# design 1

Figure 1. Wiring heat map (design 1).
The die is cut into 10 by 15 equal tiles; dark blue is low, red is high, scaled to the fullest tile. Values are wire area over tile area, all layers added.
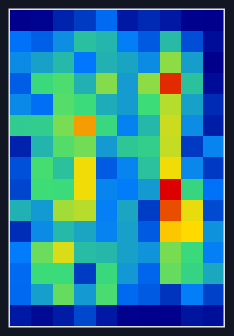

File: src/rtl/scan_pkg.sv
// Shared definitions for the scan-chain host controller.
package scan_pkg;

   localparam int SCAN_BYTE_W = 8;

   localparam logic [2:0] ST_IDLE  = 3'd0;
   localparam logic [2:0] ST_LOAD  = 3'd1;
   localparam logic [2:0] ST_SHIFT = 3'd2;
   localparam logic [2:0] ST_EMIT  = 3'd3;
   localparam logic [2:0] ST_DONE  = 3'd4;

   typedef enum logic [2:0] {
      S_IDLE  = ST_IDLE,
      S_LOAD  = ST_LOAD,
      S_SHIFT = ST_SHIFT,
      S_EMIT  = ST_EMIT,
      S_DONE  = ST_DONE
   } scan_state_e;

endpackage

File: src/rtl/scan_byte_shifter.sv
// One byte of scan traffic: outgoing tx shifter, incoming capture shifter
// and the per-byte bit counter. cap_out is the captured bits left-aligned,
// so a short final byte comes out with zero LSBs.
module scan_byte_shifter
   import scan_pkg::*;
(
   input  logic                   clk,
   input  logic                   rst,
   input  logic                   load,
   input  logic                   shift,
   input  logic [SCAN_BYTE_W-1:0] din,
   input  logic                   sin,
   output logic                   sout,
   output logic [SCAN_BYTE_W-1:0] cap_out,
   output logic                   last_bit
);

   localparam int CNT_W = $clog2(SCAN_BYTE_W + 1);

   logic [SCAN_BYTE_W-1:0] tx;
   logic [SCAN_BYTE_W-1:0] cap;
   logic [CNT_W-1:0]       bit_cnt;

   // Load a new byte, or shift one bit out of tx and one bit into cap.
   always_ff @(posedge clk) begin
      if (rst) begin
         tx      <= '0;
         cap     <= '0;
         bit_cnt <= '0;
      end else if (load) begin
         tx      <= din;
         bit_cnt <= '0;
      end else if (shift) begin
         tx      <= tx << 1;
         cap     <= {cap[SCAN_BYTE_W-2:0], sin};
         bit_cnt <= bit_cnt + CNT_W'(1);
      end
   end

   assign sout     = tx[SCAN_BYTE_W-1];
   assign last_bit = (bit_cnt == CNT_W'(SCAN_BYTE_W - 1));
   assign cap_out  = cap << (CNT_W'(SCAN_BYTE_W) - bit_cnt);

endmodule

File: src/rtl/scan_chain_ctrl.sv
// Byte-wide host controller for the processor scan chain.
//
//  state | meaning
//  ------+-----------------------------------------------------------
//  IDLE  | waiting for start; pass bit counter cleared
//  LOAD  | in_ready high, waiting for the next input byte
//  SHIFT | scan_enable high, one chain bit in and one out per cycle
//  EMIT  | out_valid high, holding the captured byte until accepted
//  DONE  | one-cycle done pulse, then back to IDLE
module scan_chain_ctrl
   import scan_pkg::*;
#(
   parameter int CHAIN_LEN = 24
) (
   input  logic                   clk,
   input  logic                   rst,
   input  logic                   start,
   input  logic                   in_valid,
   input  logic [SCAN_BYTE_W-1:0] in_data,
   output logic                   in_ready,
   output logic                   out_valid,
   output logic [SCAN_BYTE_W-1:0] out_data,
   input  logic                   out_ready,
   output logic                   scan_enable,
   output logic                   scan_in,
   input  logic                   scan_out,
   output logic                   busy,
   output logic                   done
);

   localparam int            TW     = $clog2(CHAIN_LEN + 1);
   localparam logic [TW-1:0] LEN_T  = TW'(CHAIN_LEN);
   localparam logic [TW-1:0] LEN_M1 = TW'(CHAIN_LEN - 1);

   scan_state_e            state, state_nxt;
   logic [TW-1:0]          total_cnt;
   logic                   sh_load, sh_shift, sh_sout, sh_last;
   logic [SCAN_BYTE_W-1:0] sh_cap;

   scan_byte_shifter u_shifter (
      .clk      (clk),
      .rst      (rst),
      .load     (sh_load),
      .shift    (sh_shift),
      .din      (in_data),
      .sin      (scan_out),
      .sout     (sh_sout),
      .cap_out  (sh_cap),
      .last_bit (sh_last)
   );

   // State register and whole-pass bit counter.
   always_ff @(posedge clk) begin
      if (rst) begin
         state     <= S_IDLE;
         total_cnt <= '0;
      end else begin
         state <= state_nxt;
         if (state == S_IDLE)
            total_cnt <= '0;
         else if (state == S_SHIFT)
            total_cnt <= total_cnt + TW'(1);
      end
   end

   // Next-state decode; leave SHIFT on a full byte or at the chain end.
   always_comb begin
      state_nxt = state;
      case (state)
         S_IDLE:  if (start) state_nxt = S_LOAD;
         S_LOAD:  if (in_valid) state_nxt = S_SHIFT;
         S_SHIFT: if (sh_last || (total_cnt == LEN_M1)) state_nxt = S_EMIT;
         S_EMIT:  if (out_ready) state_nxt = (total_cnt == LEN_T) ? S_DONE : S_LOAD;
         S_DONE:  state_nxt = S_IDLE;
         default: state_nxt = S_IDLE;
      endcase
   end

   assign sh_load  = (state == S_LOAD) && in_valid;
   assign sh_shift = (state == S_SHIFT);

   assign in_ready    = (state == S_LOAD);
   assign out_valid   = (state == S_EMIT);
   assign out_data    = (state == S_EMIT) ? sh_cap : '0;
   assign scan_enable = sh_shift;
   assign scan_in     = sh_shift & sh_sout;
   assign busy        = (state != S_IDLE);
   assign done        = (state == S_DONE);

endmodule
File: config.mk
export PLATFORM = sky130hd
export DESIGN_NAME = scan_chain_ctrl
export DESIGN_NICKNAME = d
export VERILOG_FILES = /design/src/rtl/scan_pkg.sv /design/src/rtl/scan_byte_shifter.sv /design/src/rtl/scan_chain_ctrl.sv
export SDC_FILE = /design/constraint.sdc
export NUM_CORES = 1
export LEC_CHECK = 0
export ABC_AREA = 1
export CORE_ASPECT_RATIO = 1.5
export CORE_MARGIN = 1
export CORE_UTILIZATION = 47
export DETAILED_ROUTE_END_ITERATION = 6
export GPL_ROUTABILITY_DRIVEN = 1
export PLACE_DENSITY_LB_ADDON = 0.1
export SLEW_MARGIN = 10
export SYNTH_ARGS = -nofsm -noshare
export SYNTH_HDL_FRONTEND = slang
export SYNTH_SLANG_ARGS = --single-unit
export TNS_END_PERCENT = 20
File: constraint.sdc
create_clock -name clk -period 1.4 [get_ports clk]
set_input_delay 0.14 -clock clk [delete_from_list [all_inputs] [get_ports clk]]
set_output_delay 0.14 -clock clk [all_outputs]
set_load 0.01 [all_outputs]
# design 2

File: src/rtl/cpu_clock_ctrl.sv
// Run/step/halt clock-enable generator for a slow single-cycle core.
// Define CPU_CLOCK_CTRL_TICK_COUNT_EN to add a 32-bit tick_count output.
module cpu_clock_ctrl #(
    parameter logic [27:0] MAXCOUNT = 28'd5000000,
    parameter logic [15:0] DEBOUNCE = 16'd50000
) (
    input  logic        inclk,
    input  logic        rst_n,
    input  logic        run_sw,
    input  logic        step_btn,
    input  logic        halt_req,
    input  logic [1:0]  div_sel,
    output logic        clk_en,
    output logic        led_clk,
    output logic [1:0]  state,
`ifdef CPU_CLOCK_CTRL_TICK_COUNT_EN
    output logic [31:0] tick_count,
`endif
    output logic        halted
);

    typedef enum logic [1:0] {
        IDLE = 2'b00,
        RUN  = 2'b01,
        STEP = 2'b10,
        HALT = 2'b11
    } state_t;

    localparam logic [27:0] LIMIT_DIV10  = MAXCOUNT / 28'd10;
    localparam logic [27:0] LIMIT_DIV100 = MAXCOUNT / 28'd100;

    state_t      fsm_state;
    logic [27:0] count;
    logic [27:0] limit;

    logic [1:0]  sync_ff;
    logic [1:0]  sync_fill;
    logic [15:0] deb_cnt;
    logic        deb_level;
    logic        deb_prev;
    logic        armed;
    logic        step_event;

    // NOTE: every path assigns limit via the default first, so no latch is inferred.
    always_comb begin
        limit = MAXCOUNT;
        case (div_sel)
            2'b01:   limit = LIMIT_DIV10;
            2'b10:   limit = LIMIT_DIV100;
            2'b11:   limit = '0;
            default: limit = MAXCOUNT;
        endcase
    end

    // Step events are suppressed until a confirmed-released button has been seen
    // after reset, so a button held through reset release cannot fire a step.
    // NOTE: sequential state uses non-blocking assignments so all flops update together.
    always_ff @(posedge inclk) begin
        if (!rst_n) begin
            sync_ff   <= 2'b00;
            sync_fill <= 2'b00;
            deb_cnt   <= '0;
            deb_level <= 1'b0;
            deb_prev  <= 1'b0;
            armed     <= 1'b0;
        end else begin
            sync_ff   <= {sync_ff[0], step_btn};
            sync_fill <= {sync_fill[0], 1'b1};
            deb_prev  <= deb_level;
            if (sync_ff[1] != deb_level) begin
                if (deb_cnt >= DEBOUNCE - 16'd1) begin
                    deb_level <= sync_ff[1];
                    deb_cnt   <= '0;
                end else begin
                    deb_cnt <= deb_cnt + 16'd1;
                end
            end else begin
                deb_cnt <= '0;
            end
            if (sync_fill[1] && !sync_ff[1] && !deb_level && (deb_cnt == '0)) begin
                armed <= 1'b1;
            end
        end
    end

    assign step_event = armed & deb_level & ~deb_prev;

    always_ff @(posedge inclk) begin
        if (!rst_n) begin
            fsm_state <= IDLE;
            count     <= '0;
            clk_en    <= 1'b0;
            led_clk   <= 1'b0;
            halted    <= 1'b0;
        end else begin
            clk_en <= 1'b0;
            case (fsm_state)
                IDLE: begin
                    count <= '0;
                    if (halt_req) begin
                        fsm_state <= HALT;
                        halted    <= 1'b1;
                    end else if (run_sw) begin
                        fsm_state <= RUN;
                    end else if (step_event) begin
                        fsm_state <= STEP;
                    end
                end
                RUN: begin
                    if (halt_req) begin
                        fsm_state <= HALT;
                        halted    <= 1'b1;
                        count     <= '0;
                    end else if (!run_sw) begin
                        fsm_state <= IDLE;
                        count     <= '0;
                    end else if (count > limit) begin
                        // Rate raised mid-count: restart the period silently.
                        count <= '0;
                    end else if (count == limit) begin
                        count   <= '0;
                        clk_en  <= 1'b1;
                        led_clk <= ~led_clk;
                    end else begin
                        count <= count + 28'd1;
                    end
                end
                STEP: begin
                    clk_en  <= 1'b1;
                    led_clk <= ~led_clk;
                    count   <= '0;
                    if (halt_req) begin
                        fsm_state <= HALT;
                        halted    <= 1'b1;
                    end else begin
                        fsm_state <= IDLE;
                    end
                end
                HALT: begin
                    count <= '0;
                    if (!halt_req && !run_sw) begin
                        fsm_state <= IDLE;
                        halted    <= 1'b0;
                    end
                end
                default: begin
                    fsm_state <= IDLE;
                    halted    <= 1'b0;
                    count     <= '0;
                end
            endcase
        end
    end

    assign state = fsm_state;

`ifdef CPU_CLOCK_CTRL_TICK_COUNT_EN
    logic [31:0] tick_cnt_q;

    // Counts pulses already issued, so it lags clk_en by one cycle and wraps freely.
    always_ff @(posedge inclk) begin
        if (!rst_n) begin
            tick_cnt_q <= '0;
        end else if (clk_en) begin
            tick_cnt_q <= tick_cnt_q + 32'd1;
        end
    end

    assign tick_count = tick_cnt_q;
`endif

endmodule
File: config.mk
export PLATFORM = sky130hd
export DESIGN_NAME = cpu_clock_ctrl
export DESIGN_NICKNAME = d
export VERILOG_FILES = /design/src/rtl/cpu_clock_ctrl.sv
export SDC_FILE = /design/constraint.sdc
export NUM_CORES = 1
export LEC_CHECK = 0
export ABC_CLOCK_PERIOD_IN_PS = 2400
export CAP_MARGIN = 15
export CORE_MARGIN = 5
export CORE_UTILIZATION = 55
export DETAILED_ROUTE_END_ITERATION = 7
export GPL_TIMING_DRIVEN = 0
export PLACE_DENSITY = 0.79
export SETUP_SLACK_MARGIN = 0.2
export SLEW_MARGIN = 20
export SYNTH_ARGS = -nofsm -noshare
export SYNTH_HDL_FRONTEND = slang
export SYNTH_SLANG_ARGS = --single-unit
File: constraint.sdc
create_clock -name inclk -period 2.4 [get_ports inclk]
set_input_delay 0.36 -clock inclk [delete_from_list [all_inputs] [get_ports inclk]]
set_output_delay 0.36 -clock inclk [all_outputs]
set_load 0.005 [all_outputs]
# design 3

### src/rtl/mem_lsu.sv
// mem_lsu: single-outstanding load/store initiator in front of a big-endian,
// byte-addressed memory with a combinational word read port and a clocked
// word write port. Sub-word stores are done as read-modify-write.
module mem_lsu #(
  parameter int unsigned MEMSIZE = 1024
) (
  input  logic        clk,
  input  logic        rst,
  input  logic        req_valid,
  output logic        req_ready,
  input  logic        req_we,
  input  logic [1:0]  req_size,
  input  logic        req_signed,
  input  logic [31:0] req_addr,
  input  logic [31:0] req_wdata,
  output logic        resp_valid,
  output logic [31:0] resp_rdata,
  output logic        resp_err,
  output logic        mem_read,
  output logic [31:0] mem_raddr,
  input  logic [31:0] mem_rdata,
  output logic        mem_write,
  output logic [31:0] mem_waddr,
  output logic [31:0] mem_wdata
);

  localparam logic [31:0] ADDR_LIMIT = 32'(MEMSIZE);

  typedef enum logic [2:0] {
    IDLE,
    LOAD,
    RMW_RD,
    WRITE,
    RESP
  } state_t;

  state_t      state, state_nxt;

  logic        we_q;
  logic [1:0]  size_q;
  logic        sgn_q;
  logic [31:0] addr_q;
  logic [1:0]  off_q;
  logic [15:0] sub_q;
  logic [31:0] word_q;
  logic [31:0] rdata_q;
  logic        err_q;

  logic        req_err;
  logic [7:0]  ld_byte;
  logic [15:0] ld_half;
  logic [31:0] ld_ext;
  logic [31:0] merged;

  // Request legality: illegal size, misalignment, or address past the memory.
  always_comb begin
    req_err = 1'b0;
    if (req_size == 2'b11) req_err = 1'b1;
    if (req_size == 2'b01 && req_addr[0]) req_err = 1'b1;
    if (req_size == 2'b10 && req_addr[1:0] != 2'b00) req_err = 1'b1;
    if (req_addr >= ADDR_LIMIT) req_err = 1'b1;
  end

  // Big-endian lane extraction, extension, and sub-word merge from the read word.
  always_comb begin
    case (off_q)
      2'd0:    ld_byte = mem_rdata[31:24];
      2'd1:    ld_byte = mem_rdata[23:16];
      2'd2:    ld_byte = mem_rdata[15:8];
      default: ld_byte = mem_rdata[7:0];
    endcase
    ld_half = off_q[1] ? mem_rdata[15:0] : mem_rdata[31:16];

    case (size_q)
      2'b00:   ld_ext = {{24{sgn_q & ld_byte[7]}}, ld_byte};
      2'b01:   ld_ext = {{16{sgn_q & ld_half[15]}}, ld_half};
      default: ld_ext = mem_rdata;
    endcase

    merged = mem_rdata;
    if (size_q == 2'b00) begin
      case (off_q)
        2'd0:    merged[31:24] = sub_q[7:0];
        2'd1:    merged[23:16] = sub_q[7:0];
        2'd2:    merged[15:8]  = sub_q[7:0];
        default: merged[7:0]   = sub_q[7:0];
      endcase
    end else if (off_q[1]) begin
      merged[15:0] = sub_q;
    end else begin
      merged[31:16] = sub_q;
    end
  end

  // State register.
  always_ff @(posedge clk or posedge rst) begin
    if (rst) state <= IDLE;
    else     state <= state_nxt;
  end

  // Next-state decode.
  always_comb begin
    state_nxt = state;
    case (state)
      IDLE: begin
        if (req_valid) begin
          if (req_err)                 state_nxt = RESP;
          else if (!req_we)            state_nxt = LOAD;
          else if (req_size == 2'b10)  state_nxt = WRITE;
          else                         state_nxt = RMW_RD;
        end
      end
      LOAD:    state_nxt = RESP;
      RMW_RD:  state_nxt = WRITE;
      WRITE:   state_nxt = RESP;
      RESP:    state_nxt = IDLE;
      default: state_nxt = IDLE;
    endcase
  end

  // Request capture on acceptance; load result and merged store word per phase.
  always_ff @(posedge clk or posedge rst) begin
    if (rst) begin
      we_q    <= 1'b0;
      size_q  <= 2'b00;
      sgn_q   <= 1'b0;
      addr_q  <= 32'h0;
      off_q   <= 2'b00;
      sub_q   <= 16'h0;
      word_q  <= 32'h0;
      rdata_q <= 32'h0;
      err_q   <= 1'b0;
    end else begin
      case (state)
        IDLE: begin
          if (req_valid) begin
            we_q    <= req_we;
            size_q  <= req_size;
            sgn_q   <= req_signed;
            addr_q  <= {req_addr[31:2], 2'b00};
            off_q   <= req_addr[1:0];
            sub_q   <= req_wdata[15:0];
            word_q  <= req_wdata;
            rdata_q <= 32'h0;
            err_q   <= req_err;
          end
        end
        LOAD:    rdata_q <= we_q ? 32'h0 : ld_ext;
        RMW_RD:  word_q  <= merged;
        default: ;
      endcase
    end
  end

  // Outputs decoded purely from registered state and data.
  always_comb begin
    req_ready  = (state == IDLE);
    resp_valid = 1'b0;
    resp_rdata = 32'h0;
    resp_err   = 1'b0;
    mem_read   = 1'b0;
    mem_raddr  = 32'h0;
    mem_write  = 1'b0;
    mem_waddr  = 32'h0;
    mem_wdata  = 32'h0;
    case (state)
      LOAD, RMW_RD: begin
        mem_read  = 1'b1;
        mem_raddr = addr_q;
      end
      WRITE: begin
        mem_write = 1'b1;
        mem_waddr = addr_q;
        mem_wdata = word_q;
      end
      RESP: begin
        resp_valid = 1'b1;
        resp_rdata = rdata_q;
        resp_err   = err_q;
      end
      default: ;
    endcase
  end

endmodule

### config.mk
export PLATFORM = sky130hd
export DESIGN_NAME = mem_lsu
export DESIGN_NICKNAME = d
export VERILOG_FILES = /design/src/rtl/mem_lsu.sv
export SDC_FILE = /design/constraint.sdc
export NUM_CORES = 1
export LEC_CHECK = 0
export CAP_MARGIN = 20
export CELL_PAD_IN_SITES_DETAIL_PLACEMENT = 1
export CELL_PAD_IN_SITES_GLOBAL_PLACEMENT = 1
export CORE_MARGIN = 4
export CORE_UTILIZATION = 36
export CTS_BUF_LIST = sky130_fd_sc_hd__clkbuf_16
export CTS_CLUSTER_DIAMETER = 30
export DETAILED_ROUTE_END_ITERATION = 10
export PLACE_DENSITY = 0.91
export SLEW_MARGIN = 5
export SYNTH_ARGS = -nofsm -noshare
export SYNTH_HDL_FRONTEND = slang
export SYNTH_SLANG_ARGS = --single-unit
### constraint.sdc
create_clock -name clk -period 6.7 [get_ports clk]
set_input_delay 1.005 -clock clk [delete_from_list [all_inputs] [get_ports clk]]
set_output_delay 1.005 -clock clk [all_outputs]
set_load 0.03 [all_outputs]
# design 4

File: config.mk
export PLATFORM = sky130hd
export DESIGN_NAME = ks_wide_add_seq
export DESIGN_NICKNAME = d
export VERILOG_FILES = /design/src/rtl/ks_wide_add_seq.sv
export SDC_FILE = /design/constraint.sdc
export NUM_CORES = 1
export LEC_CHECK = 0
export CORE_UTILIZATION = 28
export CTS_BUF_LIST = sky130_fd_sc_hd__clkbuf_8 sky130_fd_sc_hd__clkbuf_16
export DETAILED_ROUTE_END_ITERATION = 10
export GPL_TIMING_DRIVEN = 0
export SYNTH_ARGS = -nofsm -noshare
export SYNTH_HDL_FRONTEND = slang
export SYNTH_HIERARCHICAL = 1
export SYNTH_SLANG_ARGS = --single-unit
File: constraint.sdc
create_clock -name clk -period 3.9 [get_ports clk]
set_input_delay 0.39 -clock clk [delete_from_list [all_inputs] [get_ports clk]]
set_output_delay 0.39 -clock clk [all_outputs]
set_load 0.01 [all_outputs]
File: src/rtl/ks_wide_add_seq.sv
// Multi-cycle WORDS x 8-bit add/subtract that reuses one 8-bit Kogge-Stone carry network,
// one byte slice per cycle, LSB first. Optional zero flag under KS_WIDE_ADD_ZERO_FLAG_EN.

// 8-bit parallel-prefix carry network. Each output is the carry out of its bit.
// The carry-in is folded into g[0] before this block sees it.
module kogge_stone_carry (
  input  logic [7:0] g,
  input  logic [7:0] p,
  output logic [7:0] c
);
  logic [7:0] g1;
  logic [7:2] p1;
  logic [7:0] g2;
  logic [7:4] p2;
  // p[0] cannot affect any carry: bit 0 has no lower group to propagate from.
  logic unused_p0;

  assign unused_p0 = p[0];

  // Distance-1 combine.
  always_comb begin
    g1    = g;
    p1    = p[7:2] & p[6:1];
    for (int i = 1; i < 8; i++) begin
      g1[i] = g[i] | (p[i] & g[i-1]);
    end
  end

  // Distance-2 combine.
  always_comb begin
    g2 = g1;
    p2 = p1[7:4] & p1[5:2];
    for (int i = 2; i < 8; i++) begin
      g2[i] = g1[i] | (p1[i] & g1[i-2]);
    end
  end

  // Distance-4 combine produces the final group generates.
  always_comb begin
    c = g2;
    for (int i = 4; i < 8; i++) begin
      c[i] = g2[i] | (p2[i] & g2[i-4]);
    end
  end
endmodule

module ks_wide_add_seq #(
  parameter int WORDS = 4
) (
  input  logic               clk,
  input  logic               rst,
  input  logic               in_valid,
  output logic               in_ready,
  input  logic [8*WORDS-1:0] op_a,
  input  logic [8*WORDS-1:0] op_b,
  input  logic               op_sub,
  input  logic               op_cin,
  output logic               out_valid,
  input  logic               out_ready,
  output logic [8*WORDS-1:0] sum,
  output logic               cout,
  output logic               ovf
`ifdef KS_WIDE_ADD_ZERO_FLAG_EN
  ,
  output logic               zf
`endif
);
  localparam int W  = 8 * WORDS;
  localparam int IW = (WORDS > 1) ? $clog2(WORDS) : 1;
  localparam logic [IW-1:0] LAST = IW'(WORDS - 1);

  // Handshakes: a transfer happens on a rising edge where valid && ready;
  // valid never depends on ready, and DONE holds its outputs until the transfer.
  typedef enum logic [1:0] {IDLE, RUN, DONE} state_t;

  state_t          state;
  state_t          state_next;
  logic [W-1:0]    a_reg;
  logic [W-1:0]    b_reg;
  logic            carry;
  logic [IW-1:0]   idx;
  logic            accept;
  logic            last;

  logic [7:0]      sa;
  logic [7:0]      sb;
  logic [7:0]      sg;
  logic [7:0]      sp;
  logic [7:0]      c_vec;
  logic [7:0]      sum_byte;

  // State register.
  always_ff @(posedge clk) begin
    if (rst) state <= IDLE;
    else     state <= state_next;
  end

  // Next-state logic.
  always_comb begin
    state_next = state;
    case (state)
      IDLE:    if (accept) state_next = RUN;
      RUN:     if (last) state_next = DONE;
      DONE:    if (out_ready) state_next = IDLE;
      default: state_next = IDLE;
    endcase
  end

  // Handshake outputs; in_ready stays low for the whole reset cycle.
  always_comb begin
    in_ready  = (state == IDLE) && !rst;
    out_valid = (state == DONE);
  end

  assign accept = in_valid && in_ready;
  assign last   = (idx == LAST);

  // Current slice operands and the shared prefix network.
  assign sa = a_reg[idx*8 +: 8];
  assign sb = b_reg[idx*8 +: 8];
  assign sg = sa & sb;
  assign sp = sa ^ sb;

  kogge_stone_carry u_carry (
    .g ({sg[7:1], sg[0] | (sp[0] & carry)}),
    .p (sp),
    .c (c_vec)
  );

  assign sum_byte = sp ^ {c_vec[6:0], carry};

`ifdef KS_WIDE_ADD_ZERO_FLAG_EN
  logic [7:0] zacc;
`endif

  // Operand latch and slice datapath.
  always_ff @(posedge clk) begin
    if (rst) begin
      a_reg <= '0;
      b_reg <= '0;
      carry <= 1'b0;
      idx   <= '0;
      sum   <= '0;
      cout  <= 1'b0;
      ovf   <= 1'b0;
`ifdef KS_WIDE_ADD_ZERO_FLAG_EN
      zacc  <= '0;
      zf    <= 1'b0;
`endif
    end else begin
      case (state)
        IDLE: begin
          if (accept) begin
            a_reg <= op_a;
            b_reg <= op_b ^ {W{op_sub}};
            carry <= op_sub ? 1'b1 : op_cin;
            idx   <= '0;
`ifdef KS_WIDE_ADD_ZERO_FLAG_EN
            zacc  <= '0;
            zf    <= 1'b0;
`endif
          end
        end
        RUN: begin
          sum[idx*8 +: 8] <= sum_byte;
          carry           <= c_vec[7];
`ifdef KS_WIDE_ADD_ZERO_FLAG_EN
          zacc            <= zacc | sum_byte;
`endif
          if (last) begin
            cout <= c_vec[7];
            ovf  <= c_vec[7] ^ c_vec[6];
`ifdef KS_WIDE_ADD_ZERO_FLAG_EN
            zf   <= ~|(zacc | sum_byte);
`endif
          end else begin
            idx <= idx + 1'b1;
          end
        end
        default: ;
      endcase
    end
  end
endmodule

# design 5

## src/rtl/alu_main.sv

```systemverilog
// 8-bit ALU with latched operands and a LOAD/EXEC/HOLD control loop.
// Operands are captured when leaving LOAD and the result is written when leaving EXEC.
module alu_main (
   input  logic       clk,
   input  logic       rst,
   input  logic       on,
   input  logic [2:0] in_sel,
   input  logic [7:0] num1,
   input  logic [7:0] num2,
   input  logic [6:0] out_sel,
   output logic [7:0] final1,
   output logic [7:0] final2,
   output logic [7:0] out,
   output logic [1:0] currState,
   output logic [1:0] nextState
);

   localparam int unsigned W  = 8;
   localparam int unsigned PW = 2 * W;

   typedef enum logic [1:0] {
      S_OFF  = 2'b00,
      S_LOAD = 2'b01,
      S_EXEC = 2'b10,
      S_HOLD = 2'b11
   } state_t;

   state_t         state_q, state_d;
   logic [W-1:0]   final1_q, final1_d;
   logic [W-1:0]   final2_q, final2_d;
   logic [W-1:0]   out_q, out_d;
   logic [PW-1:0]  prod_c;
   logic [W-1:0]   result_c;

   // State register
   always_ff @(posedge clk or negedge rst) begin
      if (!rst) begin
         state_q <= S_OFF;
      end else begin
         state_q <= state_d;
      end
   end

   // Next-state logic; dropping the enable always returns to OFF
   always_comb begin
      state_d = S_OFF;
      if (on) begin
         case (state_q)
            S_OFF:   state_d = S_LOAD;
            S_LOAD:  state_d = S_EXEC;
            S_EXEC:  state_d = S_HOLD;
            S_HOLD:  state_d = S_LOAD;
            default: state_d = S_OFF;
         endcase
      end
   end

   // Operation decode; anything other than a single hot bit yields zero
   assign prod_c = PW'(final1_q) * PW'(final2_q);

   always_comb begin
      result_c = '0;
      case (out_sel)
         7'b1000000: result_c = final1_q + final2_q;
         7'b0100000: result_c = final1_q - final2_q;
         7'b0010000: result_c = W'(prod_c);
         7'b0001000: result_c = final1_q & final2_q;
         7'b0000100: result_c = final1_q | final2_q;
         7'b0000010: result_c = final1_q ^ final2_q;
         7'b0000001: result_c = ~final1_q;
         default:    result_c = '0;
      endcase
   end

   // Output/data next-values: capture only when leaving LOAD, compute only when leaving EXEC
   always_comb begin
      final1_d = final1_q;
      final2_d = final2_q;
      out_d    = out_q;
      if (on) begin
         case (state_q)
            S_LOAD: begin
               if (in_sel[0]) begin
                  final1_d = '0;
                  final2_d = '0;
               end else if (in_sel[1]) begin
                  final1_d = num1;
                  final2_d = num2;
               end
            end
            S_EXEC:  out_d = result_c;
            default: ;
         endcase
      end
   end

   // Data registers
   always_ff @(posedge clk or negedge rst) begin
      if (!rst) begin
         final1_q <= '0;
         final2_q <= '0;
         out_q    <= '0;
      end else begin
         final1_q <= final1_d;
         final2_q <= final2_d;
         out_q    <= out_d;
      end
   end

   assign final1    = final1_q;
   assign final2    = final2_q;
   assign out       = out_q;
   assign currState = state_q;
   assign nextState = state_d;

endmodule

```

## config.mk

```make
export PLATFORM = sky130hd
export DESIGN_NAME = alu_main
export DESIGN_NICKNAME = d
export VERILOG_FILES = /design/src/rtl/alu_main.sv
export SDC_FILE = /design/constraint.sdc
export NUM_CORES = 1
export LEC_CHECK = 0
export CORE_MARGIN = 2
export CORE_UTILIZATION = 55
export CTS_CLUSTER_DIAMETER = 100
export DETAILED_ROUTE_END_ITERATION = 8
export PLACE_DENSITY = 0.92
export SYNTH_ARGS = -nofsm -noshare
export SYNTH_HDL_FRONTEND = slang
export SYNTH_SLANG_ARGS = --single-unit
```

## constraint.sdc

```tcl
create_clock -name clk -period 8.3 [get_ports clk]
set_input_delay 1.66 -clock clk [delete_from_list [all_inputs] [get_ports clk]]
set_output_delay 1.66 -clock clk [all_outputs]
set_load 0.005 [all_outputs]
```

Figure 2. Clock distribution (design 1).
Bar = 10 um.
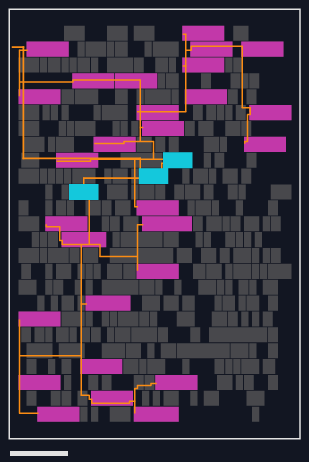
- clock drivers: cyan (count 3)
- flip-flops: magenta (count 28)
- clock wires: orange (length 318 um)
- flops lie: spread over the die
- routed clock nets: 4

About Figure 1:
- tiles over half the peak: 21%
- fullest tile: 0.45
- mean over tiles: 0.15
Total Routed Length: 3575 um
gr usage total: 21.75%
vias: 1641
WL/cell: 10.80 um

==> impl_metrics.csv, design 1 <==
group,metric,value,unit
run_status,outcome,"complete, but fails checks",
run_status,violations,"setup timing",
floorplanning,die_y,73.35,um
setup_path,cp-start-kind,"flop",
setup_path,critPathCaptureType,"output pin",
setup_path,r2r_slack,0.09,ns
cts,cts.clk_slew.worst_paths,0.09,ns
sta,skew,0.004599,ns
power_and_ir_drop,top_power_group,"combinational logic",
final_layout,final_common_cell,"nand2_1",
final_layout,comb-cell-share,41.56,%
final_layout,ff_latch_area,568.0,um^2
sta,setup_ws,-0.2922,ns
grt,top_usage_layer,"met2",
placed_design,place_ws,-0.4394,ns
final_layout,n_all_inverters,32,
sta,finalSetupViolations,10,
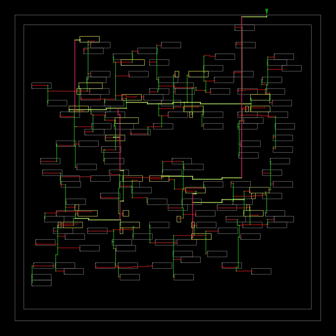
Figure 3: design 3, the clock network.
CTS sink cnt: 120
Clock Skew: 0.01306 ns
clkbuf count: 17

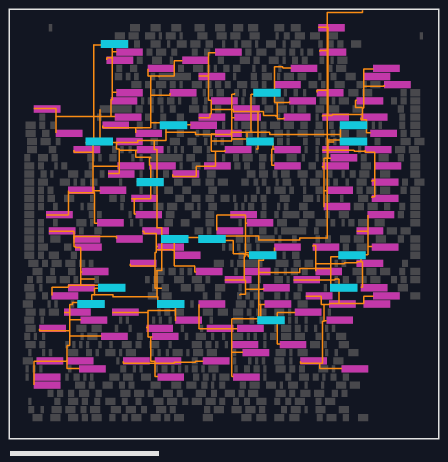
Figure 4: design 3, clock distribution.
Bar = 50 um.
- clock drivers: cyan (count 17)
- flip-flops: magenta (count 120)
- clock wires: orange (length 1730 um)
- routed clock nets: 18
- flops lie: spread over the die
Clock Power Share: 42.8%
clk ins delay skew pair: 0.42 ns
Clk power: 0.895 mW

==> impl_metrics.csv, design 3 <==
group,metric,value,unit
grt,first_global_vias,6820,
final_layout,final_nets,1043,
yosys,ff_type,"dfrtp_1",
setup_path,critPathKind,"reg2out",
power_and_ir_drop,p_comb_share,16.0,%
final_layout,comb-cell-share,34.24,%
final_layout,n_all_inverters,5,
final_layout,syn_to_final_growth,44.46,%
run_status,outcome,"completed",
detailed_routing,top_layer,"met5",
detailed_routing,drt_iter0_markers,368,
yosys,top_area_share,45.56,%
sta,slew_violations,0,
final_layout,nNonClkBuffers,240,
sta,period_minus_slack,4.073,ns
yosys,ys_sh_xor,0.1329,%
grt,grt_pass1_wl,38490,um
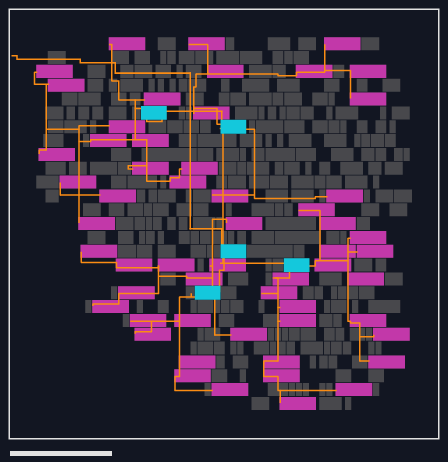
Figure 5: design 2, clock distribution.
Bar = 20 um.
- flip-flops: magenta (count 56)
- clock wires: orange (length 643 um)
- clock drivers: cyan (count 5)
- routed clock nets: 6
clk ins delay skew pair: 0.31 ns
Clk power: 0.630 mW
Clock Skew: 0.003793 ns
Clock Power Share: 35.2%

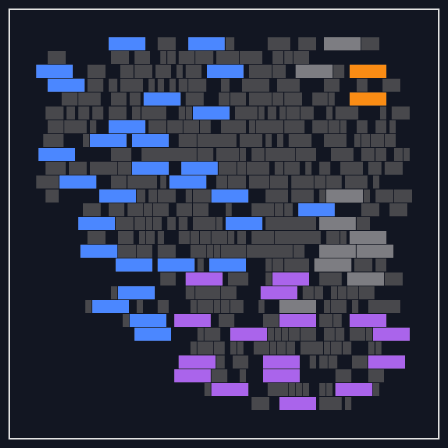
Figure 6: design 2, sequential cells grouped by signal name.
Other sequential cells in the stronger gray, the rest of the logic in the fainter gray.
- count: blue (placed flops 28)
- deb_cnt: purple (placed flops 16)
- state: orange (placed flops 2)

==> impl_metrics.csv, design 2 <==
group,metric,value,unit
cts,cts_hold_buf,0,
final_layout,final_layout_size_suffix_gt1_share,18.42,%
sta,hold_ws,0.4511,ns
power_and_ir_drop,vdd_drop_max,0.3053,mV
floorplanning,chipArea,0.007081,mm^2
detailed_routing,wire_per_inst,13.73,um
detailed_routing,vias,2257,
sta,period_minus_slack,2.039,ns
cts,root_buffer,"clkbuf_8",
yosys,ys_cells,315,
placed_design,dp_hpwl,4131,um
detailed_routing,top_layer,"met4",
yosys,synthTopLogicFamily,"simple AND/OR/NAND/NOR gates",
cts,post_cts_resized,12,
yosys,common_cells,"dfxtp_1 (56), nor2_1 (32), ha_1 (27), xnor2_1 (22), nor3_2 (21)",
final_layout,largest_reg_flops,28,
yosys,yosysWarnings,0,
final_layout,final_cell_area,0.003455,mm^2
worst_hold_path,min_path_type,"reg2reg",
run_status,outcome,"completed",
setup_path,cp-startpoint,"div_sel[0]",
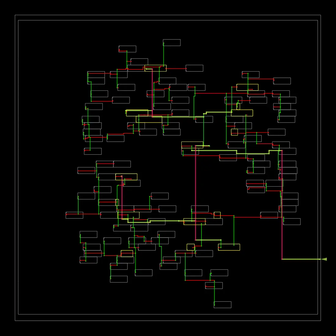
Figure 7: design 4, the clock network.
clkbuf count: 10
seq_cells: 103
Num CTS Buffers: 9
Clock Skew: 0.005277 ns

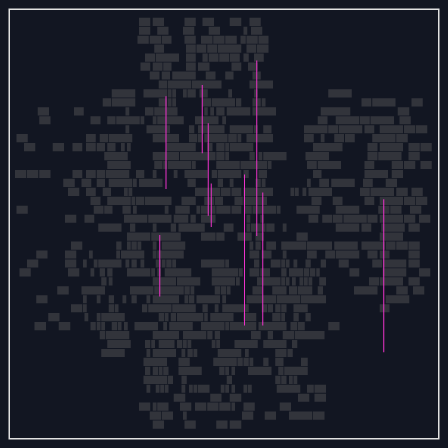
Figure 8: design 4, the metal 4 layer.
Cells faint in the background.
- share of all routed wire: 2.3%
- longest straight run: 53.0 um
- nets with wire on the layer: 6
- wire length on this layer: 292 um

==> impl_metrics.csv, design 4 <==
group,metric,value,unit
detailed_routing,met1Wirelength,5740,um
power_and_ir_drop,seq-power,1.12,mW
final_layout,stdcell_count,802,
detailed_routing,drt_wl_total,12750,um
grt,grt_util_met3,3.362,%
setup_path,worstPathRequired,4.19,ns
floorplanning,row_count,46,
sta,period_used_share,90.58,%
cts,tritoncts,"yes",
final_layout,ff_latch_area,0.002062,mm^2
grt,overflow,0,
grt,top_usage_layer,"met2",
power_and_ir_drop,p_sw_share,25.66,%
final_layout,final_util,38.92,%
run_status,outcome,"completed",
run,tool_warnings,29,
power_and_ir_drop,switchingPower,0.6189,mW
sta,fmax,283.1,MHz
final_layout,clock_area_share,4.840,%
setup_path,r2r_start,"idx[0]$_SDFFE_PP0P_",
cts,post_cts_resized,0,
run,drv_cap,0,
detailed_routing,wire_per_inst,15.90,um
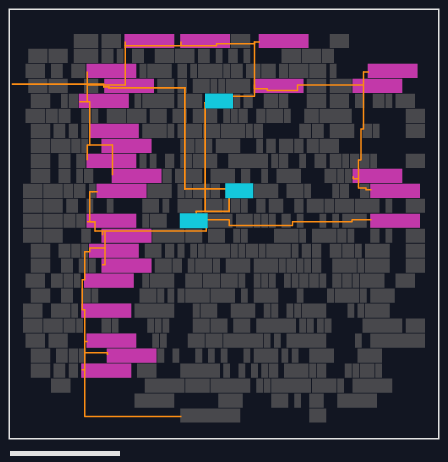
Figure 9: design 5, clock distribution.
Bar = 20 um.
- flip-flops: magenta (count 26)
- clock wires: orange (length 359 um)
- clock drivers: cyan (count 3)
- routed clock nets: 4

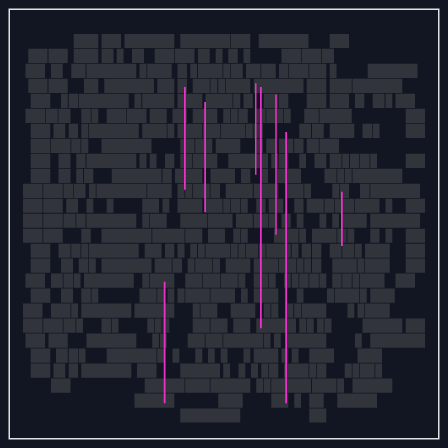
Figure 10: design 5, the metal 4 layer.
Cells faint in the background.
- nets with wire on the layer: 8
- wire length on this layer: 203 um
- share of all routed wire: 2.7%
- longest straight run: 49.0 um
- main direction: vertical

==> impl_metrics.csv, design 5 <==
group,metric,value,unit
final_layout,final-nonclk-buf-share,15.84,%
yosys,ys_cells,371,
yosys,ys_sh_aoi,15.08,%
final_layout,final_layout_size_suffix_gt1_share,3.310,%
final_layout,flop-count,26,
yosys,synthTopLogicFamily,"adder cells",
grt,top_usage_layer,"met2",
worst_hold_path,min_delay_path_depth,2,
cts,numCtsBuffers,3,
final_layout,nClkBuffers,3,
power_and_ir_drop,top_power_group,"combinational logic",
yosys,ff_type,"dfrtp_1",
cts,cts_setup_buffers,0,
setup_path,critPathBufInv,2,
final_layout,nNonClkBuffers,57,
setup_path,rr_endpoint,"out[7]$_DFFE_PN0P_",
detailed_routing,viasPerCell,5.499,
final_layout,clock_area_share,1.930,%
yosys,common_cells,"nand2_1 (61), ha_1 (43), inv_1 (40), o21ai_0 (40), nor2_1 (33)",
run_status,outcome,"completed",
yosys,ys_seq_share,21.78,%
final_layout,comb-cell-share,58.19,%

==> gallery <==
Placed cells, one color a class.
image #1
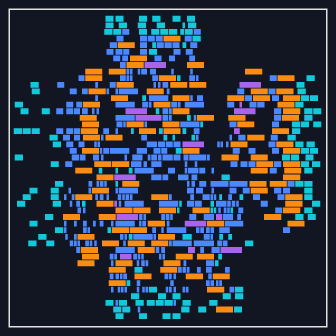
image #2
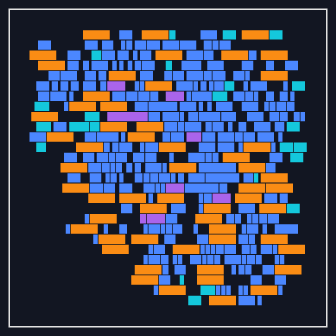
image #3
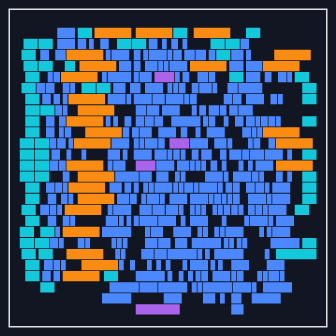
image #4
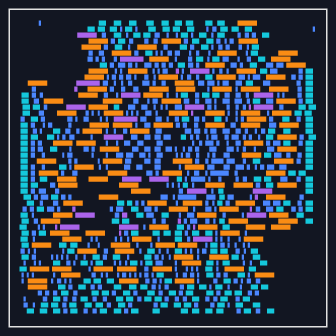
image #5
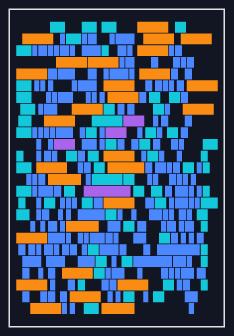
design 1 -> image #5
design 4 -> image #1
design 3 -> image #4
design 2 -> image #2
design 5 -> image #3
The one with the fewest cells is image #5.
The one with the lowest utilization is image #1.

Key to image #3:
- flops: orange (cells 26)
- clock drivers and dummy loads: purple (cells 4)
- combinational and other logic: blue (cells 336)
- other buffers and delay cells: cyan (cells 57)


# design 6

Figure 11. The clock network (design 6).
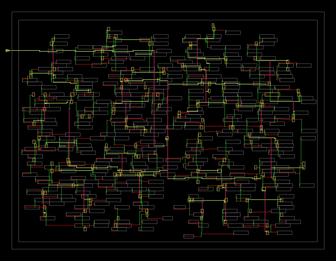

### src/rtl/fetch_issue_queue.sv
// In-order instruction queue between dual fetch and dual-issue decode: up to two pushes
// and two pops per cycle, flush on redirect. Optional stall counter under FIQ_STATS_EN.
module fetch_issue_queue #(
   parameter int DEPTH = 8,
   parameter int IW    = 32,
   parameter int AW    = 10
) (
   input  logic                    clk,
   input  logic                    rst,
   input  logic                    flush,
   input  logic                    in_valid1,
   input  logic                    in_valid2,
   input  logic [AW-1:0]           in_pc,
   input  logic [IW-1:0]           in_instr1,
   input  logic [IW-1:0]           in_instr2,
   output logic                    hold,
   output logic                    out_valid1,
   output logic                    out_valid2,
   output logic [IW-1:0]           out_instr1,
   output logic [IW-1:0]           out_instr2,
   output logic [AW-1:0]           out_pc1,
   output logic [AW-1:0]           out_pc2,
   input  logic                    accept1,
   input  logic                    accept2,
   output logic [$clog2(DEPTH):0]  count
`ifdef FIQ_STATS_EN
   ,
   output logic [15:0]             stall_cycles
`endif
);

   localparam int PW = $clog2(DEPTH);
   localparam int CW = PW + 1;

   typedef logic [PW-1:0] ptr_t;
   typedef logic [CW-1:0] cnt_t;

   // Pointers are PW bits wide, so the add wraps modulo DEPTH for free.
   function automatic ptr_t ptr_add(input ptr_t p, input logic [1:0] n);
      return p + ptr_t'(n);
   endfunction

   logic [AW-1:0] pc_mem_r    [DEPTH];
   logic [IW-1:0] instr_mem_r [DEPTH];
   ptr_t          rd_ptr_r;
   ptr_t          wr_ptr_r;
   cnt_t          count_r;

   logic          hold_s;
   logic          valid1_s;
   logic          valid2_s;
   logic          push1_s;
   logic          push2_s;
   logic          pop1_s;
   logic          pop2_s;
   logic [1:0]    push_n_s;
   logic [1:0]    pop_n_s;
   cnt_t          count_next_s;
   ptr_t          rd_ptr1_s;
   ptr_t          wr_ptr1_s;

   // Occupancy-derived flags plus push/pop decisions for this cycle.
   always_comb begin
      hold_s       = 1'b0;
      valid1_s     = 1'b0;
      valid2_s     = 1'b0;
      push1_s      = 1'b0;
      push2_s      = 1'b0;
      pop1_s       = 1'b0;
      pop2_s       = 1'b0;
      push_n_s     = 2'd0;
      pop_n_s      = 2'd0;
      count_next_s = count_r;
      rd_ptr1_s    = ptr_add(rd_ptr_r, 2'd1);
      wr_ptr1_s    = ptr_add(wr_ptr_r, 2'd1);

      // Fewer than two free slots: refuse any push, regardless of same-cycle pops.
      if (count_r > cnt_t'(DEPTH - 2)) begin
         hold_s = 1'b1;
      end else begin
         hold_s = 1'b0;
      end

      if (count_r >= cnt_t'(1)) begin
         valid1_s = 1'b1;
      end else begin
         valid1_s = 1'b0;
      end

      if (count_r >= cnt_t'(2)) begin
         valid2_s = 1'b1;
      end else begin
         valid2_s = 1'b0;
      end

      if (!hold_s && in_valid1) begin
         push1_s = 1'b1;
         push2_s = in_valid2;
      end else begin
         push1_s = 1'b0;
         push2_s = 1'b0;
      end

      if (accept1 && valid1_s) begin
         pop1_s = 1'b1;
         pop2_s = accept2 && valid2_s;
      end else begin
         pop1_s = 1'b0;
         pop2_s = 1'b0;
      end

      push_n_s     = {1'b0, push1_s} + {1'b0, push2_s};
      pop_n_s      = {1'b0, pop1_s} + {1'b0, pop2_s};
      count_next_s = count_r + cnt_t'(push_n_s) - cnt_t'(pop_n_s);
   end

   // Head and head+1 presentation; payload is forced to zero when the slot is empty.
   always_comb begin
      out_valid1 = valid1_s;
      out_valid2 = valid2_s;
      hold       = hold_s;
      count      = count_r;
      if (valid1_s) begin
         out_instr1 = instr_mem_r[rd_ptr_r];
         out_pc1    = pc_mem_r[rd_ptr_r];
      end else begin
         out_instr1 = {IW{1'b0}};
         out_pc1    = {AW{1'b0}};
      end
      if (valid2_s) begin
         out_instr2 = instr_mem_r[rd_ptr1_s];
         out_pc2    = pc_mem_r[rd_ptr1_s];
      end else begin
         out_instr2 = {IW{1'b0}};
         out_pc2    = {AW{1'b0}};
      end
   end

   // Pointer and occupancy registers; reset beats flush, flush beats traffic.
   always_ff @(posedge clk) begin
      if (!rst) begin
         rd_ptr_r <= ptr_t'(0);
         wr_ptr_r <= ptr_t'(0);
         count_r  <= cnt_t'(0);
      end else if (flush) begin
         rd_ptr_r <= ptr_t'(0);
         wr_ptr_r <= ptr_t'(0);
         count_r  <= cnt_t'(0);
      end else begin
         rd_ptr_r <= ptr_add(rd_ptr_r, pop_n_s);
         wr_ptr_r <= ptr_add(wr_ptr_r, push_n_s);
         count_r  <= count_next_s;
      end
   end

   // Entry storage; contents need no reset because validity comes from count_r alone.
   always_ff @(posedge clk) begin
      if (rst && !flush && push1_s) begin
         pc_mem_r[wr_ptr_r]    <= in_pc;
         instr_mem_r[wr_ptr_r] <= in_instr1;
      end
      if (rst && !flush && push2_s) begin
         pc_mem_r[wr_ptr1_s]    <= in_pc + AW'(1'b1);
         instr_mem_r[wr_ptr1_s] <= in_instr2;
      end
   end

`ifdef FIQ_STATS_EN
   logic [15:0] stall_cycles_r;

   // Saturating count of cycles where fetch had work but was held off; survives flush.
   always_ff @(posedge clk) begin
      if (!rst) begin
         stall_cycles_r <= 16'd0;
      end else if (hold_s && in_valid1 && (stall_cycles_r != 16'hFFFF)) begin
         stall_cycles_r <= stall_cycles_r + 16'd1;
      end else begin
         stall_cycles_r <= stall_cycles_r;
      end
   end

   assign stall_cycles = stall_cycles_r;
`endif

endmodule
### config.mk
export PLATFORM = sky130hd
export DESIGN_NAME = fetch_issue_queue
export DESIGN_NICKNAME = d
export VERILOG_FILES = /design/src/rtl/fetch_issue_queue.sv
export SDC_FILE = /design/constraint.sdc
export NUM_CORES = 1
export LEC_CHECK = 0
export CORE_ASPECT_RATIO = 0.75
export CORE_MARGIN = 5
export CORE_UTILIZATION = 55
export CTS_BUF_LIST = sky130_fd_sc_hd__clkbuf_2
export DETAILED_ROUTE_END_ITERATION = 10
export PLACE_DENSITY = 0.8
export SLEW_MARGIN = 10
export SYNTH_ARGS = -nofsm -noshare
export SYNTH_HDL_FRONTEND = slang
export SYNTH_SLANG_ARGS = --single-unit
### constraint.sdc
create_clock -name clk -period 5.4 [get_ports clk]
set_input_delay 1.08 -clock clk [delete_from_list [all_inputs] [get_ports clk]]
set_output_delay 1.08 -clock clk [all_outputs]
set_load 0.05 [all_outputs]
# design 7

--- src/rtl/instr_loader.sv ---
// Program loader: assembles a length-prefixed little-endian byte stream into 32-bit words,
// writes them to instruction memory and holds the CPU in reset until the image is complete.
module instr_loader #(
   parameter int unsigned                ADDRESS_WIDTH = 32,
   parameter int unsigned                DATA_WIDTH    = 32,
   parameter logic [ADDRESS_WIDTH-1:0]   BASE_ADDR     = '0,
   parameter int unsigned                MEM_WORDS     = 1024
) (
   input  logic                     clk,
   input  logic                     rst,
   input  logic                     start,
   input  logic [7:0]               byte_in,
   input  logic                     byte_valid,
   output logic                     byte_ready,
   output logic                     mem_we,
   output logic [ADDRESS_WIDTH-1:0] mem_addr,
   output logic [DATA_WIDTH-1:0]    mem_wdata,
   output logic                     cpu_rst,
   output logic                     busy,
   output logic                     done,
   output logic                     err
);

   // Extra bit so a count of exactly MEM_WORDS is representable without wrapping
   localparam int unsigned WIDX_W = $clog2(MEM_WORDS) + 1;

   typedef enum logic [2:0] {
      S_IDLE, S_LEN_LO, S_LEN_HI, S_DATA, S_WRITE, S_DONE, S_ERROR
   } state_e;

   state_e                     state_q, state_d;
   logic [7:0]                 len_lo_q, len_lo_d;
   logic [WIDX_W-1:0]          len_q, len_d;
   logic [WIDX_W-1:0]          widx_q, widx_d;
   logic [1:0]                 bidx_q, bidx_d;
   logic [DATA_WIDTH-1:0]      word_q, word_d;
   logic [ADDRESS_WIDTH-1:0]   addr_d;
   logic [DATA_WIDTH-1:0]      wdata_d;
   logic [15:0]                n_c;
   logic                       xfer_c;

   // Next-state and datapath update
   always_comb begin
      state_d  = state_q;
      len_lo_d = len_lo_q;
      len_d    = len_q;
      widx_d   = widx_q;
      bidx_d   = bidx_q;
      word_d   = word_q;
      addr_d   = mem_addr;
      wdata_d  = mem_wdata;
      n_c      = {byte_in, len_lo_q};
      xfer_c   = byte_valid && byte_ready;

      case (state_q)
         S_IDLE, S_DONE, S_ERROR: begin
            if (start) begin
               state_d  = S_LEN_LO;
               len_lo_d = '0;
               len_d    = '0;
               widx_d   = '0;
               bidx_d   = '0;
               word_d   = '0;
            end
         end
         S_LEN_LO: begin
            if (xfer_c) begin
               len_lo_d = byte_in;
               state_d  = S_LEN_HI;
            end
         end
         S_LEN_HI: begin
            if (xfer_c) begin
               if (n_c == 16'd0) begin
                  state_d = S_DONE;
               end else if (32'(n_c) > 32'(MEM_WORDS)) begin
                  state_d = S_ERROR;
               end else begin
                  len_d   = WIDX_W'(n_c);
                  state_d = S_DATA;
               end
            end
         end
         S_DATA: begin
            if (xfer_c) begin
               word_d[{bidx_q, 3'b000} +: 8] = byte_in;
               bidx_d = bidx_q + 2'd1;
               if (bidx_q == 2'd3) begin
                  addr_d  = BASE_ADDR + (ADDRESS_WIDTH'(widx_q) << 2);
                  wdata_d = word_d;
                  state_d = S_WRITE;
               end
            end
         end
         S_WRITE: begin
            widx_d  = widx_q + WIDX_W'(1);
            state_d = (widx_d == len_q) ? S_DONE : S_DATA;
         end
         default: state_d = S_IDLE;
      endcase
   end

   // State, counters and registered outputs (decoded from the next state)
   always_ff @(posedge clk or posedge rst) begin
      if (rst) begin
         state_q    <= S_IDLE;
         len_lo_q   <= '0;
         len_q      <= '0;
         widx_q     <= '0;
         bidx_q     <= '0;
         word_q     <= '0;
         byte_ready <= 1'b0;
         mem_we     <= 1'b0;
         mem_addr   <= BASE_ADDR;
         mem_wdata  <= '0;
         cpu_rst    <= 1'b1;
         busy       <= 1'b0;
         done       <= 1'b0;
         err        <= 1'b0;
      end else begin
         state_q    <= state_d;
         len_lo_q   <= len_lo_d;
         len_q      <= len_d;
         widx_q     <= widx_d;
         bidx_q     <= bidx_d;
         word_q     <= word_d;
         byte_ready <= (state_d == S_LEN_LO) || (state_d == S_LEN_HI) || (state_d == S_DATA);
         mem_we     <= (state_d == S_WRITE);
         mem_addr   <= addr_d;
         mem_wdata  <= wdata_d;
         cpu_rst    <= (state_d != S_DONE);
         busy       <= (state_d == S_LEN_LO) || (state_d == S_LEN_HI) ||
                       (state_d == S_DATA)   || (state_d == S_WRITE);
         done       <= (state_d == S_DONE);
         err        <= (state_d == S_ERROR);
      end
   end

endmodule

--- config.mk ---
export PLATFORM = sky130hd
export DESIGN_NAME = instr_loader
export DESIGN_NICKNAME = d
export VERILOG_FILES = /design/src/rtl/instr_loader.sv
export SDC_FILE = /design/constraint.sdc
export NUM_CORES = 1
export LEC_CHECK = 0
export CAP_MARGIN = 0
export CORE_ASPECT_RATIO = 0.75
export CORE_MARGIN = 1.5
export CORE_UTILIZATION = 40
export CTS_CLUSTER_DIAMETER = 30
export CTS_CLUSTER_SIZE = 10
export DETAILED_ROUTE_END_ITERATION = 16
export GPL_TIMING_DRIVEN = 0
export PLACE_DENSITY_LB_ADDON = 0.3
export SETUP_SLACK_MARGIN = 0.1
export SLEW_MARGIN = 20
export SYNTH_ARGS = -nofsm -noshare
export SYNTH_HDL_FRONTEND = slang
export SYNTH_SLANG_ARGS = --single-unit
--- constraint.sdc ---
create_clock -name clk -period 4.8 [get_ports clk]
set_input_delay 1.44 -clock clk [delete_from_list [all_inputs] [get_ports clk]]
set_output_delay 1.44 -clock clk [all_outputs]
set_load 0.005 [all_outputs]
# design 8

File: src/rtl/bit_unstuffer_escape.sv
// rtl/bit_unstuffer_escape.sv - removes 0x00 stuffing after 0xFF from an MSB-first 32-bit byte stream
module bit_unstuffer_escape #(
    parameter logic [7:0] PAD_BYTE  = 8'h00,
    parameter int         CNT_WIDTH = 16
) (
    input  logic                 xclk,
    input  logic                 rst,
    input  logic [31:0]          din,
    input  logic [1:0]           bytes_in,
    input  logic                 flush_in,
    input  logic                 in_stb,
    output logic [31:0]          d_out,
    output logic [1:0]           bytes_out,
    output logic                 dv,
    output logic                 flush_out,
    output logic                 marker_stb,
    output logic [CNT_WIDTH-1:0] removed_cnt
);

    // Residual bytes (0..3) kept MSB-aligned; bytes beyond res_cnt_q are always zero.
    logic [23:0]          res_q, res_d;
    logic [1:0]           res_cnt_q, res_cnt_d;
    logic                 cry_q, cry_d;
    logic [31:0]          d_out_q, d_out_d;
    logic [1:0]           bytes_out_q, bytes_out_d;
    logic                 dv_q, dv_d;
    logic                 flush_p1_q, flush_p1_d;
    logic                 flush_out_q, flush_out_d;
    logic                 marker_q, marker_d;
    logic [CNT_WIDTH-1:0] removed_q, removed_d;

    // Scratch for the per-word scan: 7-byte accumulator (3 residual + 4 new).
    logic [7:0] acc [7];
    logic [2:0] cnt;
    logic [2:0] n_in;
    logic [2:0] rm;
    logic       cry;
    logic       keep;
    logic [7:0] b;

    // Next-state: flush has priority over in_stb; otherwise scan, compact and emit a word when 4 bytes are ready.
    always_comb begin
        res_d       = res_q;
        res_cnt_d   = res_cnt_q;
        cry_d       = cry_q;
        d_out_d     = d_out_q;
        bytes_out_d = bytes_out_q;
        dv_d        = 1'b0;
        marker_d    = 1'b0;
        removed_d   = removed_q;
        flush_p1_d  = flush_in;
        flush_out_d = flush_p1_q;

        for (int i = 0; i < 7; i++) begin
            acc[i] = 8'h00;
        end
        acc[0] = res_q[23:16];
        acc[1] = res_q[15:8];
        acc[2] = res_q[7:0];
        cnt    = {1'b0, res_cnt_q};
        n_in   = (bytes_in == 2'd0) ? 3'd4 : {1'b0, bytes_in};
        rm     = 3'd0;
        cry    = cry_q;
        keep   = 1'b0;
        b      = 8'h00;

        if (flush_in) begin
            if (res_cnt_q != 2'd0) begin
                d_out_d     = {res_q[23:16],
                               (res_cnt_q >= 2'd2) ? res_q[15:8] : PAD_BYTE,
                               (res_cnt_q == 2'd3) ? res_q[7:0]  : PAD_BYTE,
                               PAD_BYTE};
                bytes_out_d = res_cnt_q;
                dv_d        = 1'b1;
            end
            res_d     = 24'h0;
            res_cnt_d = 2'd0;
            cry_d     = 1'b0;
        end else if (in_stb) begin
            for (int i = 0; i < 4; i++) begin
                if (3'(i) < n_in) begin
                    b    = din[31-8*i -: 8];
                    keep = 1'b1;
                    if (cry) begin
                        if (b == 8'h00) begin
                            keep = 1'b0;
                            rm   = rm + 3'd1;
                            cry  = 1'b0;
                        end else if (b != 8'hFF) begin
                            marker_d = 1'b1;
                            cry      = 1'b0;
                        end
                    end else if (b == 8'hFF) begin
                        cry = 1'b1;
                    end
                    if (keep) begin
                        acc[cnt] = b;
                        cnt      = cnt + 3'd1;
                    end
                end
            end
            cry_d     = cry;
            removed_d = removed_q + CNT_WIDTH'(rm);
            if (cnt >= 3'd4) begin
                d_out_d     = {acc[0], acc[1], acc[2], acc[3]};
                bytes_out_d = 2'd0;
                dv_d        = 1'b1;
                res_d       = {acc[4], acc[5], acc[6]};
                res_cnt_d   = 2'(cnt - 3'd4);
            end else begin
                res_d     = {acc[0], acc[1], acc[2]};
                res_cnt_d = cnt[1:0];
            end
        end
    end

    // State and registered outputs; async reset discards any residual bytes.
    always_ff @(posedge xclk or posedge rst) begin
        if (rst) begin
            res_q       <= 24'h0;
            res_cnt_q   <= 2'd0;
            cry_q       <= 1'b0;
            d_out_q     <= 32'h0;
            bytes_out_q <= 2'd0;
            dv_q        <= 1'b0;
            flush_p1_q  <= 1'b0;
            flush_out_q <= 1'b0;
            marker_q    <= 1'b0;
            removed_q   <= '0;
        end else begin
            res_q       <= res_d;
            res_cnt_q   <= res_cnt_d;
            cry_q       <= cry_d;
            d_out_q     <= d_out_d;
            bytes_out_q <= bytes_out_d;
            dv_q        <= dv_d;
            flush_p1_q  <= flush_p1_d;
            flush_out_q <= flush_out_d;
            marker_q    <= marker_d;
            removed_q   <= removed_d;
        end
    end

    assign d_out       = d_out_q;
    assign bytes_out   = bytes_out_q;
    assign dv          = dv_q;
    assign flush_out   = flush_out_q;
    assign marker_stb  = marker_q;
    assign removed_cnt = removed_q;

endmodule

File: config.mk
export PLATFORM = sky130hd
export DESIGN_NAME = bit_unstuffer_escape
export DESIGN_NICKNAME = d
export VERILOG_FILES = /design/src/rtl/bit_unstuffer_escape.sv
export SDC_FILE = /design/constraint.sdc
export NUM_CORES = 1
export LEC_CHECK = 0
export ABC_AREA = 1
export CAP_MARGIN = 40
export CORE_ASPECT_RATIO = 0.7
export CORE_MARGIN = 10
export CORE_UTILIZATION = 40
export DETAILED_ROUTE_END_ITERATION = 6
export PLACE_DENSITY_LB_ADDON = 0.15
export SYNTH_ARGS = -nofsm -noshare
export SYNTH_HDL_FRONTEND = slang
export SYNTH_SLANG_ARGS = --single-unit
File: constraint.sdc
create_clock -name xclk -period 5.1 [get_ports xclk]
set_clock_uncertainty 0.2 [all_clocks]
set_input_delay 1.275 -clock xclk [delete_from_list [all_inputs] [get_ports xclk]]
set_output_delay 1.275 -clock xclk [all_outputs]
set_load 0.02 [all_outputs]
# design 9

## src/rtl/cpu_pkg.sv

```systemverilog
// cpu_pkg: shared datapath widths and the NZCV flag type.
package cpu_pkg;
    localparam int WIDTH = 64;
    localparam int REG_ADDR = 5;
    typedef struct packed {
        logic n;
        logic z;
        logic v;
        logic c;
    } nzcv_t;
endpackage

```

## src/rtl/nzcv_register.sv

```systemverilog
// nzcv_register: architectural NZCV flags plus a same-cycle bypass for B.cond.
module nzcv_register
    import cpu_pkg::nzcv_t;
(
    input  logic  clk,
    input  logic  reset,
    input  logic  load,
    input  logic  bypass,
    input  nzcv_t flags_in,
    output nzcv_t flags,
    output nzcv_t cond
);
    nzcv_t flags_d, flags_q;
    always_comb begin
        flags_d = load ? flags_in : flags_q;
        cond    = bypass ? flags_in : flags_q;
    end
    always_ff @(posedge clk or posedge reset) begin
        if (reset) flags_q <= '0;
        else       flags_q <= flags_d;
    end
    assign flags = flags_q;
endmodule

```

## src/rtl/ex_mem_flag_stage.sv

```systemverilog
// ex_mem_flag_stage: EX/MEM pipeline register with stall, flush and NZCV ownership.
module ex_mem_flag_stage
    import cpu_pkg::nzcv_t;
#(
    parameter int WIDTH    = cpu_pkg::WIDTH,
    parameter int REG_ADDR = cpu_pkg::REG_ADDR
) (
    input  logic                clk,
    input  logic                reset,
    input  logic                stall,
    input  logic                flush,
    input  logic                in_valid,
    input  logic [WIDTH-1:0]    alu_result,
    input  logic                negative,
    input  logic                zero,
    input  logic                overflow,
    input  logic                carry_out,
    input  logic                set_flags,
    input  logic [REG_ADDR-1:0] rd,
    input  logic                reg_write,
    input  logic                mem_read,
    input  logic                mem_write,
    input  logic [WIDTH-1:0]    store_data,
    output logic                out_valid,
    output logic                out_reg_write,
    output logic                out_mem_read,
    output logic                out_mem_write,
    output logic [WIDTH-1:0]    out_result,
    output logic [WIDTH-1:0]    out_store_data,
    output logic [REG_ADDR-1:0] out_rd,
    output logic                flag_n,
    output logic                flag_z,
    output logic                flag_v,
    output logic                flag_c,
    output logic                cond_n,
    output logic                cond_z,
    output logic                cond_v,
    output logic                cond_c
);
    logic                advance;
    logic                valid_d, valid_q;
    logic [2:0]          ctrl_d, ctrl_q;
    logic [WIDTH-1:0]    result_d, result_q, store_d, store_q;
    logic [REG_ADDR-1:0] rd_d, rd_q;
    nzcv_t               flags_in, flags, cond;

    // Controls are gated by in_valid so a bubble can never carry side effects.
    always_comb begin
        advance  = ~flush & ~stall;
        valid_d  = flush ? 1'b0 : stall ? valid_q : in_valid;
        ctrl_d   = flush ? 3'b000 : stall ? ctrl_q : in_valid ? {reg_write, mem_read, mem_write} : 3'b000;
        result_d = advance ? alu_result : result_q;
        store_d  = advance ? store_data : store_q;
        rd_d     = advance ? rd : rd_q;
        flags_in = '{n: negative, z: zero, v: overflow, c: carry_out};
    end

    always_ff @(posedge clk or posedge reset) begin
        if (reset) begin
            valid_q  <= 1'b0;
            ctrl_q   <= '0;
            result_q <= '0;
            store_q  <= '0;
            rd_q     <= '0;
        end else begin
            valid_q  <= valid_d;
            ctrl_q   <= ctrl_d;
            result_q <= result_d;
            store_q  <= store_d;
            rd_q     <= rd_d;
        end
    end

    nzcv_register u_nzcv (
        .clk      (clk),
        .reset    (reset),
        .load     (in_valid & set_flags & advance),
        .bypass   (in_valid & set_flags & ~flush),
        .flags_in (flags_in),
        .flags    (flags),
        .cond     (cond)
    );

    assign out_valid      = valid_q;
    assign {out_reg_write, out_mem_read, out_mem_write} = ctrl_q;
    assign out_result     = result_q;
    assign out_store_data = store_q;
    assign out_rd         = rd_q;
    assign {flag_n, flag_z, flag_v, flag_c} = flags;
    assign {cond_n, cond_z, cond_v, cond_c} = cond;
endmodule

```

## config.mk

```make
export PLATFORM = sky130hd
export DESIGN_NAME = ex_mem_flag_stage
export DESIGN_NICKNAME = d
export VERILOG_FILES = /design/src/rtl/cpu_pkg.sv /design/src/rtl/nzcv_register.sv /design/src/rtl/ex_mem_flag_stage.sv
export SDC_FILE = /design/constraint.sdc
export NUM_CORES = 1
export LEC_CHECK = 0
export CAP_MARGIN = 25
export CORE_MARGIN = 1.5
export CORE_UTILIZATION = 35
export DETAILED_ROUTE_END_ITERATION = 8
export PLACE_DENSITY = 0.76
export SYNTH_ARGS = -nofsm -noshare
export SYNTH_HDL_FRONTEND = slang
export SYNTH_SLANG_ARGS = --single-unit
```

## constraint.sdc

```tcl
create_clock -name clk -period 4.39 [get_ports clk]
set_input_delay 0.878 -clock clk [delete_from_list [all_inputs] [get_ports clk]]
set_output_delay 0.878 -clock clk [all_outputs]
set_load 0.02 [all_outputs]
```

# design 10

--- config.mk ---
export PLATFORM = sky130hd
export DESIGN_NAME = divisor_preco
export DESIGN_NICKNAME = d
export VERILOG_FILES = /design/src/rtl/balanca_pkg.sv /design/src/rtl/divisor_preco_div_passo.sv /design/src/rtl/divisor_preco.sv
export SDC_FILE = /design/constraint.sdc
export NUM_CORES = 1
export LEC_CHECK = 0
export ABC_AREA = 1
export CAP_MARGIN = 20
export CORE_UTILIZATION = 50
export DETAILED_ROUTE_END_ITERATION = 8
export PLACE_DENSITY = 0.75
export SLEW_MARGIN = 10
export SYNTH_ARGS = -nofsm -noshare
export SYNTH_HDL_FRONTEND = slang
export SYNTH_SLANG_ARGS = --single-unit
--- constraint.sdc ---
create_clock -name clk -period 5.25 [get_ports clk]
set_input_delay 0.7875 -clock clk [delete_from_list [all_inputs] [get_ports clk]]
set_output_delay 0.7875 -clock clk [all_outputs]
set_load 0.02 [all_outputs]
--- src/rtl/balanca_pkg.sv ---
// Shared scale definitions: datapath widths, weight saturation value and the
// controller state encoding used by the multiplier, divider and display paths.
package balanca_pkg;

    localparam int W_PESO  = 12;
    localparam int W_CENT  = 10;
    localparam int W_PRECO = 29;

    localparam logic [W_PESO-1:0] PESO_SAT = 12'hFFF;

    typedef enum logic [1:0] {
        IDLE,
        CALC,
        DONE
    } estado_t;

endpackage

--- src/rtl/divisor_preco_div_passo.sv ---
// One combinational restoring-division step: shift the next dividend bit into
// the partial remainder and subtract the divisor if it fits.
module div_passo
    import balanca_pkg::*;
(
    input  logic [W_CENT:0]   r_i,
    input  logic              bit_i,
    input  logic [W_CENT-1:0] centimos_i,
    output logic [W_CENT:0]   r_o,
    output logic              q_o
);

    logic [W_CENT+1:0] t;
    logic [W_CENT+1:0] divisor;

    assign t       = {r_i, bit_i};
    assign divisor = (W_CENT+2)'(centimos_i);
    assign q_o     = (t >= divisor);
    // The new remainder is always below the divisor, so dropping the top bit is lossless.
    assign r_o     = q_o ? (W_CENT+1)'(t - divisor) : (W_CENT+1)'(t);

endmodule

--- src/rtl/divisor_preco.sv ---
// Sequential restoring divider: weightInGrams = preco / centimos with remainder,
// one quotient bit per cycle, with overflow and divide-by-zero detection.
module divisor_preco
    import balanca_pkg::*;
(
    input  logic               clk,
    input  logic               reset,
    input  logic               start,
    input  logic [W_PRECO-1:0] preco,
    input  logic [W_CENT-1:0]  centimos,
    output logic               busy,
    output logic               done,
    output logic [W_PESO-1:0]  weightInGrams,
    output logic [W_CENT-1:0]  resto,
    output logic               overflow,
    output logic               divZero
);

    localparam int HI_W  = W_PRECO - W_PESO;
    localparam int CNT_W = $clog2(W_PESO);

    estado_t             state_q, state_d;
    logic [CNT_W-1:0]    cnt_q, cnt_d;
    logic [W_PESO-1:0]   lo_q, lo_d;
    logic [W_CENT-1:0]   cent_q, cent_d;
    logic [W_CENT:0]     r_q, r_d;
    logic [W_PESO-2:0]   quo_q, quo_d;
    logic [W_PESO-1:0]   weight_q, weight_d;
    logic [W_CENT-1:0]   resto_q, resto_d;
    logic                ovf_q, ovf_d;
    logic                dz_q, dz_d;

    logic [HI_W-1:0]     preco_hi;
    logic [W_CENT:0]     step_r;
    logic                step_q;

    assign preco_hi = preco[W_PRECO-1:W_PESO];

    div_passo u_passo (
        .r_i        (r_q),
        .bit_i      (lo_q[cnt_q]),
        .centimos_i (cent_q),
        .r_o        (step_r),
        .q_o        (step_q)
    );

    always_comb begin
        // NOTE: every next-state signal gets its hold value first so no path infers a latch.
        state_d  = state_q;
        cnt_d    = cnt_q;
        lo_d     = lo_q;
        cent_d   = cent_q;
        r_d      = r_q;
        quo_d    = quo_q;
        weight_d = weight_q;
        resto_d  = resto_q;
        ovf_d    = ovf_q;
        dz_d     = dz_q;

        unique case (state_q)
            IDLE: begin
                if (start) begin
                    lo_d     = preco[W_PESO-1:0];
                    cent_d   = centimos;
                    quo_d    = '0;
                    weight_d = '0;
                    resto_d  = '0;
                    ovf_d    = 1'b0;
                    dz_d     = 1'b0;
                    if (centimos == '0) begin
                        dz_d     = 1'b1;
                        weight_d = PESO_SAT;
                        state_d  = DONE;
                    end else if (preco_hi >= HI_W'(centimos)) begin
                        // Upper dividend already holds the divisor: quotient needs more than W_PESO bits.
                        ovf_d    = 1'b1;
                        weight_d = PESO_SAT;
                        state_d  = DONE;
                    end else begin
                        r_d     = preco_hi[W_CENT:0];
                        cnt_d   = CNT_W'(W_PESO - 1);
                        state_d = CALC;
                    end
                end
            end
            CALC: begin
                r_d   = step_r;
                quo_d = {quo_q[W_PESO-3:0], step_q};
                cnt_d = cnt_q - 1'b1;
                if (cnt_q == '0) begin
                    weight_d = {quo_q, step_q};
                    resto_d  = step_r[W_CENT-1:0];
                    state_d  = DONE;
                end
            end
            DONE: begin
                state_d = IDLE;
            end
            default: begin
                state_d = IDLE;
            end
        endcase
    end

    always_ff @(posedge clk) begin
        // NOTE: non-blocking assignments so every register samples pre-edge values.
        if (reset) begin
            state_q  <= IDLE;
            cnt_q    <= '0;
            lo_q     <= '0;
            cent_q   <= '0;
            r_q      <= '0;
            quo_q    <= '0;
            weight_q <= '0;
            resto_q  <= '0;
            ovf_q    <= 1'b0;
            dz_q     <= 1'b0;
        end else begin
            state_q  <= state_d;
            cnt_q    <= cnt_d;
            lo_q     <= lo_d;
            cent_q   <= cent_d;
            r_q      <= r_d;
            quo_q    <= quo_d;
            weight_q <= weight_d;
            resto_q  <= resto_d;
            ovf_q    <= ovf_d;
            dz_q     <= dz_d;
        end
    end

    assign busy          = (state_q != IDLE);
    assign done          = (state_q == DONE);
    assign weightInGrams = weight_q;
    assign resto         = resto_q;
    assign overflow      = ovf_q;
    assign divZero       = dz_q;

endmodule

Figure 12. The clock network (design 7).
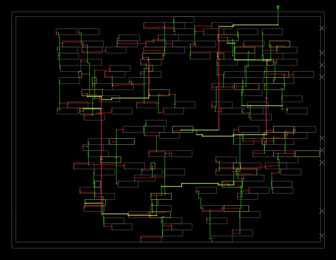
CTS sink cnt: 116
Num CTS Buffers: 17
Clk power: 1.37 mW
Clock Skew: 0.01612 ns
clk ins delay skew pair: 0.42 ns

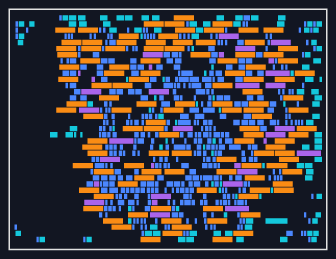
Figure 13: design 7, placed cells, one color a class.
- flops: orange (cells 116)
- combinational and other logic: blue (cells 425)
- other buffers and delay cells: cyan (cells 114)
- clock drivers and dummy loads: purple (cells 32)
# rows: 37
utilization after layout: 51.92%
Seq/total area: 40.82%
Core Box Area: 0.01370 mm^2
Final Instance Area: 0.007114 mm^2

==> impl_metrics.csv, design 7 <==
group,metric,value,unit
final_layout,stdcell_count,862,
yosys,ys_cells,579,
detailed_routing,met1Wirelength,6235,um
worst_hold_path,hp-start,"mem_addr[10]$_DFFE_PP0P_",
cts,clk_path_buf_depth,2,
setup_path,cp-startpoint,"byte_valid",
setup_path,worstPathMaxFanout,10,
power_and_ir_drop,pwr-share-clk,37.7,%
run_status,violations,"DRC",
grt,grt_use_total,20.01,%
placed_design,gpl.final_weighted_congestion,0.8870,
yosys,synth_top_cell_by_count,"dfrtp_1",
sta,setup_ws,1.523,ns
detailed_routing,drt_wl_total,13620,um
sta,tns,0,ns
placed_design,placed_cells,830,
grt,overflow,0,
placed_design,port_buffers,55,
detailed_routing,drc,9,
run_status,outcome,"complete, but fails checks",
grt,antenna_found_initial,0,
cts,root_buffer,"clkbuf_16",
detailed_routing,wire_per_inst,15.80,um
sta,hold_ws,0.4725,ns
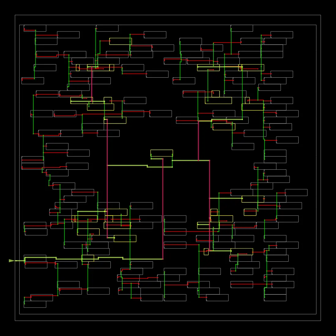
Figure 14: design 9, the clock network.
Clock Skew: 0 ns
seq_cells: 141
clk ins delay skew pair: 0.41 ns
Clk power: 1.44 mW
Num CTS Buffers: 17

==> impl_metrics.csv, design 9 <==
group,metric,value,unit
run_status,outcome,"completed",
sta,hold_ws,0.4793,ns
detailed_routing,met1Wirelength,4923,um
sta,finalSetupViolations,0,
yosys,async_reset_ff_share,100.0,%
sta,rsz0062_at_grt,"false",
yosys,synthTopLogicFamily,"multiplexers",
power_and_ir_drop,power-per-cell-area,453.4,mW/mm^2
setup_path,r2r_slack,3.60,ns
yosys,synthesis.nets,458,
setup_path,r2r_cells,1,
detailed_routing,wire_per_inst,16.65,um
placed_design,gpl.final_weighted_congestion,0.7548,
sta,period_used_share,80.72,%
detailed_routing,drc,0,
placed_design,postPlaceCellArea,0.008413,mm^2
floorplanning,boundaryPins,291,
yosys,avgSynthCellArea,17.11,um^2
worst_hold_path,hold_end,"out_store_data[61]$_DFFE_PP0P_",
power_and_ir_drop,switchingPower,1.086,mW
final_layout,mi_logic_area,0.001682,mm^2
detailed_routing,viasPerCell,4.637,
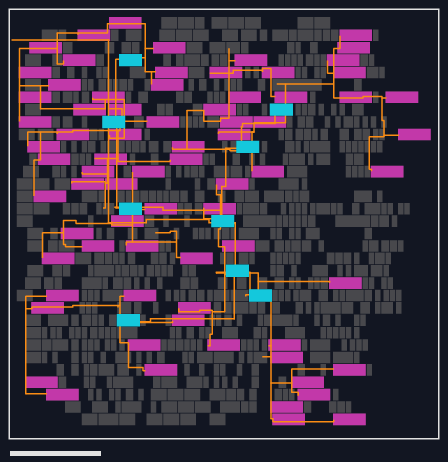
Figure 15: design 10, clock distribution.
Bar = 20 um.
- flip-flops: magenta (count 74)
- clock wires: orange (length 977 um)
- clock drivers: cyan (count 9)
- flops lie: spread over the die
clk ins delay skew pair: 0.36 ns
Clk power: 0.475 mW
Clock Skew: 0.01379 ns
Clock Power Share: 34.7%

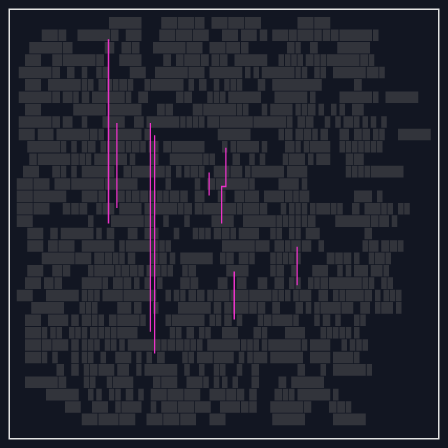
Figure 16: design 10, the metal 4 layer.
Cells faint in the background.
- share of all routed wire: 1.7%
- main direction: vertical
- wire length on this layer: 192 um
- longest straight run: 47.6 um

==> impl_metrics.csv, design 10 <==
group,metric,value,unit
floorplanning,boundaryPins,68,
run_status,outcome,"completed",
worst_hold_path,hp-start,"cent_q[7]$_SDFFE_PP0P_",
detailed_routing,vias,4205,
setup_path,rr_endpoint,"r_q[9]$_SDFFE_PP0P_",
cts,clock-sinks,74,
yosys,async_reset_ff_share,0,%
detailed_routing,wire_per_inst,14.50,um
setup_path,max_stage_delay,0.53,ns
grt,first_global_vias,3880,
sta,setup_ws,2.154,ns
detailed_routing,drc,0,
detailed_routing,drt_iter0_markers,241,
power_and_ir_drop,top_power_group,"sequential cells",
yosys,synthesis.nets,696,
final_layout,stdcell_count,795,
grt,grt_util_met3,5.825,%
yosys,synth_adder_area_share,6.688,%
cts,root_buffer,"clkbuf_8",
setup_path,cp_slowest_cell,"dfxtp_1",
cts,cts_hold_buf,0,
floorplanning,row_count,33,
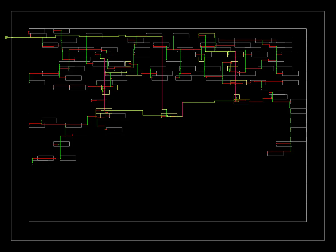
Figure 17: design 8, the clock network.
seq_cells: 81
clk ins delay skew pair: 0.35 ns

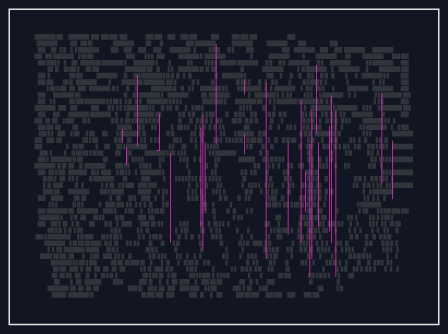
Figure 18: design 8, the metal 4 layer.
Cells faint in the background.
- share of all routed wire: 2.9%
- nets with wire on the layer: 22
- wire length on this layer: 890 um
- longest straight run: 74.1 um
- main direction: vertical

==> impl_metrics.csv, design 8 <==
group,metric,value,unit
placed_design,gpl.final_weighted_congestion,1.027,
setup_path,crit_cells,21,
power_and_ir_drop,vdd_drop_max,0.2163,mV
yosys,synth_area,0.007221,mm^2
yosys,avgSynthCellArea,5.953,um^2
sta,finalSetupViolations,0,
sta,worst_pin_slew,0.7240,ns
detailed_routing,vias,8732,
power_and_ir_drop,p_sw_share,45.74,%
run_status,outcome,"completed",
grt,grt_util_met3,6.728,%
final_layout,stdcell_count,1624,
sta,setup_ws,0.1333,ns
sta,hold_ws,0.1539,ns
setup_path,max_stage_delay,0.41,ns
yosys,ys_sh_xor,1.819,%
final_layout,final_cell_area,0.009570,mm^2
power_and_ir_drop,switchingPower,1.518,mW
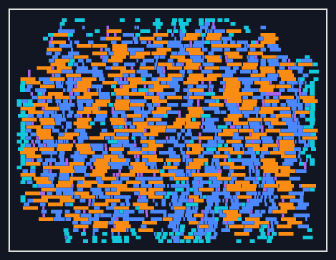
Figure 19: design 6, placed cells, one color a class.
- combinational and other logic: blue (cells 897)
- other buffers and delay cells: cyan (cells 207)
- flops: orange (cells 346)
- clock drivers and dummy loads: purple (cells 145)

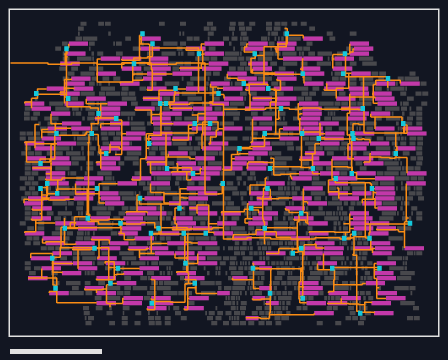
Figure 20: design 6, clock distribution.
Bar = 50 um.
- clock wires: orange (length 5040 um)
- clock drivers: cyan (count 83)
- flip-flops: magenta (count 346)
- flops lie: spread over the die
- routed clock nets: 84

Notes on Figure 11 above:
clk ins delay skew pair: 1.04 ns
seq_cells: 346
CTS sink cnt: 346
Clk power: 1.74 mW
Clock Skew: 0.08619 ns

==> impl_metrics.csv, design 6 <==
group,metric,value,unit
run_status,outcome,"completed",
yosys,ys_seq_share,50.02,%
placed_design,placed_cells,1953,
yosys,synth_area,0.02057,mm^2
setup_path,crit_family,"buffers and inverters",
setup_path,worstPathCellList,"ha_4 -> buf_4 -> mux4_2 -> nand2_1 -> a21oi_1 -> clkdlybuf4s50_1",
floorplanning,chipWidth,233.3,um
setup_path,timing.critical_path.to,"out_instr2[18]",
setup_path,r2r_slack,1.94,ns
final_layout,mi_logic_area,0.009777,mm^2
setup_path,r2r_cells,12,
detailed_routing,vias,13410,
power_and_ir_drop,pwr-share-clk,19.6,%
yosys,synth-edff-count,336,
yosys,ys_chip_area,0.02057,mm^2
final_layout,ff_latch_area,0.01030,mm^2
run,tool_warnings,28,
power_and_ir_drop,vdd_drop_max,0.3261,mV
yosys,async_reset_ff_share,0,%
worst_hold_path,hold_end,"wr_ptr_r[2]$_SDFF_PP0_",
detailed_routing,drt_iter0_markers,1440,
final_layout,final_nets,1632,
power_and_ir_drop,combinationalPower,4.08,mW
floorplanning,die_y,177.5,um

==> notes/layouts.md <==
Pictures saved along the way, in no particular order.

Wiring heat map.
shot_01.png
The die is cut into 28 by 21 equal tiles; dark blue is low, red is high, scaled to the fullest tile. Values are wire area over tile area, all layers added.
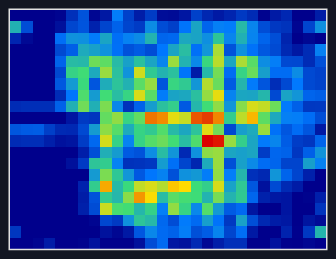
shot_02.png
The die is cut into 36 by 26 equal tiles; dark blue is low, red is high, scaled to the fullest tile. Values are wire area over tile area, all layers added.
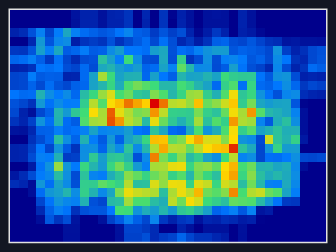
shot_03.png
The die is cut into 25 by 25 equal tiles; dark blue is low, red is high, scaled to the fullest tile. Values are wire area over tile area, all layers added.
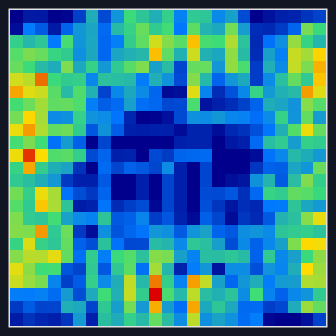
shot_04.png
The die is cut into 19 by 19 equal tiles; dark blue is low, red is high, scaled to the fullest tile. Values are wire area over tile area, all layers added.
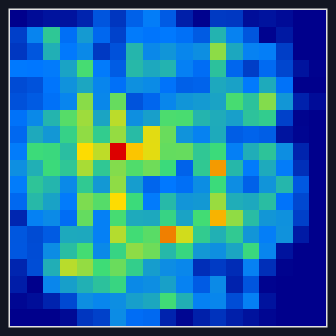
shot_05.png
The die is cut into 23 by 18 equal tiles; dark blue is low, red is high, scaled to the fullest tile. Values are wire area over tile area, all layers added.
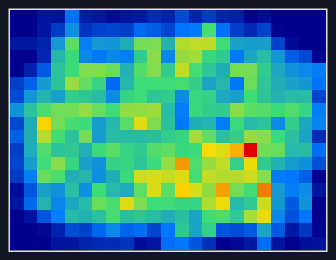
shot_03.png: design 9
shot_05.png: design 6
shot_01.png: design 7
shot_04.png: design 10
shot_02.png: design 8


# design 11

Figure 21. The clock network (design 11).
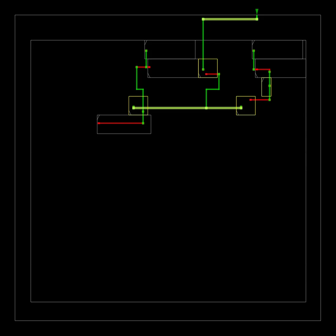

<file path="config.mk">
export PLATFORM = sky130hd
export DESIGN_NAME = pipe_hazard_ctrl
export DESIGN_NICKNAME = d
export VERILOG_FILES = /design/src/rtl/pipe_hazard_ctrl_pkg.sv /design/src/rtl/pipe_hazard_ctrl_md_busy_counter.sv /design/src/rtl/pipe_hazard_ctrl.sv
export SDC_FILE = /design/constraint.sdc
export NUM_CORES = 1
export LEC_CHECK = 0
export ABC_AREA = 1
export CAP_MARGIN = 20
export CORE_MARGIN = 2
export CORE_UTILIZATION = 56
export CTS_CLUSTER_DIAMETER = 200
export DETAILED_ROUTE_END_ITERATION = 10
export DONT_BUFFER_PORTS = 1
export PLACE_DENSITY = 0.75
export SYNTH_ARGS = -nofsm -noshare
export SYNTH_HDL_FRONTEND = slang
export SYNTH_SLANG_ARGS = --single-unit
export TNS_END_PERCENT = 30
</file>
<file path="constraint.sdc">
create_clock -name clk -period 1.8 [get_ports clk]
set_input_delay 0.45 -clock clk [delete_from_list [all_inputs] [get_ports clk]]
set_output_delay 0.45 -clock clk [all_outputs]
set_load 0.01 [all_outputs]
</file>
<file path="src/rtl/pipe_hazard_ctrl_pkg.sv">
// pipe_hazard_ctrl_pkg: shared Tuse/Tnew encodings, exception vector, MDU latencies and hazard helper.
package pipe_hazard_ctrl_pkg;
  localparam logic [1:0]  TUSE_NONE       = 2'd3;
  localparam logic [31:0] EXC_VECTOR      = 32'h0000_4180;
  localparam int          MULT_CYCLES_DEF = 5;
  localparam int          DIV_CYCLES_DEF  = 10;
  localparam int          CNT_W_DEF       = 4;
  typedef enum logic {IDLE, BUSY} md_state_e;
  // A D-stage source stalls when a younger producer writes it but its result
  // arrives later than the D-stage instruction needs it. Register 0 never stalls;
  // TUSE_NONE can never be exceeded by a 2-bit Tnew, so unused sources never stall.
  function automatic logic reg_hazard(
    input logic [4:0] a,
    input logic [1:0] tuse,
    input logic [4:0] e_wa,
    input logic [1:0] e_tnew,
    input logic [4:0] m_wa,
    input logic [1:0] m_tnew
  );
    return (a != 5'd0) && (((a == e_wa) && (e_tnew > tuse)) || ((a == m_wa) && (m_tnew > tuse)));
  endfunction
endpackage

</file>
<file path="src/rtl/pipe_hazard_ctrl_md_busy_counter.sv">
// md_busy_counter: MDU busy counter with start gating and a registered done pulse.
//  clk, reset : clock, synchronous active-high reset
//  i_start    : E-stage mult/div start
//  i_op       : 0 = mult family, 1 = div family
//  i_req      : exception flush; a start during it is discarded
//  o_busy     : counter non-zero
//  o_done     : one-cycle pulse the cycle the counter reaches 0
module md_busy_counter
  import pipe_hazard_ctrl_pkg::*;
#(
  parameter int MULT_CYCLES = MULT_CYCLES_DEF,
  parameter int DIV_CYCLES  = DIV_CYCLES_DEF,
  parameter int CNT_W       = CNT_W_DEF
) (
  input  logic clk,
  input  logic reset,
  input  logic i_start,
  input  logic i_op,
  input  logic i_req,
  output logic o_busy,
  output logic o_done
);
  logic [CNT_W-1:0] r_cnt;
  logic             r_done;
  logic [CNT_W-1:0] w_cnt_nxt;
  logic             w_done_nxt;
  md_state_e        w_state;
  // A busy counter keeps counting through Req and ignores stray starts, so an
  // in-flight operation always completes.
  always_comb begin
    w_state    = (r_cnt != '0) ? BUSY : IDLE;
    w_cnt_nxt  = (w_state == BUSY) ? r_cnt - CNT_W'(1) :
                 (i_start && !i_req) ? (i_op ? CNT_W'(DIV_CYCLES) : CNT_W'(MULT_CYCLES)) : r_cnt;
    w_done_nxt = (w_state == BUSY) && (r_cnt == CNT_W'(1));
  end
  always_ff @(posedge clk) begin
    if (reset) begin
      r_cnt  <= '0;
      r_done <= 1'b0;
    end else begin
      r_cnt  <= w_cnt_nxt;
      r_done <= w_done_nxt;
    end
  end
  assign o_busy = (r_cnt != '0);
  assign o_done = r_done;
endmodule

</file>
<file path="src/rtl/pipe_hazard_ctrl.sv">
// pipe_hazard_ctrl: stall/flush/exception sequencer beside the D stage.
//  Inputs : D-stage source addresses and Tuse, E/M write addresses and Tnew,
//           MDU start/op, M-stage exception code, masked interrupt request.
//  Outputs: stall (PC/D hold), E_clr (E bubble), Req (global flush to 0x4180),
//           md_busy / md_done from the MDU busy counter.
module pipe_hazard_ctrl
  import pipe_hazard_ctrl_pkg::*;
#(
  parameter int MULT_CYCLES = MULT_CYCLES_DEF,
  parameter int DIV_CYCLES  = DIV_CYCLES_DEF,
  parameter int CNT_W       = CNT_W_DEF
) (
  input  logic       clk,
  input  logic       reset,
  input  logic [4:0] D_rs_addr,
  input  logic [4:0] D_rt_addr,
  input  logic [1:0] D_Tuse_rs,
  input  logic [1:0] D_Tuse_rt,
  input  logic       D_is_md,
  input  logic [4:0] E_wa,
  input  logic [1:0] E_Tnew,
  input  logic [4:0] M_wa,
  input  logic [1:0] M_Tnew,
  input  logic       E_md_start,
  input  logic       E_md_op,
  input  logic [4:0] M_ExcCode,
  input  logic       IntReq,
  output logic       stall,
  output logic       E_clr,
  output logic       Req,
  output logic       md_busy,
  output logic       md_done
);
  logic w_stall_rs;
  logic w_stall_rt;
  logic w_stall_md;
  logic w_req;
  logic w_busy;
  md_busy_counter #(
    .MULT_CYCLES(MULT_CYCLES),
    .DIV_CYCLES (DIV_CYCLES),
    .CNT_W      (CNT_W)
  ) u_md_cnt (
    .clk    (clk),
    .reset  (reset),
    .i_start(E_md_start),
    .i_op   (E_md_op),
    .i_req  (w_req),
    .o_busy (w_busy),
    .o_done (md_done)
  );
  // Req wins over every stall source: a flushing cycle must not also hold PC.
  always_comb begin
    w_req      = (M_ExcCode != 5'd0) || IntReq;
    w_stall_rs = reg_hazard(D_rs_addr, D_Tuse_rs, E_wa, E_Tnew, M_wa, M_Tnew);
    w_stall_rt = reg_hazard(D_rt_addr, D_Tuse_rt, E_wa, E_Tnew, M_wa, M_Tnew);
    w_stall_md = D_is_md && (w_busy || E_md_start);
    stall      = (w_stall_rs || w_stall_rt || w_stall_md) && !w_req;
    E_clr      = stall;
    Req        = w_req;
    md_busy    = w_busy;
  end
endmodule

</file>
# design 12

<file path="config.mk">
export PLATFORM = sky130hd
export DESIGN_NAME = instruction_memory_responder
export DESIGN_NICKNAME = d
export VERILOG_FILES = /design/src/rtl/instruction_memory_responder.sv
export SDC_FILE = /design/constraint.sdc
export NUM_CORES = 1
export LEC_CHECK = 0
export CAP_MARGIN = 20
export CORE_ASPECT_RATIO = 1.5
export CORE_MARGIN = 4
export CORE_UTILIZATION = 40
export DETAILED_ROUTE_END_ITERATION = 16
export PLACE_DENSITY_LB_ADDON = 0.3
export SETUP_SLACK_MARGIN = 0.2
export SLEW_MARGIN = 20
export SYNTH_ARGS = -nofsm -noshare
export SYNTH_HDL_FRONTEND = slang
export SYNTH_SLANG_ARGS = --single-unit
</file>
<file path="constraint.sdc">
create_clock -name clk_i -period 5.6 [get_ports clk_i]
set_input_delay 1.4 -clock clk_i [delete_from_list [all_inputs] [get_ports clk_i]]
set_output_delay 1.4 -clock clk_i [all_outputs]
set_load 0.1 [all_outputs]
</file>
<file path="src/rtl/instruction_memory_responder.sv">
// ============================================================================
// instruction_memory_responder
//
// Memory-side responder for the instruction-cache refill interface.
// Several instruction caches raise cacheline read requests. A round-robin
// arbiter picks one of them and forwards it to a single backing memory port
// that uses a req/gnt handshake and returns read data in request order.
// Each granted requestor ID is kept in a small in-flight FIFO. When read data
// comes back, the ID at the head of the FIFO selects which cache receives a
// one-cycle valid pulse. The cacheline data bus is shared by all caches.
//
// Ports
//   clk_i         clock
//   rst_ni        asynchronous reset, active low
//   ic_req_i      per-cache refill request; held with its address until ready
//   ic_ready_o    per-cache accept strobe (one-hot or zero), combinational
//   ic_addr_i     per-cache cacheline address, cache i at [i*AddrW +: AddrW]
//   ic_valid_o    per-cache response pulse (one-hot or zero), registered
//   ic_data_o     response cacheline, shared; holds its value between pulses
//   mem_req_o     backing memory read request
//   mem_gnt_i     backing memory accepts the current request
//   mem_addr_o    backing memory cacheline address
//   mem_rvalid_i  read data valid, returned in request order
//   mem_rdata_i   read data
// ============================================================================
module instruction_memory_responder #(
    parameter int NumRequestors    = 4,
    parameter int PcWidth          = 32,
    parameter int EncInstWidth     = 32,
    parameter int CachelineIdxBits = 1,
    parameter int MaxOutstanding   = 4,
    localparam int AddrW = PcWidth - CachelineIdxBits,
    localparam int LineW = (1 << CachelineIdxBits) * EncInstWidth,
    localparam int IdW   = (NumRequestors > 1) ? $clog2(NumRequestors) : 1
) (
    input  logic                           clk_i,
    input  logic                           rst_ni,
    input  logic [NumRequestors-1:0]       ic_req_i,
    output logic [NumRequestors-1:0]       ic_ready_o,
    input  logic [NumRequestors*AddrW-1:0] ic_addr_i,
    output logic [NumRequestors-1:0]       ic_valid_o,
    output logic [LineW-1:0]               ic_data_o,
    output logic                           mem_req_o,
    input  logic                           mem_gnt_i,
    output logic [AddrW-1:0]               mem_addr_o,
    input  logic                           mem_rvalid_i,
    input  logic [LineW-1:0]               mem_rdata_i
);

    localparam int PtrW = (MaxOutstanding > 1) ? $clog2(MaxOutstanding) : 1;
    localparam int CntW = $clog2(MaxOutstanding + 1);

    // ------------------------------------------------------------------------
    // Helper functions
    // ------------------------------------------------------------------------

    // Round-robin pick: the first requester after 'last', wrapping around.
    // The loop runs from the farthest offset to the nearest so that the
    // nearest requester is the one left in 'pick'. Returns 'last' when no
    // request is raised; callers gate the result with the request-present
    // flag.
    function automatic logic [IdW-1:0] rr_pick(
        input logic [IdW-1:0]           last,
        input logic [NumRequestors-1:0] req
    );
        logic [IdW-1:0] pick;
        logic [IdW-1:0] idx_l;
        int             idx;
        pick = last;
        for (int k = NumRequestors; k >= 1; k--) begin
            idx   = (int'(last) + k) % NumRequestors;
            idx_l = IdW'(idx);
            if (req[idx_l]) begin
                pick = idx_l;
            end
        end
        return pick;
    endfunction

    function automatic logic [NumRequestors-1:0] id_onehot(input logic [IdW-1:0] id);
        logic [NumRequestors-1:0] oh;
        oh     = '0;
        oh[id] = 1'b1;
        return oh;
    endfunction

    // FIFO pointers wrap at MaxOutstanding, which need not be a power of two.
    function automatic logic [PtrW-1:0] ptr_inc(input logic [PtrW-1:0] p);
        if (p == PtrW'(MaxOutstanding - 1)) begin
            return '0;
        end
        return p + 1'b1;
    endfunction

    // ------------------------------------------------------------------------
    // Stage p0: arbitration and memory request (combinational)
    // ------------------------------------------------------------------------
    logic [AddrW-1:0]         req_addr_p0 [NumRequestors];
    logic                     any_req_p0;
    logic [IdW-1:0]           cand_id_p0;
    logic                     handshake_p0;

    logic [IdW-1:0]           rr_q;
    logic [IdW-1:0]           id_fifo [MaxOutstanding];
    logic [PtrW-1:0]          wr_ptr_q;
    logic [PtrW-1:0]          rd_ptr_q;
    logic [CntW-1:0]          count_q;
    logic                     fifo_full;
    logic                     fifo_empty;
    logic [IdW-1:0]           head_id;
    logic                     vld_p0;

    logic [NumRequestors-1:0] rsp_onehot_p1;
    logic [LineW-1:0]         rsp_data_p1;

    for (genvar g = 0; g < NumRequestors; g++) begin : g_addr_unpack
        assign req_addr_p0[g] = ic_addr_i[g*AddrW +: AddrW];
    end

    assign fifo_full  = (count_q == CntW'(MaxOutstanding));
    assign fifo_empty = (count_q == '0);
    assign any_req_p0 = |ic_req_i;
    assign cand_id_p0 = rr_pick(rr_q, ic_req_i);

    // A full FIFO blocks issue even when a response pops an entry in the same
    // cycle; the freed slot becomes usable on the following cycle.
    assign mem_req_o    = any_req_p0 && !fifo_full;
    assign mem_addr_o   = req_addr_p0[cand_id_p0];
    assign handshake_p0 = mem_req_o && mem_gnt_i;

    always_comb begin
        ic_ready_o = '0;
        if (handshake_p0) begin
            ic_ready_o = id_onehot(cand_id_p0);
        end
    end

    // Round-robin pointer: remembers the last granted requester.
    always_ff @(posedge clk_i or negedge rst_ni) begin
        if (!rst_ni) begin
            rr_q <= IdW'(NumRequestors - 1);
        end else if (handshake_p0) begin
            rr_q <= cand_id_p0;
        end
    end

    // ------------------------------------------------------------------------
    // In-flight ID FIFO (push on grant, pop on read data)
    // ------------------------------------------------------------------------
    assign head_id = id_fifo[rd_ptr_q];
    // A response with no outstanding entry is a system error. It is flagged
    // by the checker below and ignored here so that occupancy cannot wrap.
    assign vld_p0  = mem_rvalid_i && !fifo_empty;

    always_ff @(posedge clk_i or negedge rst_ni) begin
        if (!rst_ni) begin
            wr_ptr_q <= '0;
            rd_ptr_q <= '0;
            count_q  <= '0;
        end else begin
            if (handshake_p0) begin
                wr_ptr_q <= ptr_inc(wr_ptr_q);
            end
            if (vld_p0) begin
                rd_ptr_q <= ptr_inc(rd_ptr_q);
            end
            unique case ({handshake_p0, vld_p0})
                2'b10:   count_q <= count_q + 1'b1;
                2'b01:   count_q <= count_q - 1'b1;
                default: count_q <= count_q;
            endcase
        end
    end

    // Entry storage needs no reset: occupancy alone defines which entries
    // are live.
    always_ff @(posedge clk_i) begin
        if (handshake_p0) begin
            id_fifo[wr_ptr_q] <= cand_id_p0;
        end
    end

    // ------------------------------------------------------------------------
    // Stage p1: registered response towards the caches
    // ------------------------------------------------------------------------
    always_ff @(posedge clk_i or negedge rst_ni) begin
        if (!rst_ni) begin
            rsp_onehot_p1 <= '0;
            rsp_data_p1   <= '0;
        end else begin
            rsp_onehot_p1 <= vld_p0 ? id_onehot(head_id) : '0;
            if (mem_rvalid_i) begin
                rsp_data_p1 <= mem_rdata_i;
            end
        end
    end

    assign ic_valid_o = rsp_onehot_p1;
    assign ic_data_o  = rsp_data_p1;

`ifndef SYNTHESIS
    // ------------------------------------------------------------------------
    // Protocol checks (simulation only)
    // ------------------------------------------------------------------------
    // hold_q[i] marks a cache that requested last cycle without being
    // accepted; such a cache must keep its request and address unchanged.
    logic [NumRequestors-1:0] hold_q;
    logic [AddrW-1:0]         hold_addr_q [NumRequestors];

    always_ff @(posedge clk_i or negedge rst_ni) begin
        if (!rst_ni) begin
            hold_q <= '0;
        end else begin
            hold_q <= ic_req_i & ~ic_ready_o;
        end
    end

    always_ff @(posedge clk_i) begin
        for (int i = 0; i < NumRequestors; i++) begin
            hold_addr_q[i] <= req_addr_p0[i];
        end
    end

    always @(posedge clk_i) begin
        if (rst_ni) begin
            assert (!(mem_rvalid_i && fifo_empty))
                else $fatal(1, "mem_rvalid_i with no outstanding request");
            for (int i = 0; i < NumRequestors; i++) begin
                assert (!(hold_q[i] && (!ic_req_i[i] || (req_addr_p0[i] != hold_addr_q[i]))))
                    else $error("cache %0d dropped request or changed address before ready", i);
            end
            assert ($onehot0(ic_valid_o))
                else $error("ic_valid_o has more than one bit set");
        end
    end
`endif

endmodule
</file>
# design 13

## src/rtl/noc_async_fifo_tx.sv

```systemverilog
// Producer half of the NoC clock-domain-crossing FIFO: accepts packets in the NoC domain,
// exports a Gray write pointer and the entry addressed by the consumer's Gray read pointer.
module noc_async_fifo_tx #(
    parameter int unsigned DATA_WIDTH  = 128,
    parameter int unsigned AWIDTH      = 3,
    parameter int unsigned SYNC_STAGES = 2
) (
    input  logic                  clk_i,
    input  logic                  reset_n_i,
    input  logic [DATA_WIDTH-1:0] pkt_data_i,
    input  logic                  pkt_valid_i,
    output logic                  pkt_ready_o,
    output logic [DATA_WIDTH-1:0] fifo_data_o,
    output logic [AWIDTH:0]       fifo_waddr_o,
    input  logic [AWIDTH:0]       fifo_raddr_i,
    output logic [AWIDTH:0]       fill_level_o
);
    localparam int unsigned PW    = AWIDTH + 1;
    localparam int unsigned DEPTH = 1 << AWIDTH;
    // Gray write pointer equals the synced read pointer with its two MSBs inverted when full.
    localparam logic [PW-1:0] FULL_MASK = PW'(3) << (AWIDTH - 1);

    function automatic logic [PW-1:0] bin2gray(input logic [PW-1:0] b);
        return b ^ (b >> 1);
    endfunction

    function automatic logic [PW-1:0] gray2bin(input logic [PW-1:0] g);
        logic [PW-1:0] b;
        b = g;
        for (int unsigned i = 1; i < PW; i++) begin
            b = b ^ (g >> i);
        end
        return b;
    endfunction

    logic [PW-1:0]         wbin;
    logic [PW-1:0]         wgray;
    logic [PW-1:0]         wbin_next;
    logic [PW-1:0]         rsync [SYNC_STAGES];
    logic [PW-1:0]         rs;
    logic                  full;
    logic                  wr_en;
    logic [DATA_WIDTH-1:0] mem [DEPTH];

    assign rs        = rsync[SYNC_STAGES-1];
    assign full      = (wgray == (rs ^ FULL_MASK));
    assign wr_en     = pkt_valid_i && !full;
    assign wbin_next = wbin + PW'(1);

    // Write pointer advances on the same edge the entry is stored.
    always_ff @(posedge clk_i or negedge reset_n_i) begin
        if (!reset_n_i) begin
            wbin  <= '0;
            wgray <= '0;
        end else if (wr_en) begin
            wbin  <= wbin_next;
            wgray <= bin2gray(wbin_next);
        end
    end

    // Read-pointer synchroniser from the consumer domain.
    always_ff @(posedge clk_i or negedge reset_n_i) begin
        if (!reset_n_i) begin
            for (int i = 0; i < int'(SYNC_STAGES); i++) begin
                rsync[i] <= '0;
            end
        end else begin
            rsync[0] <= fifo_raddr_i;
            for (int i = 1; i < int'(SYNC_STAGES); i++) begin
                rsync[i] <= rsync[i-1];
            end
        end
    end

    // Storage is intentionally not reset.
    always_ff @(posedge clk_i) begin
        if (wr_en) begin
            mem[wbin[AWIDTH-1:0]] <= pkt_data_i;
        end
    end

    assign fifo_data_o  = mem[AWIDTH'(gray2bin(fifo_raddr_i))];
    assign fifo_waddr_o = wgray;
    assign pkt_ready_o  = !full;
    assign fill_level_o = wbin - gray2bin(rs);

endmodule

```

## config.mk

```make
export PLATFORM = sky130hd
export DESIGN_NAME = noc_async_fifo_tx
export DESIGN_NICKNAME = d
export VERILOG_FILES = /design/src/rtl/noc_async_fifo_tx.sv
export SDC_FILE = /design/constraint.sdc
export NUM_CORES = 1
export LEC_CHECK = 0
export ABC_AREA = 0
export CAP_MARGIN = 10
export CORE_UTILIZATION = 50
export CTS_BUF_LIST = sky130_fd_sc_hd__clkbuf_8
export DETAILED_ROUTE_END_ITERATION = 7
export PLACE_DENSITY = 0.72
export SLEW_MARGIN = 20
export SYNTH_ARGS = -nofsm -noshare
export SYNTH_HDL_FRONTEND = slang
export SYNTH_SLANG_ARGS = --single-unit
```

## constraint.sdc

```tcl
create_clock -name clk_i -period 16.1 [get_ports clk_i]
set_clock_uncertainty 0.05 [all_clocks]
set_input_delay 3.22 -clock clk_i [delete_from_list [all_inputs] [get_ports clk_i]]
set_output_delay 3.22 -clock clk_i [all_outputs]
set_load 0.01 [all_outputs]
```

# design 14

--- src/rtl/johnson_phase_monitor.sv ---
// johnson_phase_monitor
// Watches the code of an upstream 4-bit Johnson counter. Every cycle it
// decodes the code to a one-hot phase, checks that the counter only holds or
// steps forward by one phase, and keeps a lock/fault state machine plus a
// revolution counter that is active only while locked.
//
// state     | meaning
// ----------+---------------------------------------------------------------
// ST_SEARCH | waiting for LOCK_CNT consecutive legal advances (holds allowed)
// ST_LOCKED | counter tracks cleanly; 7->0 advances count revolutions
// ST_FAULT  | illegal code or sequence error seen while locked; wait clr_err
module johnson_phase_monitor #(
    parameter int LOCK_CNT = 8,
    parameter int REV_W    = 8
) (
    input  logic             clk,
    input  logic             rst,
    input  logic [3:0]       jc_in,
    input  logic             clr_err,
    output logic [7:0]       phase,
    output logic             phase_vld,
    output logic             locked,
    output logic             err_illegal,
    output logic             err_seq,
    output logic [REV_W-1:0] rev_cnt,
    output logic             rev_pulse
);

    typedef enum logic [1:0] {
        ST_SEARCH = 2'd0,
        ST_LOCKED = 2'd1,
        ST_FAULT  = 2'd2
    } state_t;

    // Lock threshold as a 4-bit terminal count for the advance counter.
    localparam logic [3:0]       LOCK_TC = 4'(LOCK_CNT);
    localparam logic [REV_W-1:0] REV_ONE = {{(REV_W-1){1'b0}}, 1'b1};

    state_t     state;
    state_t     state_nxt;
    logic [3:0] adv_cnt;
    logic [3:0] adv_cnt_nxt;
    logic [3:0] adv_cnt_inc;

    logic [2:0] prev_idx;
    logic       prev_vld;
    logic [2:0] prev_inc;

    logic [2:0] smp_idx;
    logic       smp_legal;
    logic       smp_adv;
    logic       smp_seqerr;
    logic       smp_bad;
    logic       rev_hit;

    // Decode the incoming Johnson code to a phase index; anything else is illegal.
    always_comb begin
        smp_idx   = 3'd0;
        smp_legal = 1'b1;
        case (jc_in)
            4'b0000: smp_idx = 3'd0;
            4'b1000: smp_idx = 3'd1;
            4'b1100: smp_idx = 3'd2;
            4'b1110: smp_idx = 3'd3;
            4'b1111: smp_idx = 3'd4;
            4'b0111: smp_idx = 3'd5;
            4'b0011: smp_idx = 3'd6;
            4'b0001: smp_idx = 3'd7;
            default: smp_legal = 1'b0;
        endcase
    end

    // Classify a legal sample against the previous one. Without a valid
    // previous sample nothing can be an advance or a sequence error.
    always_comb begin
        prev_inc    = prev_idx + 3'd1;
        adv_cnt_inc = adv_cnt + 4'd1;
        smp_adv     = smp_legal & prev_vld & (smp_idx == prev_inc);
        smp_seqerr  = smp_legal & prev_vld & (smp_idx != prev_idx) & (smp_idx != prev_inc);
        smp_bad     = ~smp_legal | smp_seqerr;
    end

    // Next-state logic for the lock FSM, the advance counter and revolution hits.
    always_comb begin
        state_nxt   = state;
        adv_cnt_nxt = adv_cnt;
        rev_hit     = 1'b0;
        case (state)
            ST_SEARCH: begin
                // An error on the qualifying sample wins: counter clears, no lock.
                if (smp_bad) begin
                    adv_cnt_nxt = 4'd0;
                end else if (smp_adv) begin
                    if (adv_cnt_inc == LOCK_TC) begin
                        state_nxt   = ST_LOCKED;
                        adv_cnt_nxt = 4'd0;
                    end else begin
                        adv_cnt_nxt = adv_cnt_inc;
                    end
                end
            end
            ST_LOCKED: begin
                adv_cnt_nxt = 4'd0;
                if (smp_bad) begin
                    state_nxt = ST_FAULT;
                end else if (smp_adv && (prev_idx == 3'd7)) begin
                    rev_hit = 1'b1;
                end
            end
            ST_FAULT: begin
                // The exit sample never counts toward lock.
                adv_cnt_nxt = 4'd0;
                if (clr_err) begin
                    state_nxt = ST_SEARCH;
                end
            end
            default: begin
                state_nxt   = ST_SEARCH;
                adv_cnt_nxt = 4'd0;
            end
        endcase
    end

    // FSM state, advance counter and the registered locked indication.
    always_ff @(posedge clk) begin
        if (!rst) begin
            state   <= ST_SEARCH;
            adv_cnt <= 4'd0;
            locked  <= 1'b0;
        end else begin
            state   <= state_nxt;
            adv_cnt <= adv_cnt_nxt;
            locked  <= (state_nxt == ST_LOCKED);
        end
    end

    // Previous-sample tracking used to classify the next sample.
    always_ff @(posedge clk) begin
        if (!rst) begin
            prev_idx <= 3'd0;
            prev_vld <= 1'b0;
        end else if (smp_legal) begin
            prev_idx <= smp_idx;
            prev_vld <= 1'b1;
        end else begin
            prev_vld <= 1'b0;
        end
    end

    // Registered one-hot phase output and its valid.
    always_ff @(posedge clk) begin
        if (!rst) begin
            phase     <= 8'd0;
            phase_vld <= 1'b0;
        end else if (smp_legal) begin
            phase     <= 8'd1 << smp_idx;
            phase_vld <= 1'b1;
        end else begin
            phase     <= 8'd0;
            phase_vld <= 1'b0;
        end
    end

    // Sticky error flags; a detection in the clearing cycle keeps the flag set.
    always_ff @(posedge clk) begin
        if (!rst) begin
            err_illegal <= 1'b0;
            err_seq     <= 1'b0;
        end else begin
            err_illegal <= (err_illegal & ~clr_err) | ~smp_legal;
            err_seq     <= (err_seq & ~clr_err) | smp_seqerr;
        end
    end

    // Revolution counter and strobe; only reset clears the count.
    always_ff @(posedge clk) begin
        if (!rst) begin
            rev_cnt   <= '0;
            rev_pulse <= 1'b0;
        end else begin
            rev_pulse <= rev_hit;
            if (rev_hit) begin
                rev_cnt <= rev_cnt + REV_ONE;
            end
        end
    end

endmodule

--- config.mk ---
export PLATFORM = sky130hd
export DESIGN_NAME = johnson_phase_monitor
export DESIGN_NICKNAME = d
export VERILOG_FILES = /design/src/rtl/johnson_phase_monitor.sv
export SDC_FILE = /design/constraint.sdc
export NUM_CORES = 1
export LEC_CHECK = 0
export ABC_AREA = 1
export CAP_MARGIN = 25
export CORE_UTILIZATION = 45
export CTS_CLUSTER_SIZE = 14
export DETAILED_ROUTE_END_ITERATION = 10
export PLACE_DENSITY = 0.74
export SLEW_MARGIN = 40
export SYNTH_ARGS = -nofsm -noshare
export SYNTH_HDL_FRONTEND = slang
export SYNTH_SLANG_ARGS = --single-unit
--- constraint.sdc ---
create_clock -name clk -period 1.62 [get_ports clk]
set_input_delay 0.486 -clock clk [delete_from_list [all_inputs] [get_ports clk]]
set_output_delay 0.486 -clock clk [all_outputs]
set_load 0.01 [all_outputs]
Figure 22. Placed cells, one color a class (design 11).
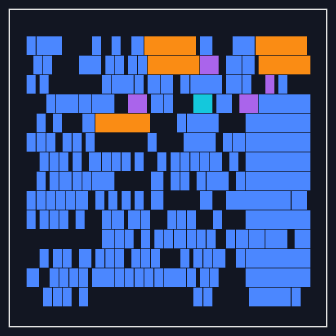
- clock drivers and dummy loads: purple (cells 4)
- combinational and other logic: blue (cells 166)
- flops: orange (cells 5)
- other buffers and delay cells: cyan (cells 1)
Final Instance Area: 0.001105 mm^2
Core Box Area: 0.001524 mm^2
Seq/total area: 9.173%

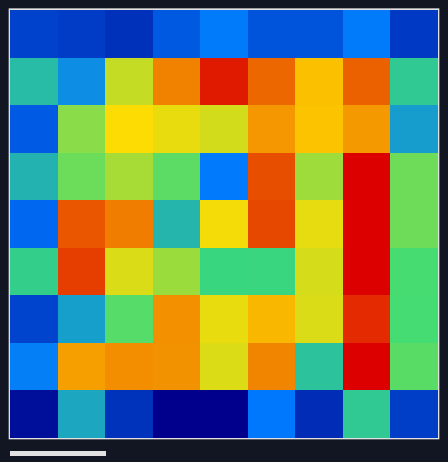
Figure 23: design 11, cell area per tile.
Bar = 10 um. The die is cut into 9 by 9 equal tiles; dark blue is low, red is high, 0 to 100% covered.
- nearly empty tiles: 2.5%
- fullest tile: 100%
- tiles over 75% full: 30%
- mean over tiles: 55%
- densest ninth of the die: east

## Picture notes: Figure 21
Clock Skew: 0.002184 ns
Clk power: 0.128 mW

==> impl_metrics.csv, design 11 <==
group,metric,value,unit
run,tool_warnings,30,
final_layout,final_cell_mix,"nand2_1 (57), inv_1 (36), nor2_1 (17), nand3_1 (12), ha_4 (8)",
detailed_routing,viasPerCell,5.000,
setup_path,cp-start-kind,"input pin",
final_layout,final_nets,227,
run_status,violations,"setup timing",
run_status,outcome,"complete, but fails checks",
sta,fmax,555.4,MHz
yosys,common_cells,"nand2_1 (58), inv_1 (41), nor2_1 (17), nand3_1 (12), ha_1 (11)",
power_and_ir_drop,pwr-share-seq,21.5,%
final_layout,final_layout_size_suffix_gt1_share,15.91,%
cts,cts.clk_slew.worst_paths,0.04,ns
power_and_ir_drop,top_power_group,"combinational logic",
detailed_routing,drt_wl_total,2055,um
final_layout,largest_class,"combinational gates",
power_and_ir_drop,seq-power,0.210,mW
yosys,synth_top_cell_by_count,"nand2_1",
power_and_ir_drop,pwr-share-clk,13.1,%
setup_path,r2r_start,"u_md_cnt.r_cnt[0]$_SDFFE_PP0P_",
floorplanning,num_tap_cells,16,
power_and_ir_drop,p_sw_share,46.41,%
power_and_ir_drop,switchingPower,0.4542,mW
power_and_ir_drop,p_leak,0.6297,nW
final_layout,final_common_cell,"nand2_1",
sta,slew_violations,0,
sta,setup_ws,-0.0004000,ns
final_layout,clock_area_share,2.378,%
sta,finalSetupViolations,2,
detailed_routing,vias,960,
grt,overflow,0,
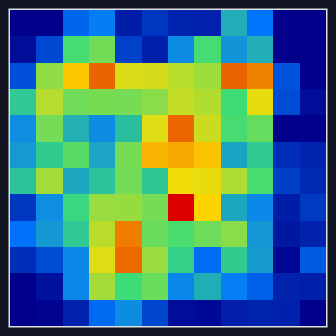
Figure 24: design 14, wiring heat map.
The die is cut into 12 by 12 equal tiles; dark blue is low, red is high, scaled to the fullest tile. Values are wire area over tile area, all layers added.
- fullest tile: 0.41
- nearly empty tiles: 10%
- emptiest ninth of the die: south-east
- densest ninth of the die: center
- mean over tiles: 0.15
- tiles over half the peak: 38%

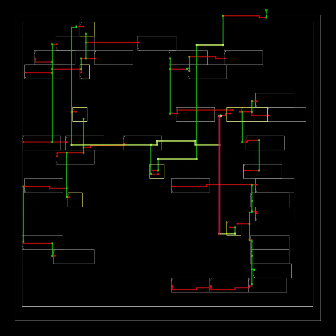
Figure 25: design 14, the clock network.
clk ins delay skew pair: 0.33 ns
seq_cells: 30

==> impl_metrics.csv, design 14 <==
group,metric,value,unit
grt,grt_use_total,19.99,%
cts,clk_path_buf_depth,2,
detailed_routing,wl_met2,1536,um
detailed_routing,met3_length,112,um
run,drv_cap,0,
power_and_ir_drop,seq-power,0.762,mW
final_layout,mi_logic_area,842.1,um^2
setup_path,r2r_cells,10,
setup_path,worstPathMaxFanout,6,
floorplanning,fp-utilization,47.40,%
final_layout,seq_share,27.77,%
final_layout,antenna_cells,0,
worst_hold_path,hold_end,"err_illegal$_SDFF_PN0_",
final_layout,clock_area_share,2.933,%
yosys,synthesis.nets,206,
floorplanning,num_tap_cells,44,
run_status,outcome,"completed",
final_layout,final_common_cell,"nand2_1",
setup_path,r2r_start,"prev_idx[1]$_SDFFE_PN0N_",
setup_path,worstPathRequired,1.85,ns
yosys,top_area_share,41.85,%
floorplanning,boundaryPins,28,
final_layout,comb-cell-share,38.70,%
detailed_routing,drt_iter0_markers,40,
yosys,synth_top_cell_by_count,"nand2_1",
power_and_ir_drop,clock_power,0.475,mW
sta,hold_viol,0,
cts,cts_hold_buf,0,
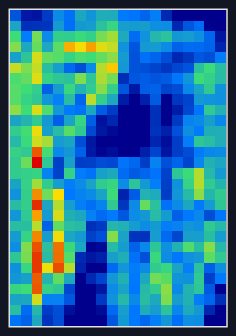
Figure 26: design 12, wiring heat map.
The die is cut into 20 by 30 equal tiles; dark blue is low, red is high, scaled to the fullest tile. Values are wire area over tile area, all layers added.
- emptiest ninth of the die: center
- mean over tiles: 0.19
- tiles over half the peak: 15%
Total Routed Length: 17620 um
WL/cell: 19.77 um
gr usage total: 22.56%
vias: 4992

==> impl_metrics.csv, design 12 <==
group,metric,value,unit
yosys,top_cells_by_area,"dfrtp_1 (35%), mux2_2 (14%), o31ai_2 (6.8%)",
yosys,synthDistinctLibCells,45,
yosys,ys_cells,460,
detailed_routing,met1Wirelength,6151,um
setup_path,timing.critical_path.to,"mem_addr_o[3]",
yosys,ys_sh_aoi,22.33,%
cts,numCtsBuffers,9,
run_status,outcome,"completed",
final_layout,ff_latch_area,0.002170,mm^2
worst_hold_path,hp-start,"ic_data_o[18]$_DFFE_PN0P_",
grt,first_global_vias,5309,
final_layout,n_fill_cell,1005,
power_and_ir_drop,top_power_group,"combinational logic",
floorplanning,chipWidth,102.0,um
power_and_ir_drop,power-per-cell-area,602.7,mW/mm^2
final_layout,largest_class,"buffers",
power_and_ir_drop,vdd_drop_max,0.6791,mV
power_and_ir_drop,p_sw_share,55.72,%
yosys,synth_adder_area_share,1.792,%
setup_path,r2r_start,"count_q[0]$_DFFE_PN0P_",
final_layout,final_cell_area,0.008887,mm^2
detailed_routing,drc,0,
final_layout,clock_area_share,3.308,%
yosys,ys_chip_area,0.005306,mm^2
floorplanning,fp.coreArea,0.01302,mm^2
yosys,synthesis.nets,663,
grt,top_usage_layer,"met2",
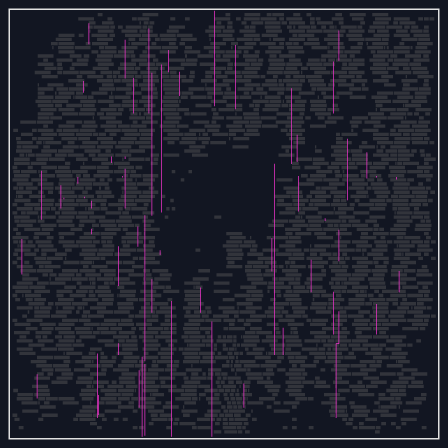
Figure 27: design 13, the metal 4 layer.
Cells faint in the background.
- nets with wire on the layer: 35
- main direction: vertical
- longest straight run: 126 um
- share of all routed wire: 2.2%
- wire length on this layer: 1670 um
Total Routed Length: 77740 um
vias: 17310

==> impl_metrics.csv, design 13 <==
group,metric,value,unit
sta,finalSetupViolations,0,
placed_design,gpl.final_weighted_congestion,0.7108,
final_layout,final_common_cell,"edfxtp_1",
detailed_routing,drt_iter0_markers,1119,
cts,tritoncts,"yes",
setup_path,rr_endpoint,"mem[1][106]$_DFFE_PP_",
run_status,outcome,"completed",
final_layout,nClkBuffers,164,
yosys,synthDistinctLibCells,25,
worst_hold_path,min_delay_path_depth,0,
final_layout,comb-cell-share,16.60,%
setup_path,crit_family,"buffers and inverters",
final_layout,stdcell_count,3110,
sta,tns,0,ns
final_layout,final_nets,2084,
grt,top_usage_layer,"met2",

==> layout pictures side by side <==
Clock distribution.
picture 1
Bar = 20 um.
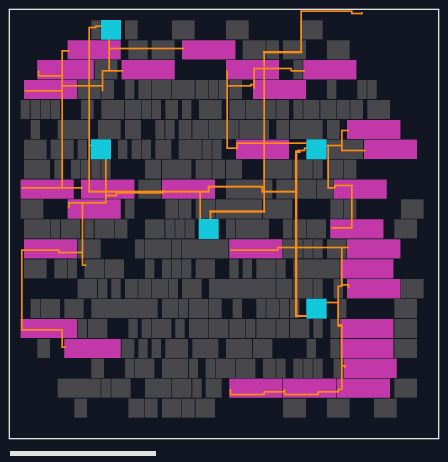
picture 2
Bar = 20 um.
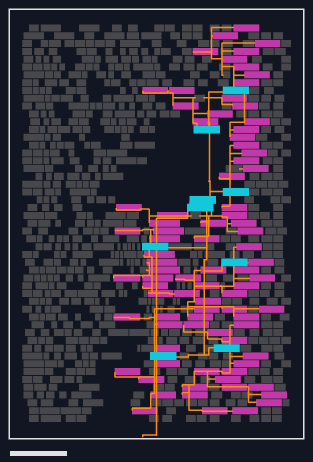
picture 3
Bar = 10 um.
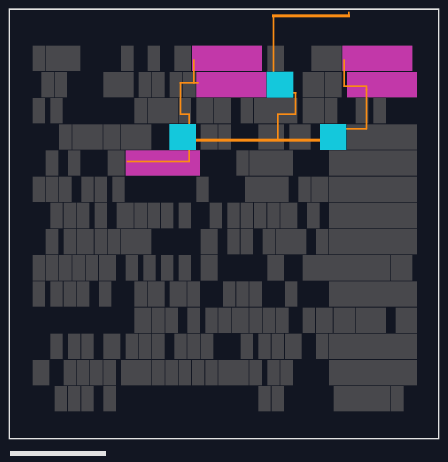
picture 4
Bar = 100 um.
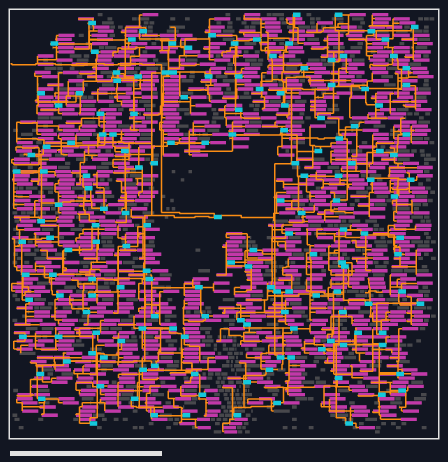
- largest die: picture 4
- most sequential cells: picture 4
- picture 3 = design 11
- picture 4 = design 13
- picture 2 = design 12
- picture 1 = design 14


# design 15

File: src/rtl/fetch_unit.sv
// Instruction-fetch stage: sequential PC generation, single-outstanding imem
// requests, prefetch FIFO toward decode, and redirect-driven wrong-path flush.
module fetch_unit #(
  parameter int unsigned          XLEN     = 32,
  parameter int unsigned          DEPTH    = 2,
  parameter logic [XLEN-1:0]      RESET_PC = '0
) (
  input  logic            CLK,
  input  logic            RST,
  output logic            imem_req,
  output logic [XLEN-1:0] imem_addr,
  input  logic            imem_ready,
  input  logic            imem_rvalid,
  input  logic [XLEN-1:0] imem_rdata,
  output logic            instr_valid,
  output logic [XLEN-1:0] instr,
  output logic [XLEN-1:0] instr_pc,
  input  logic            instr_ready,
  input  logic            redirect,
  input  logic [XLEN-1:0] redirect_pc
);

  localparam int unsigned PW = $clog2(DEPTH);

  typedef enum logic [1:0] {
    RUN,
    WAIT,
    DROP
  } state_t;

  state_t          state;
  logic [XLEN-1:0] fetch_pc;
  logic [XLEN-1:0] req_pc;
  logic [XLEN-1:0] data_q [DEPTH];
  logic [XLEN-1:0] pc_q   [DEPTH];
  logic [PW-1:0]   wr_ptr;
  logic [PW-1:0]   rd_ptr;
  logic [PW:0]     count;
  logic            issue;
  logic            push;
  logic            pop;

  // RUN implies nothing outstanding, so the slot test reduces to count < DEPTH.
  always_comb begin
    imem_req    = RST && (state == RUN) && !redirect && (count < (PW+1)'(DEPTH));
    issue       = imem_req && imem_ready;
    push        = (state == WAIT) && imem_rvalid;
    instr_valid = (count != '0);
    pop         = instr_valid && instr_ready;
    imem_addr   = fetch_pc;
    instr       = data_q[rd_ptr];
    instr_pc    = pc_q[rd_ptr];
  end

  always_ff @(posedge CLK or negedge RST) begin
    if (!RST) begin
      state    <= RUN;
      fetch_pc <= RESET_PC;
      req_pc   <= '0;
      wr_ptr   <= '0;
      rd_ptr   <= '0;
      count    <= '0;
      data_q   <= '{default: '0};
      pc_q     <= '{default: '0};
    end else if (redirect) begin
      // An in-flight request becomes wrong-path unless it returns this very cycle.
      fetch_pc <= redirect_pc & ~XLEN'(3);
      wr_ptr   <= '0;
      rd_ptr   <= '0;
      count    <= '0;
      if ((state != RUN) && !imem_rvalid) state <= DROP;
      else                                state <= RUN;
    end else begin
      case (state)
        RUN: begin
          if (issue) begin
            state    <= WAIT;
            req_pc   <= fetch_pc;
            fetch_pc <= fetch_pc + XLEN'(4);
          end
        end
        WAIT:    if (imem_rvalid) state <= RUN;
        DROP:    if (imem_rvalid) state <= RUN;
        default: state <= RUN;
      endcase
      if (push) begin
        data_q[wr_ptr] <= imem_rdata;
        pc_q[wr_ptr]   <= req_pc;
        wr_ptr         <= wr_ptr + PW'(1);
      end
      if (pop) rd_ptr <= rd_ptr + PW'(1);
      if (push && !pop)      count <= count + (PW+1)'(1);
      else if (pop && !push) count <= count - (PW+1)'(1);
    end
  end

endmodule

File: config.mk
export PLATFORM = sky130hd
export DESIGN_NAME = fetch_unit
export DESIGN_NICKNAME = d
export VERILOG_FILES = /design/src/rtl/fetch_unit.sv
export SDC_FILE = /design/constraint.sdc
export NUM_CORES = 1
export LEC_CHECK = 0
export ABC_AREA = 1
export CORE_UTILIZATION = 35
export CTS_BUF_LIST = sky130_fd_sc_hd__clkbuf_4
export DETAILED_ROUTE_END_ITERATION = 16
export DONT_BUFFER_PORTS = 1
export SLEW_MARGIN = 20
export SYNTH_ARGS = -nofsm -noshare
export SYNTH_HDL_FRONTEND = slang
export SYNTH_SLANG_ARGS = --single-unit
File: constraint.sdc
create_clock -name CLK -period 1.9 [get_ports CLK]
set_input_delay 0.19 -clock CLK [delete_from_list [all_inputs] [get_ports CLK]]
set_output_delay 0.19 -clock CLK [all_outputs]
set_load 0.1 [all_outputs]
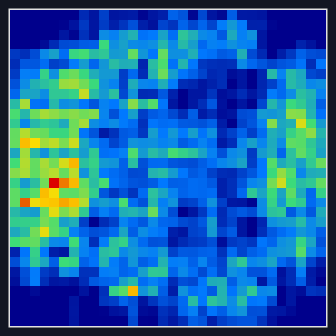
Figure 28: design 15, wiring heat map.
The die is cut into 32 by 32 equal tiles; dark blue is low, red is high, scaled to the fullest tile. Values are wire area over tile area, all layers added.
- tiles over half the peak: 11%
- fullest tile: 0.61
- emptiest ninth of the die: north-east
- mean over tiles: 0.15

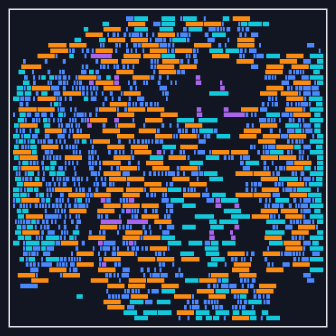
Figure 29: design 15, placed cells, one color a class.
- combinational and other logic: blue (cells 884)
- clock drivers and dummy loads: purple (cells 32)
- other buffers and delay cells: cyan (cells 196)
- flops: orange (cells 190)

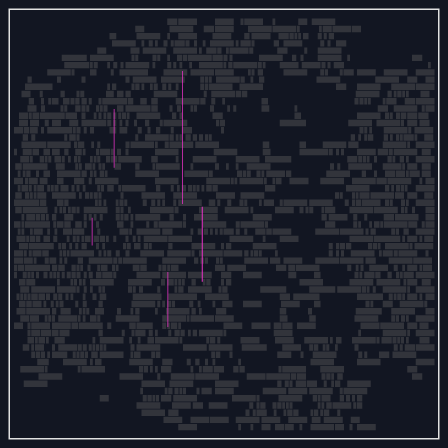
Figure 30: design 15, the metal 4 layer.
Cells faint in the background.
- share of all routed wire: 0.51%
- wire length on this layer: 130 um
- longest straight run: 49.6 um

==> impl_metrics.csv <==
group,metric,value,unit
detailed_routing,drt_iter0_markers,567,
final_layout,final_cell_mix,"nand2_1 (315), dfrtp_1 (173), o21ai_0 (166), inv_1 (104), buf_12 (78)",
sta,period_used_share,101.0,%
sta,tns,-0.1886,ns
setup_path,rr_endpoint,"count[1]$_DFFE_PN0P_",
cts,tritoncts,"yes",
sta,finalSetupViolations,21,
floorplanning,fp-utilization,35.97,%
grt,groute.layer.met1.usage,28.34,%
sta,hold_viol,190,
power_and_ir_drop,switchingPower,11.96,mW
placed_design,port_buffers,0,
sta,setup_ws,-0.01848,ns
sta,hold_ws,-0.7000,ns
run_status,outcome,"complete, but fails checks",
final_layout,final_util,52.71,%
placed_design,placed_cells,1507,
final_layout,mi_logic_area,0.004154,mm^2
run_status,violations,"hold timing, setup timing",
worst_hold_path,min_path_type,"in2async",
placed_design,place_ws,0.1110,ns
yosys,ys_cells,1130,
yosys,synth_top_cell_by_count,"nand2_1",


## Gallery

The clock network.
panel A
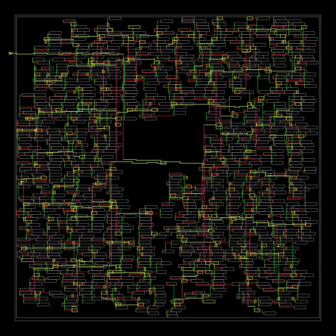
panel B
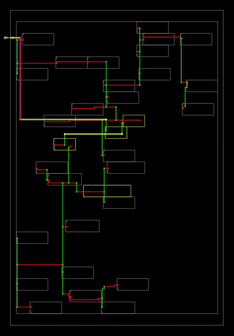
panel C
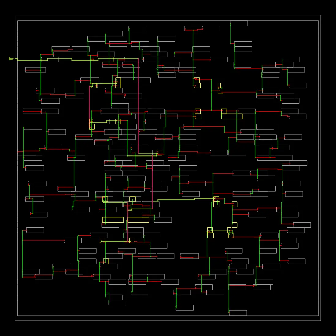
panel D
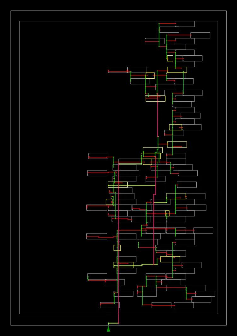
panel E
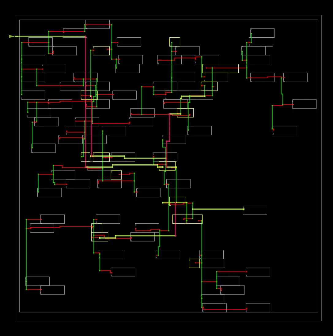
panel F
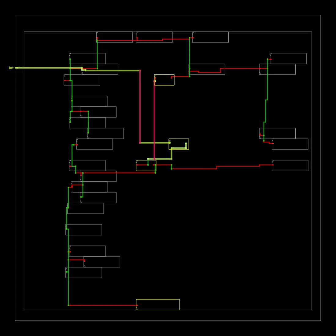
- panel E = design 10
- panel C = design 15
- panel F = design 5
- panel D = design 12
- panel A = design 13
- panel B = design 1


==> layout pictures side by side <==
Placed cells, one color a class.
Plate I
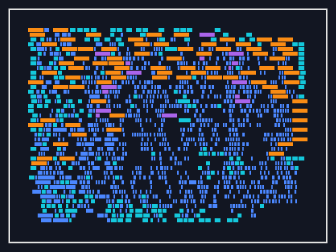
Plate II
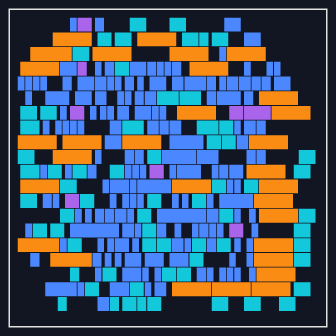
Plate III
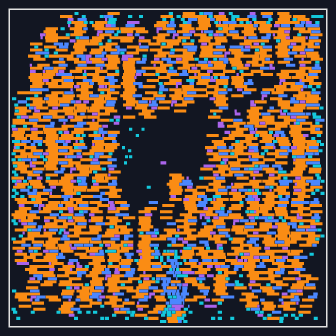
Plate IV
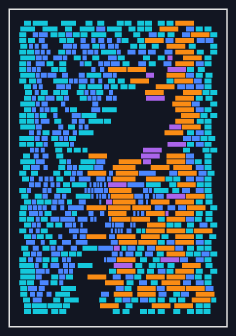
Plate V
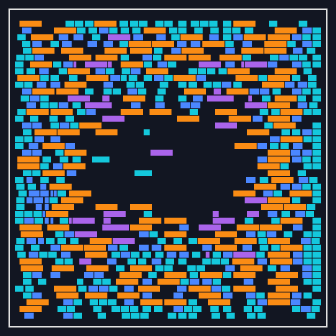
Plate VI
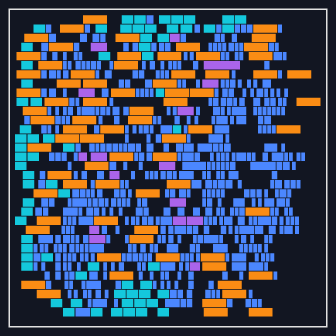
Plate II is design 14.
Plate VI is design 10.
Plate I is design 8.
Plate IV is design 12.
Plate V is design 9.
Plate III is design 13.
- fewest sequential cells: Plate II

Power figures rest on the tool's default switching activity, not on a simulated workload.
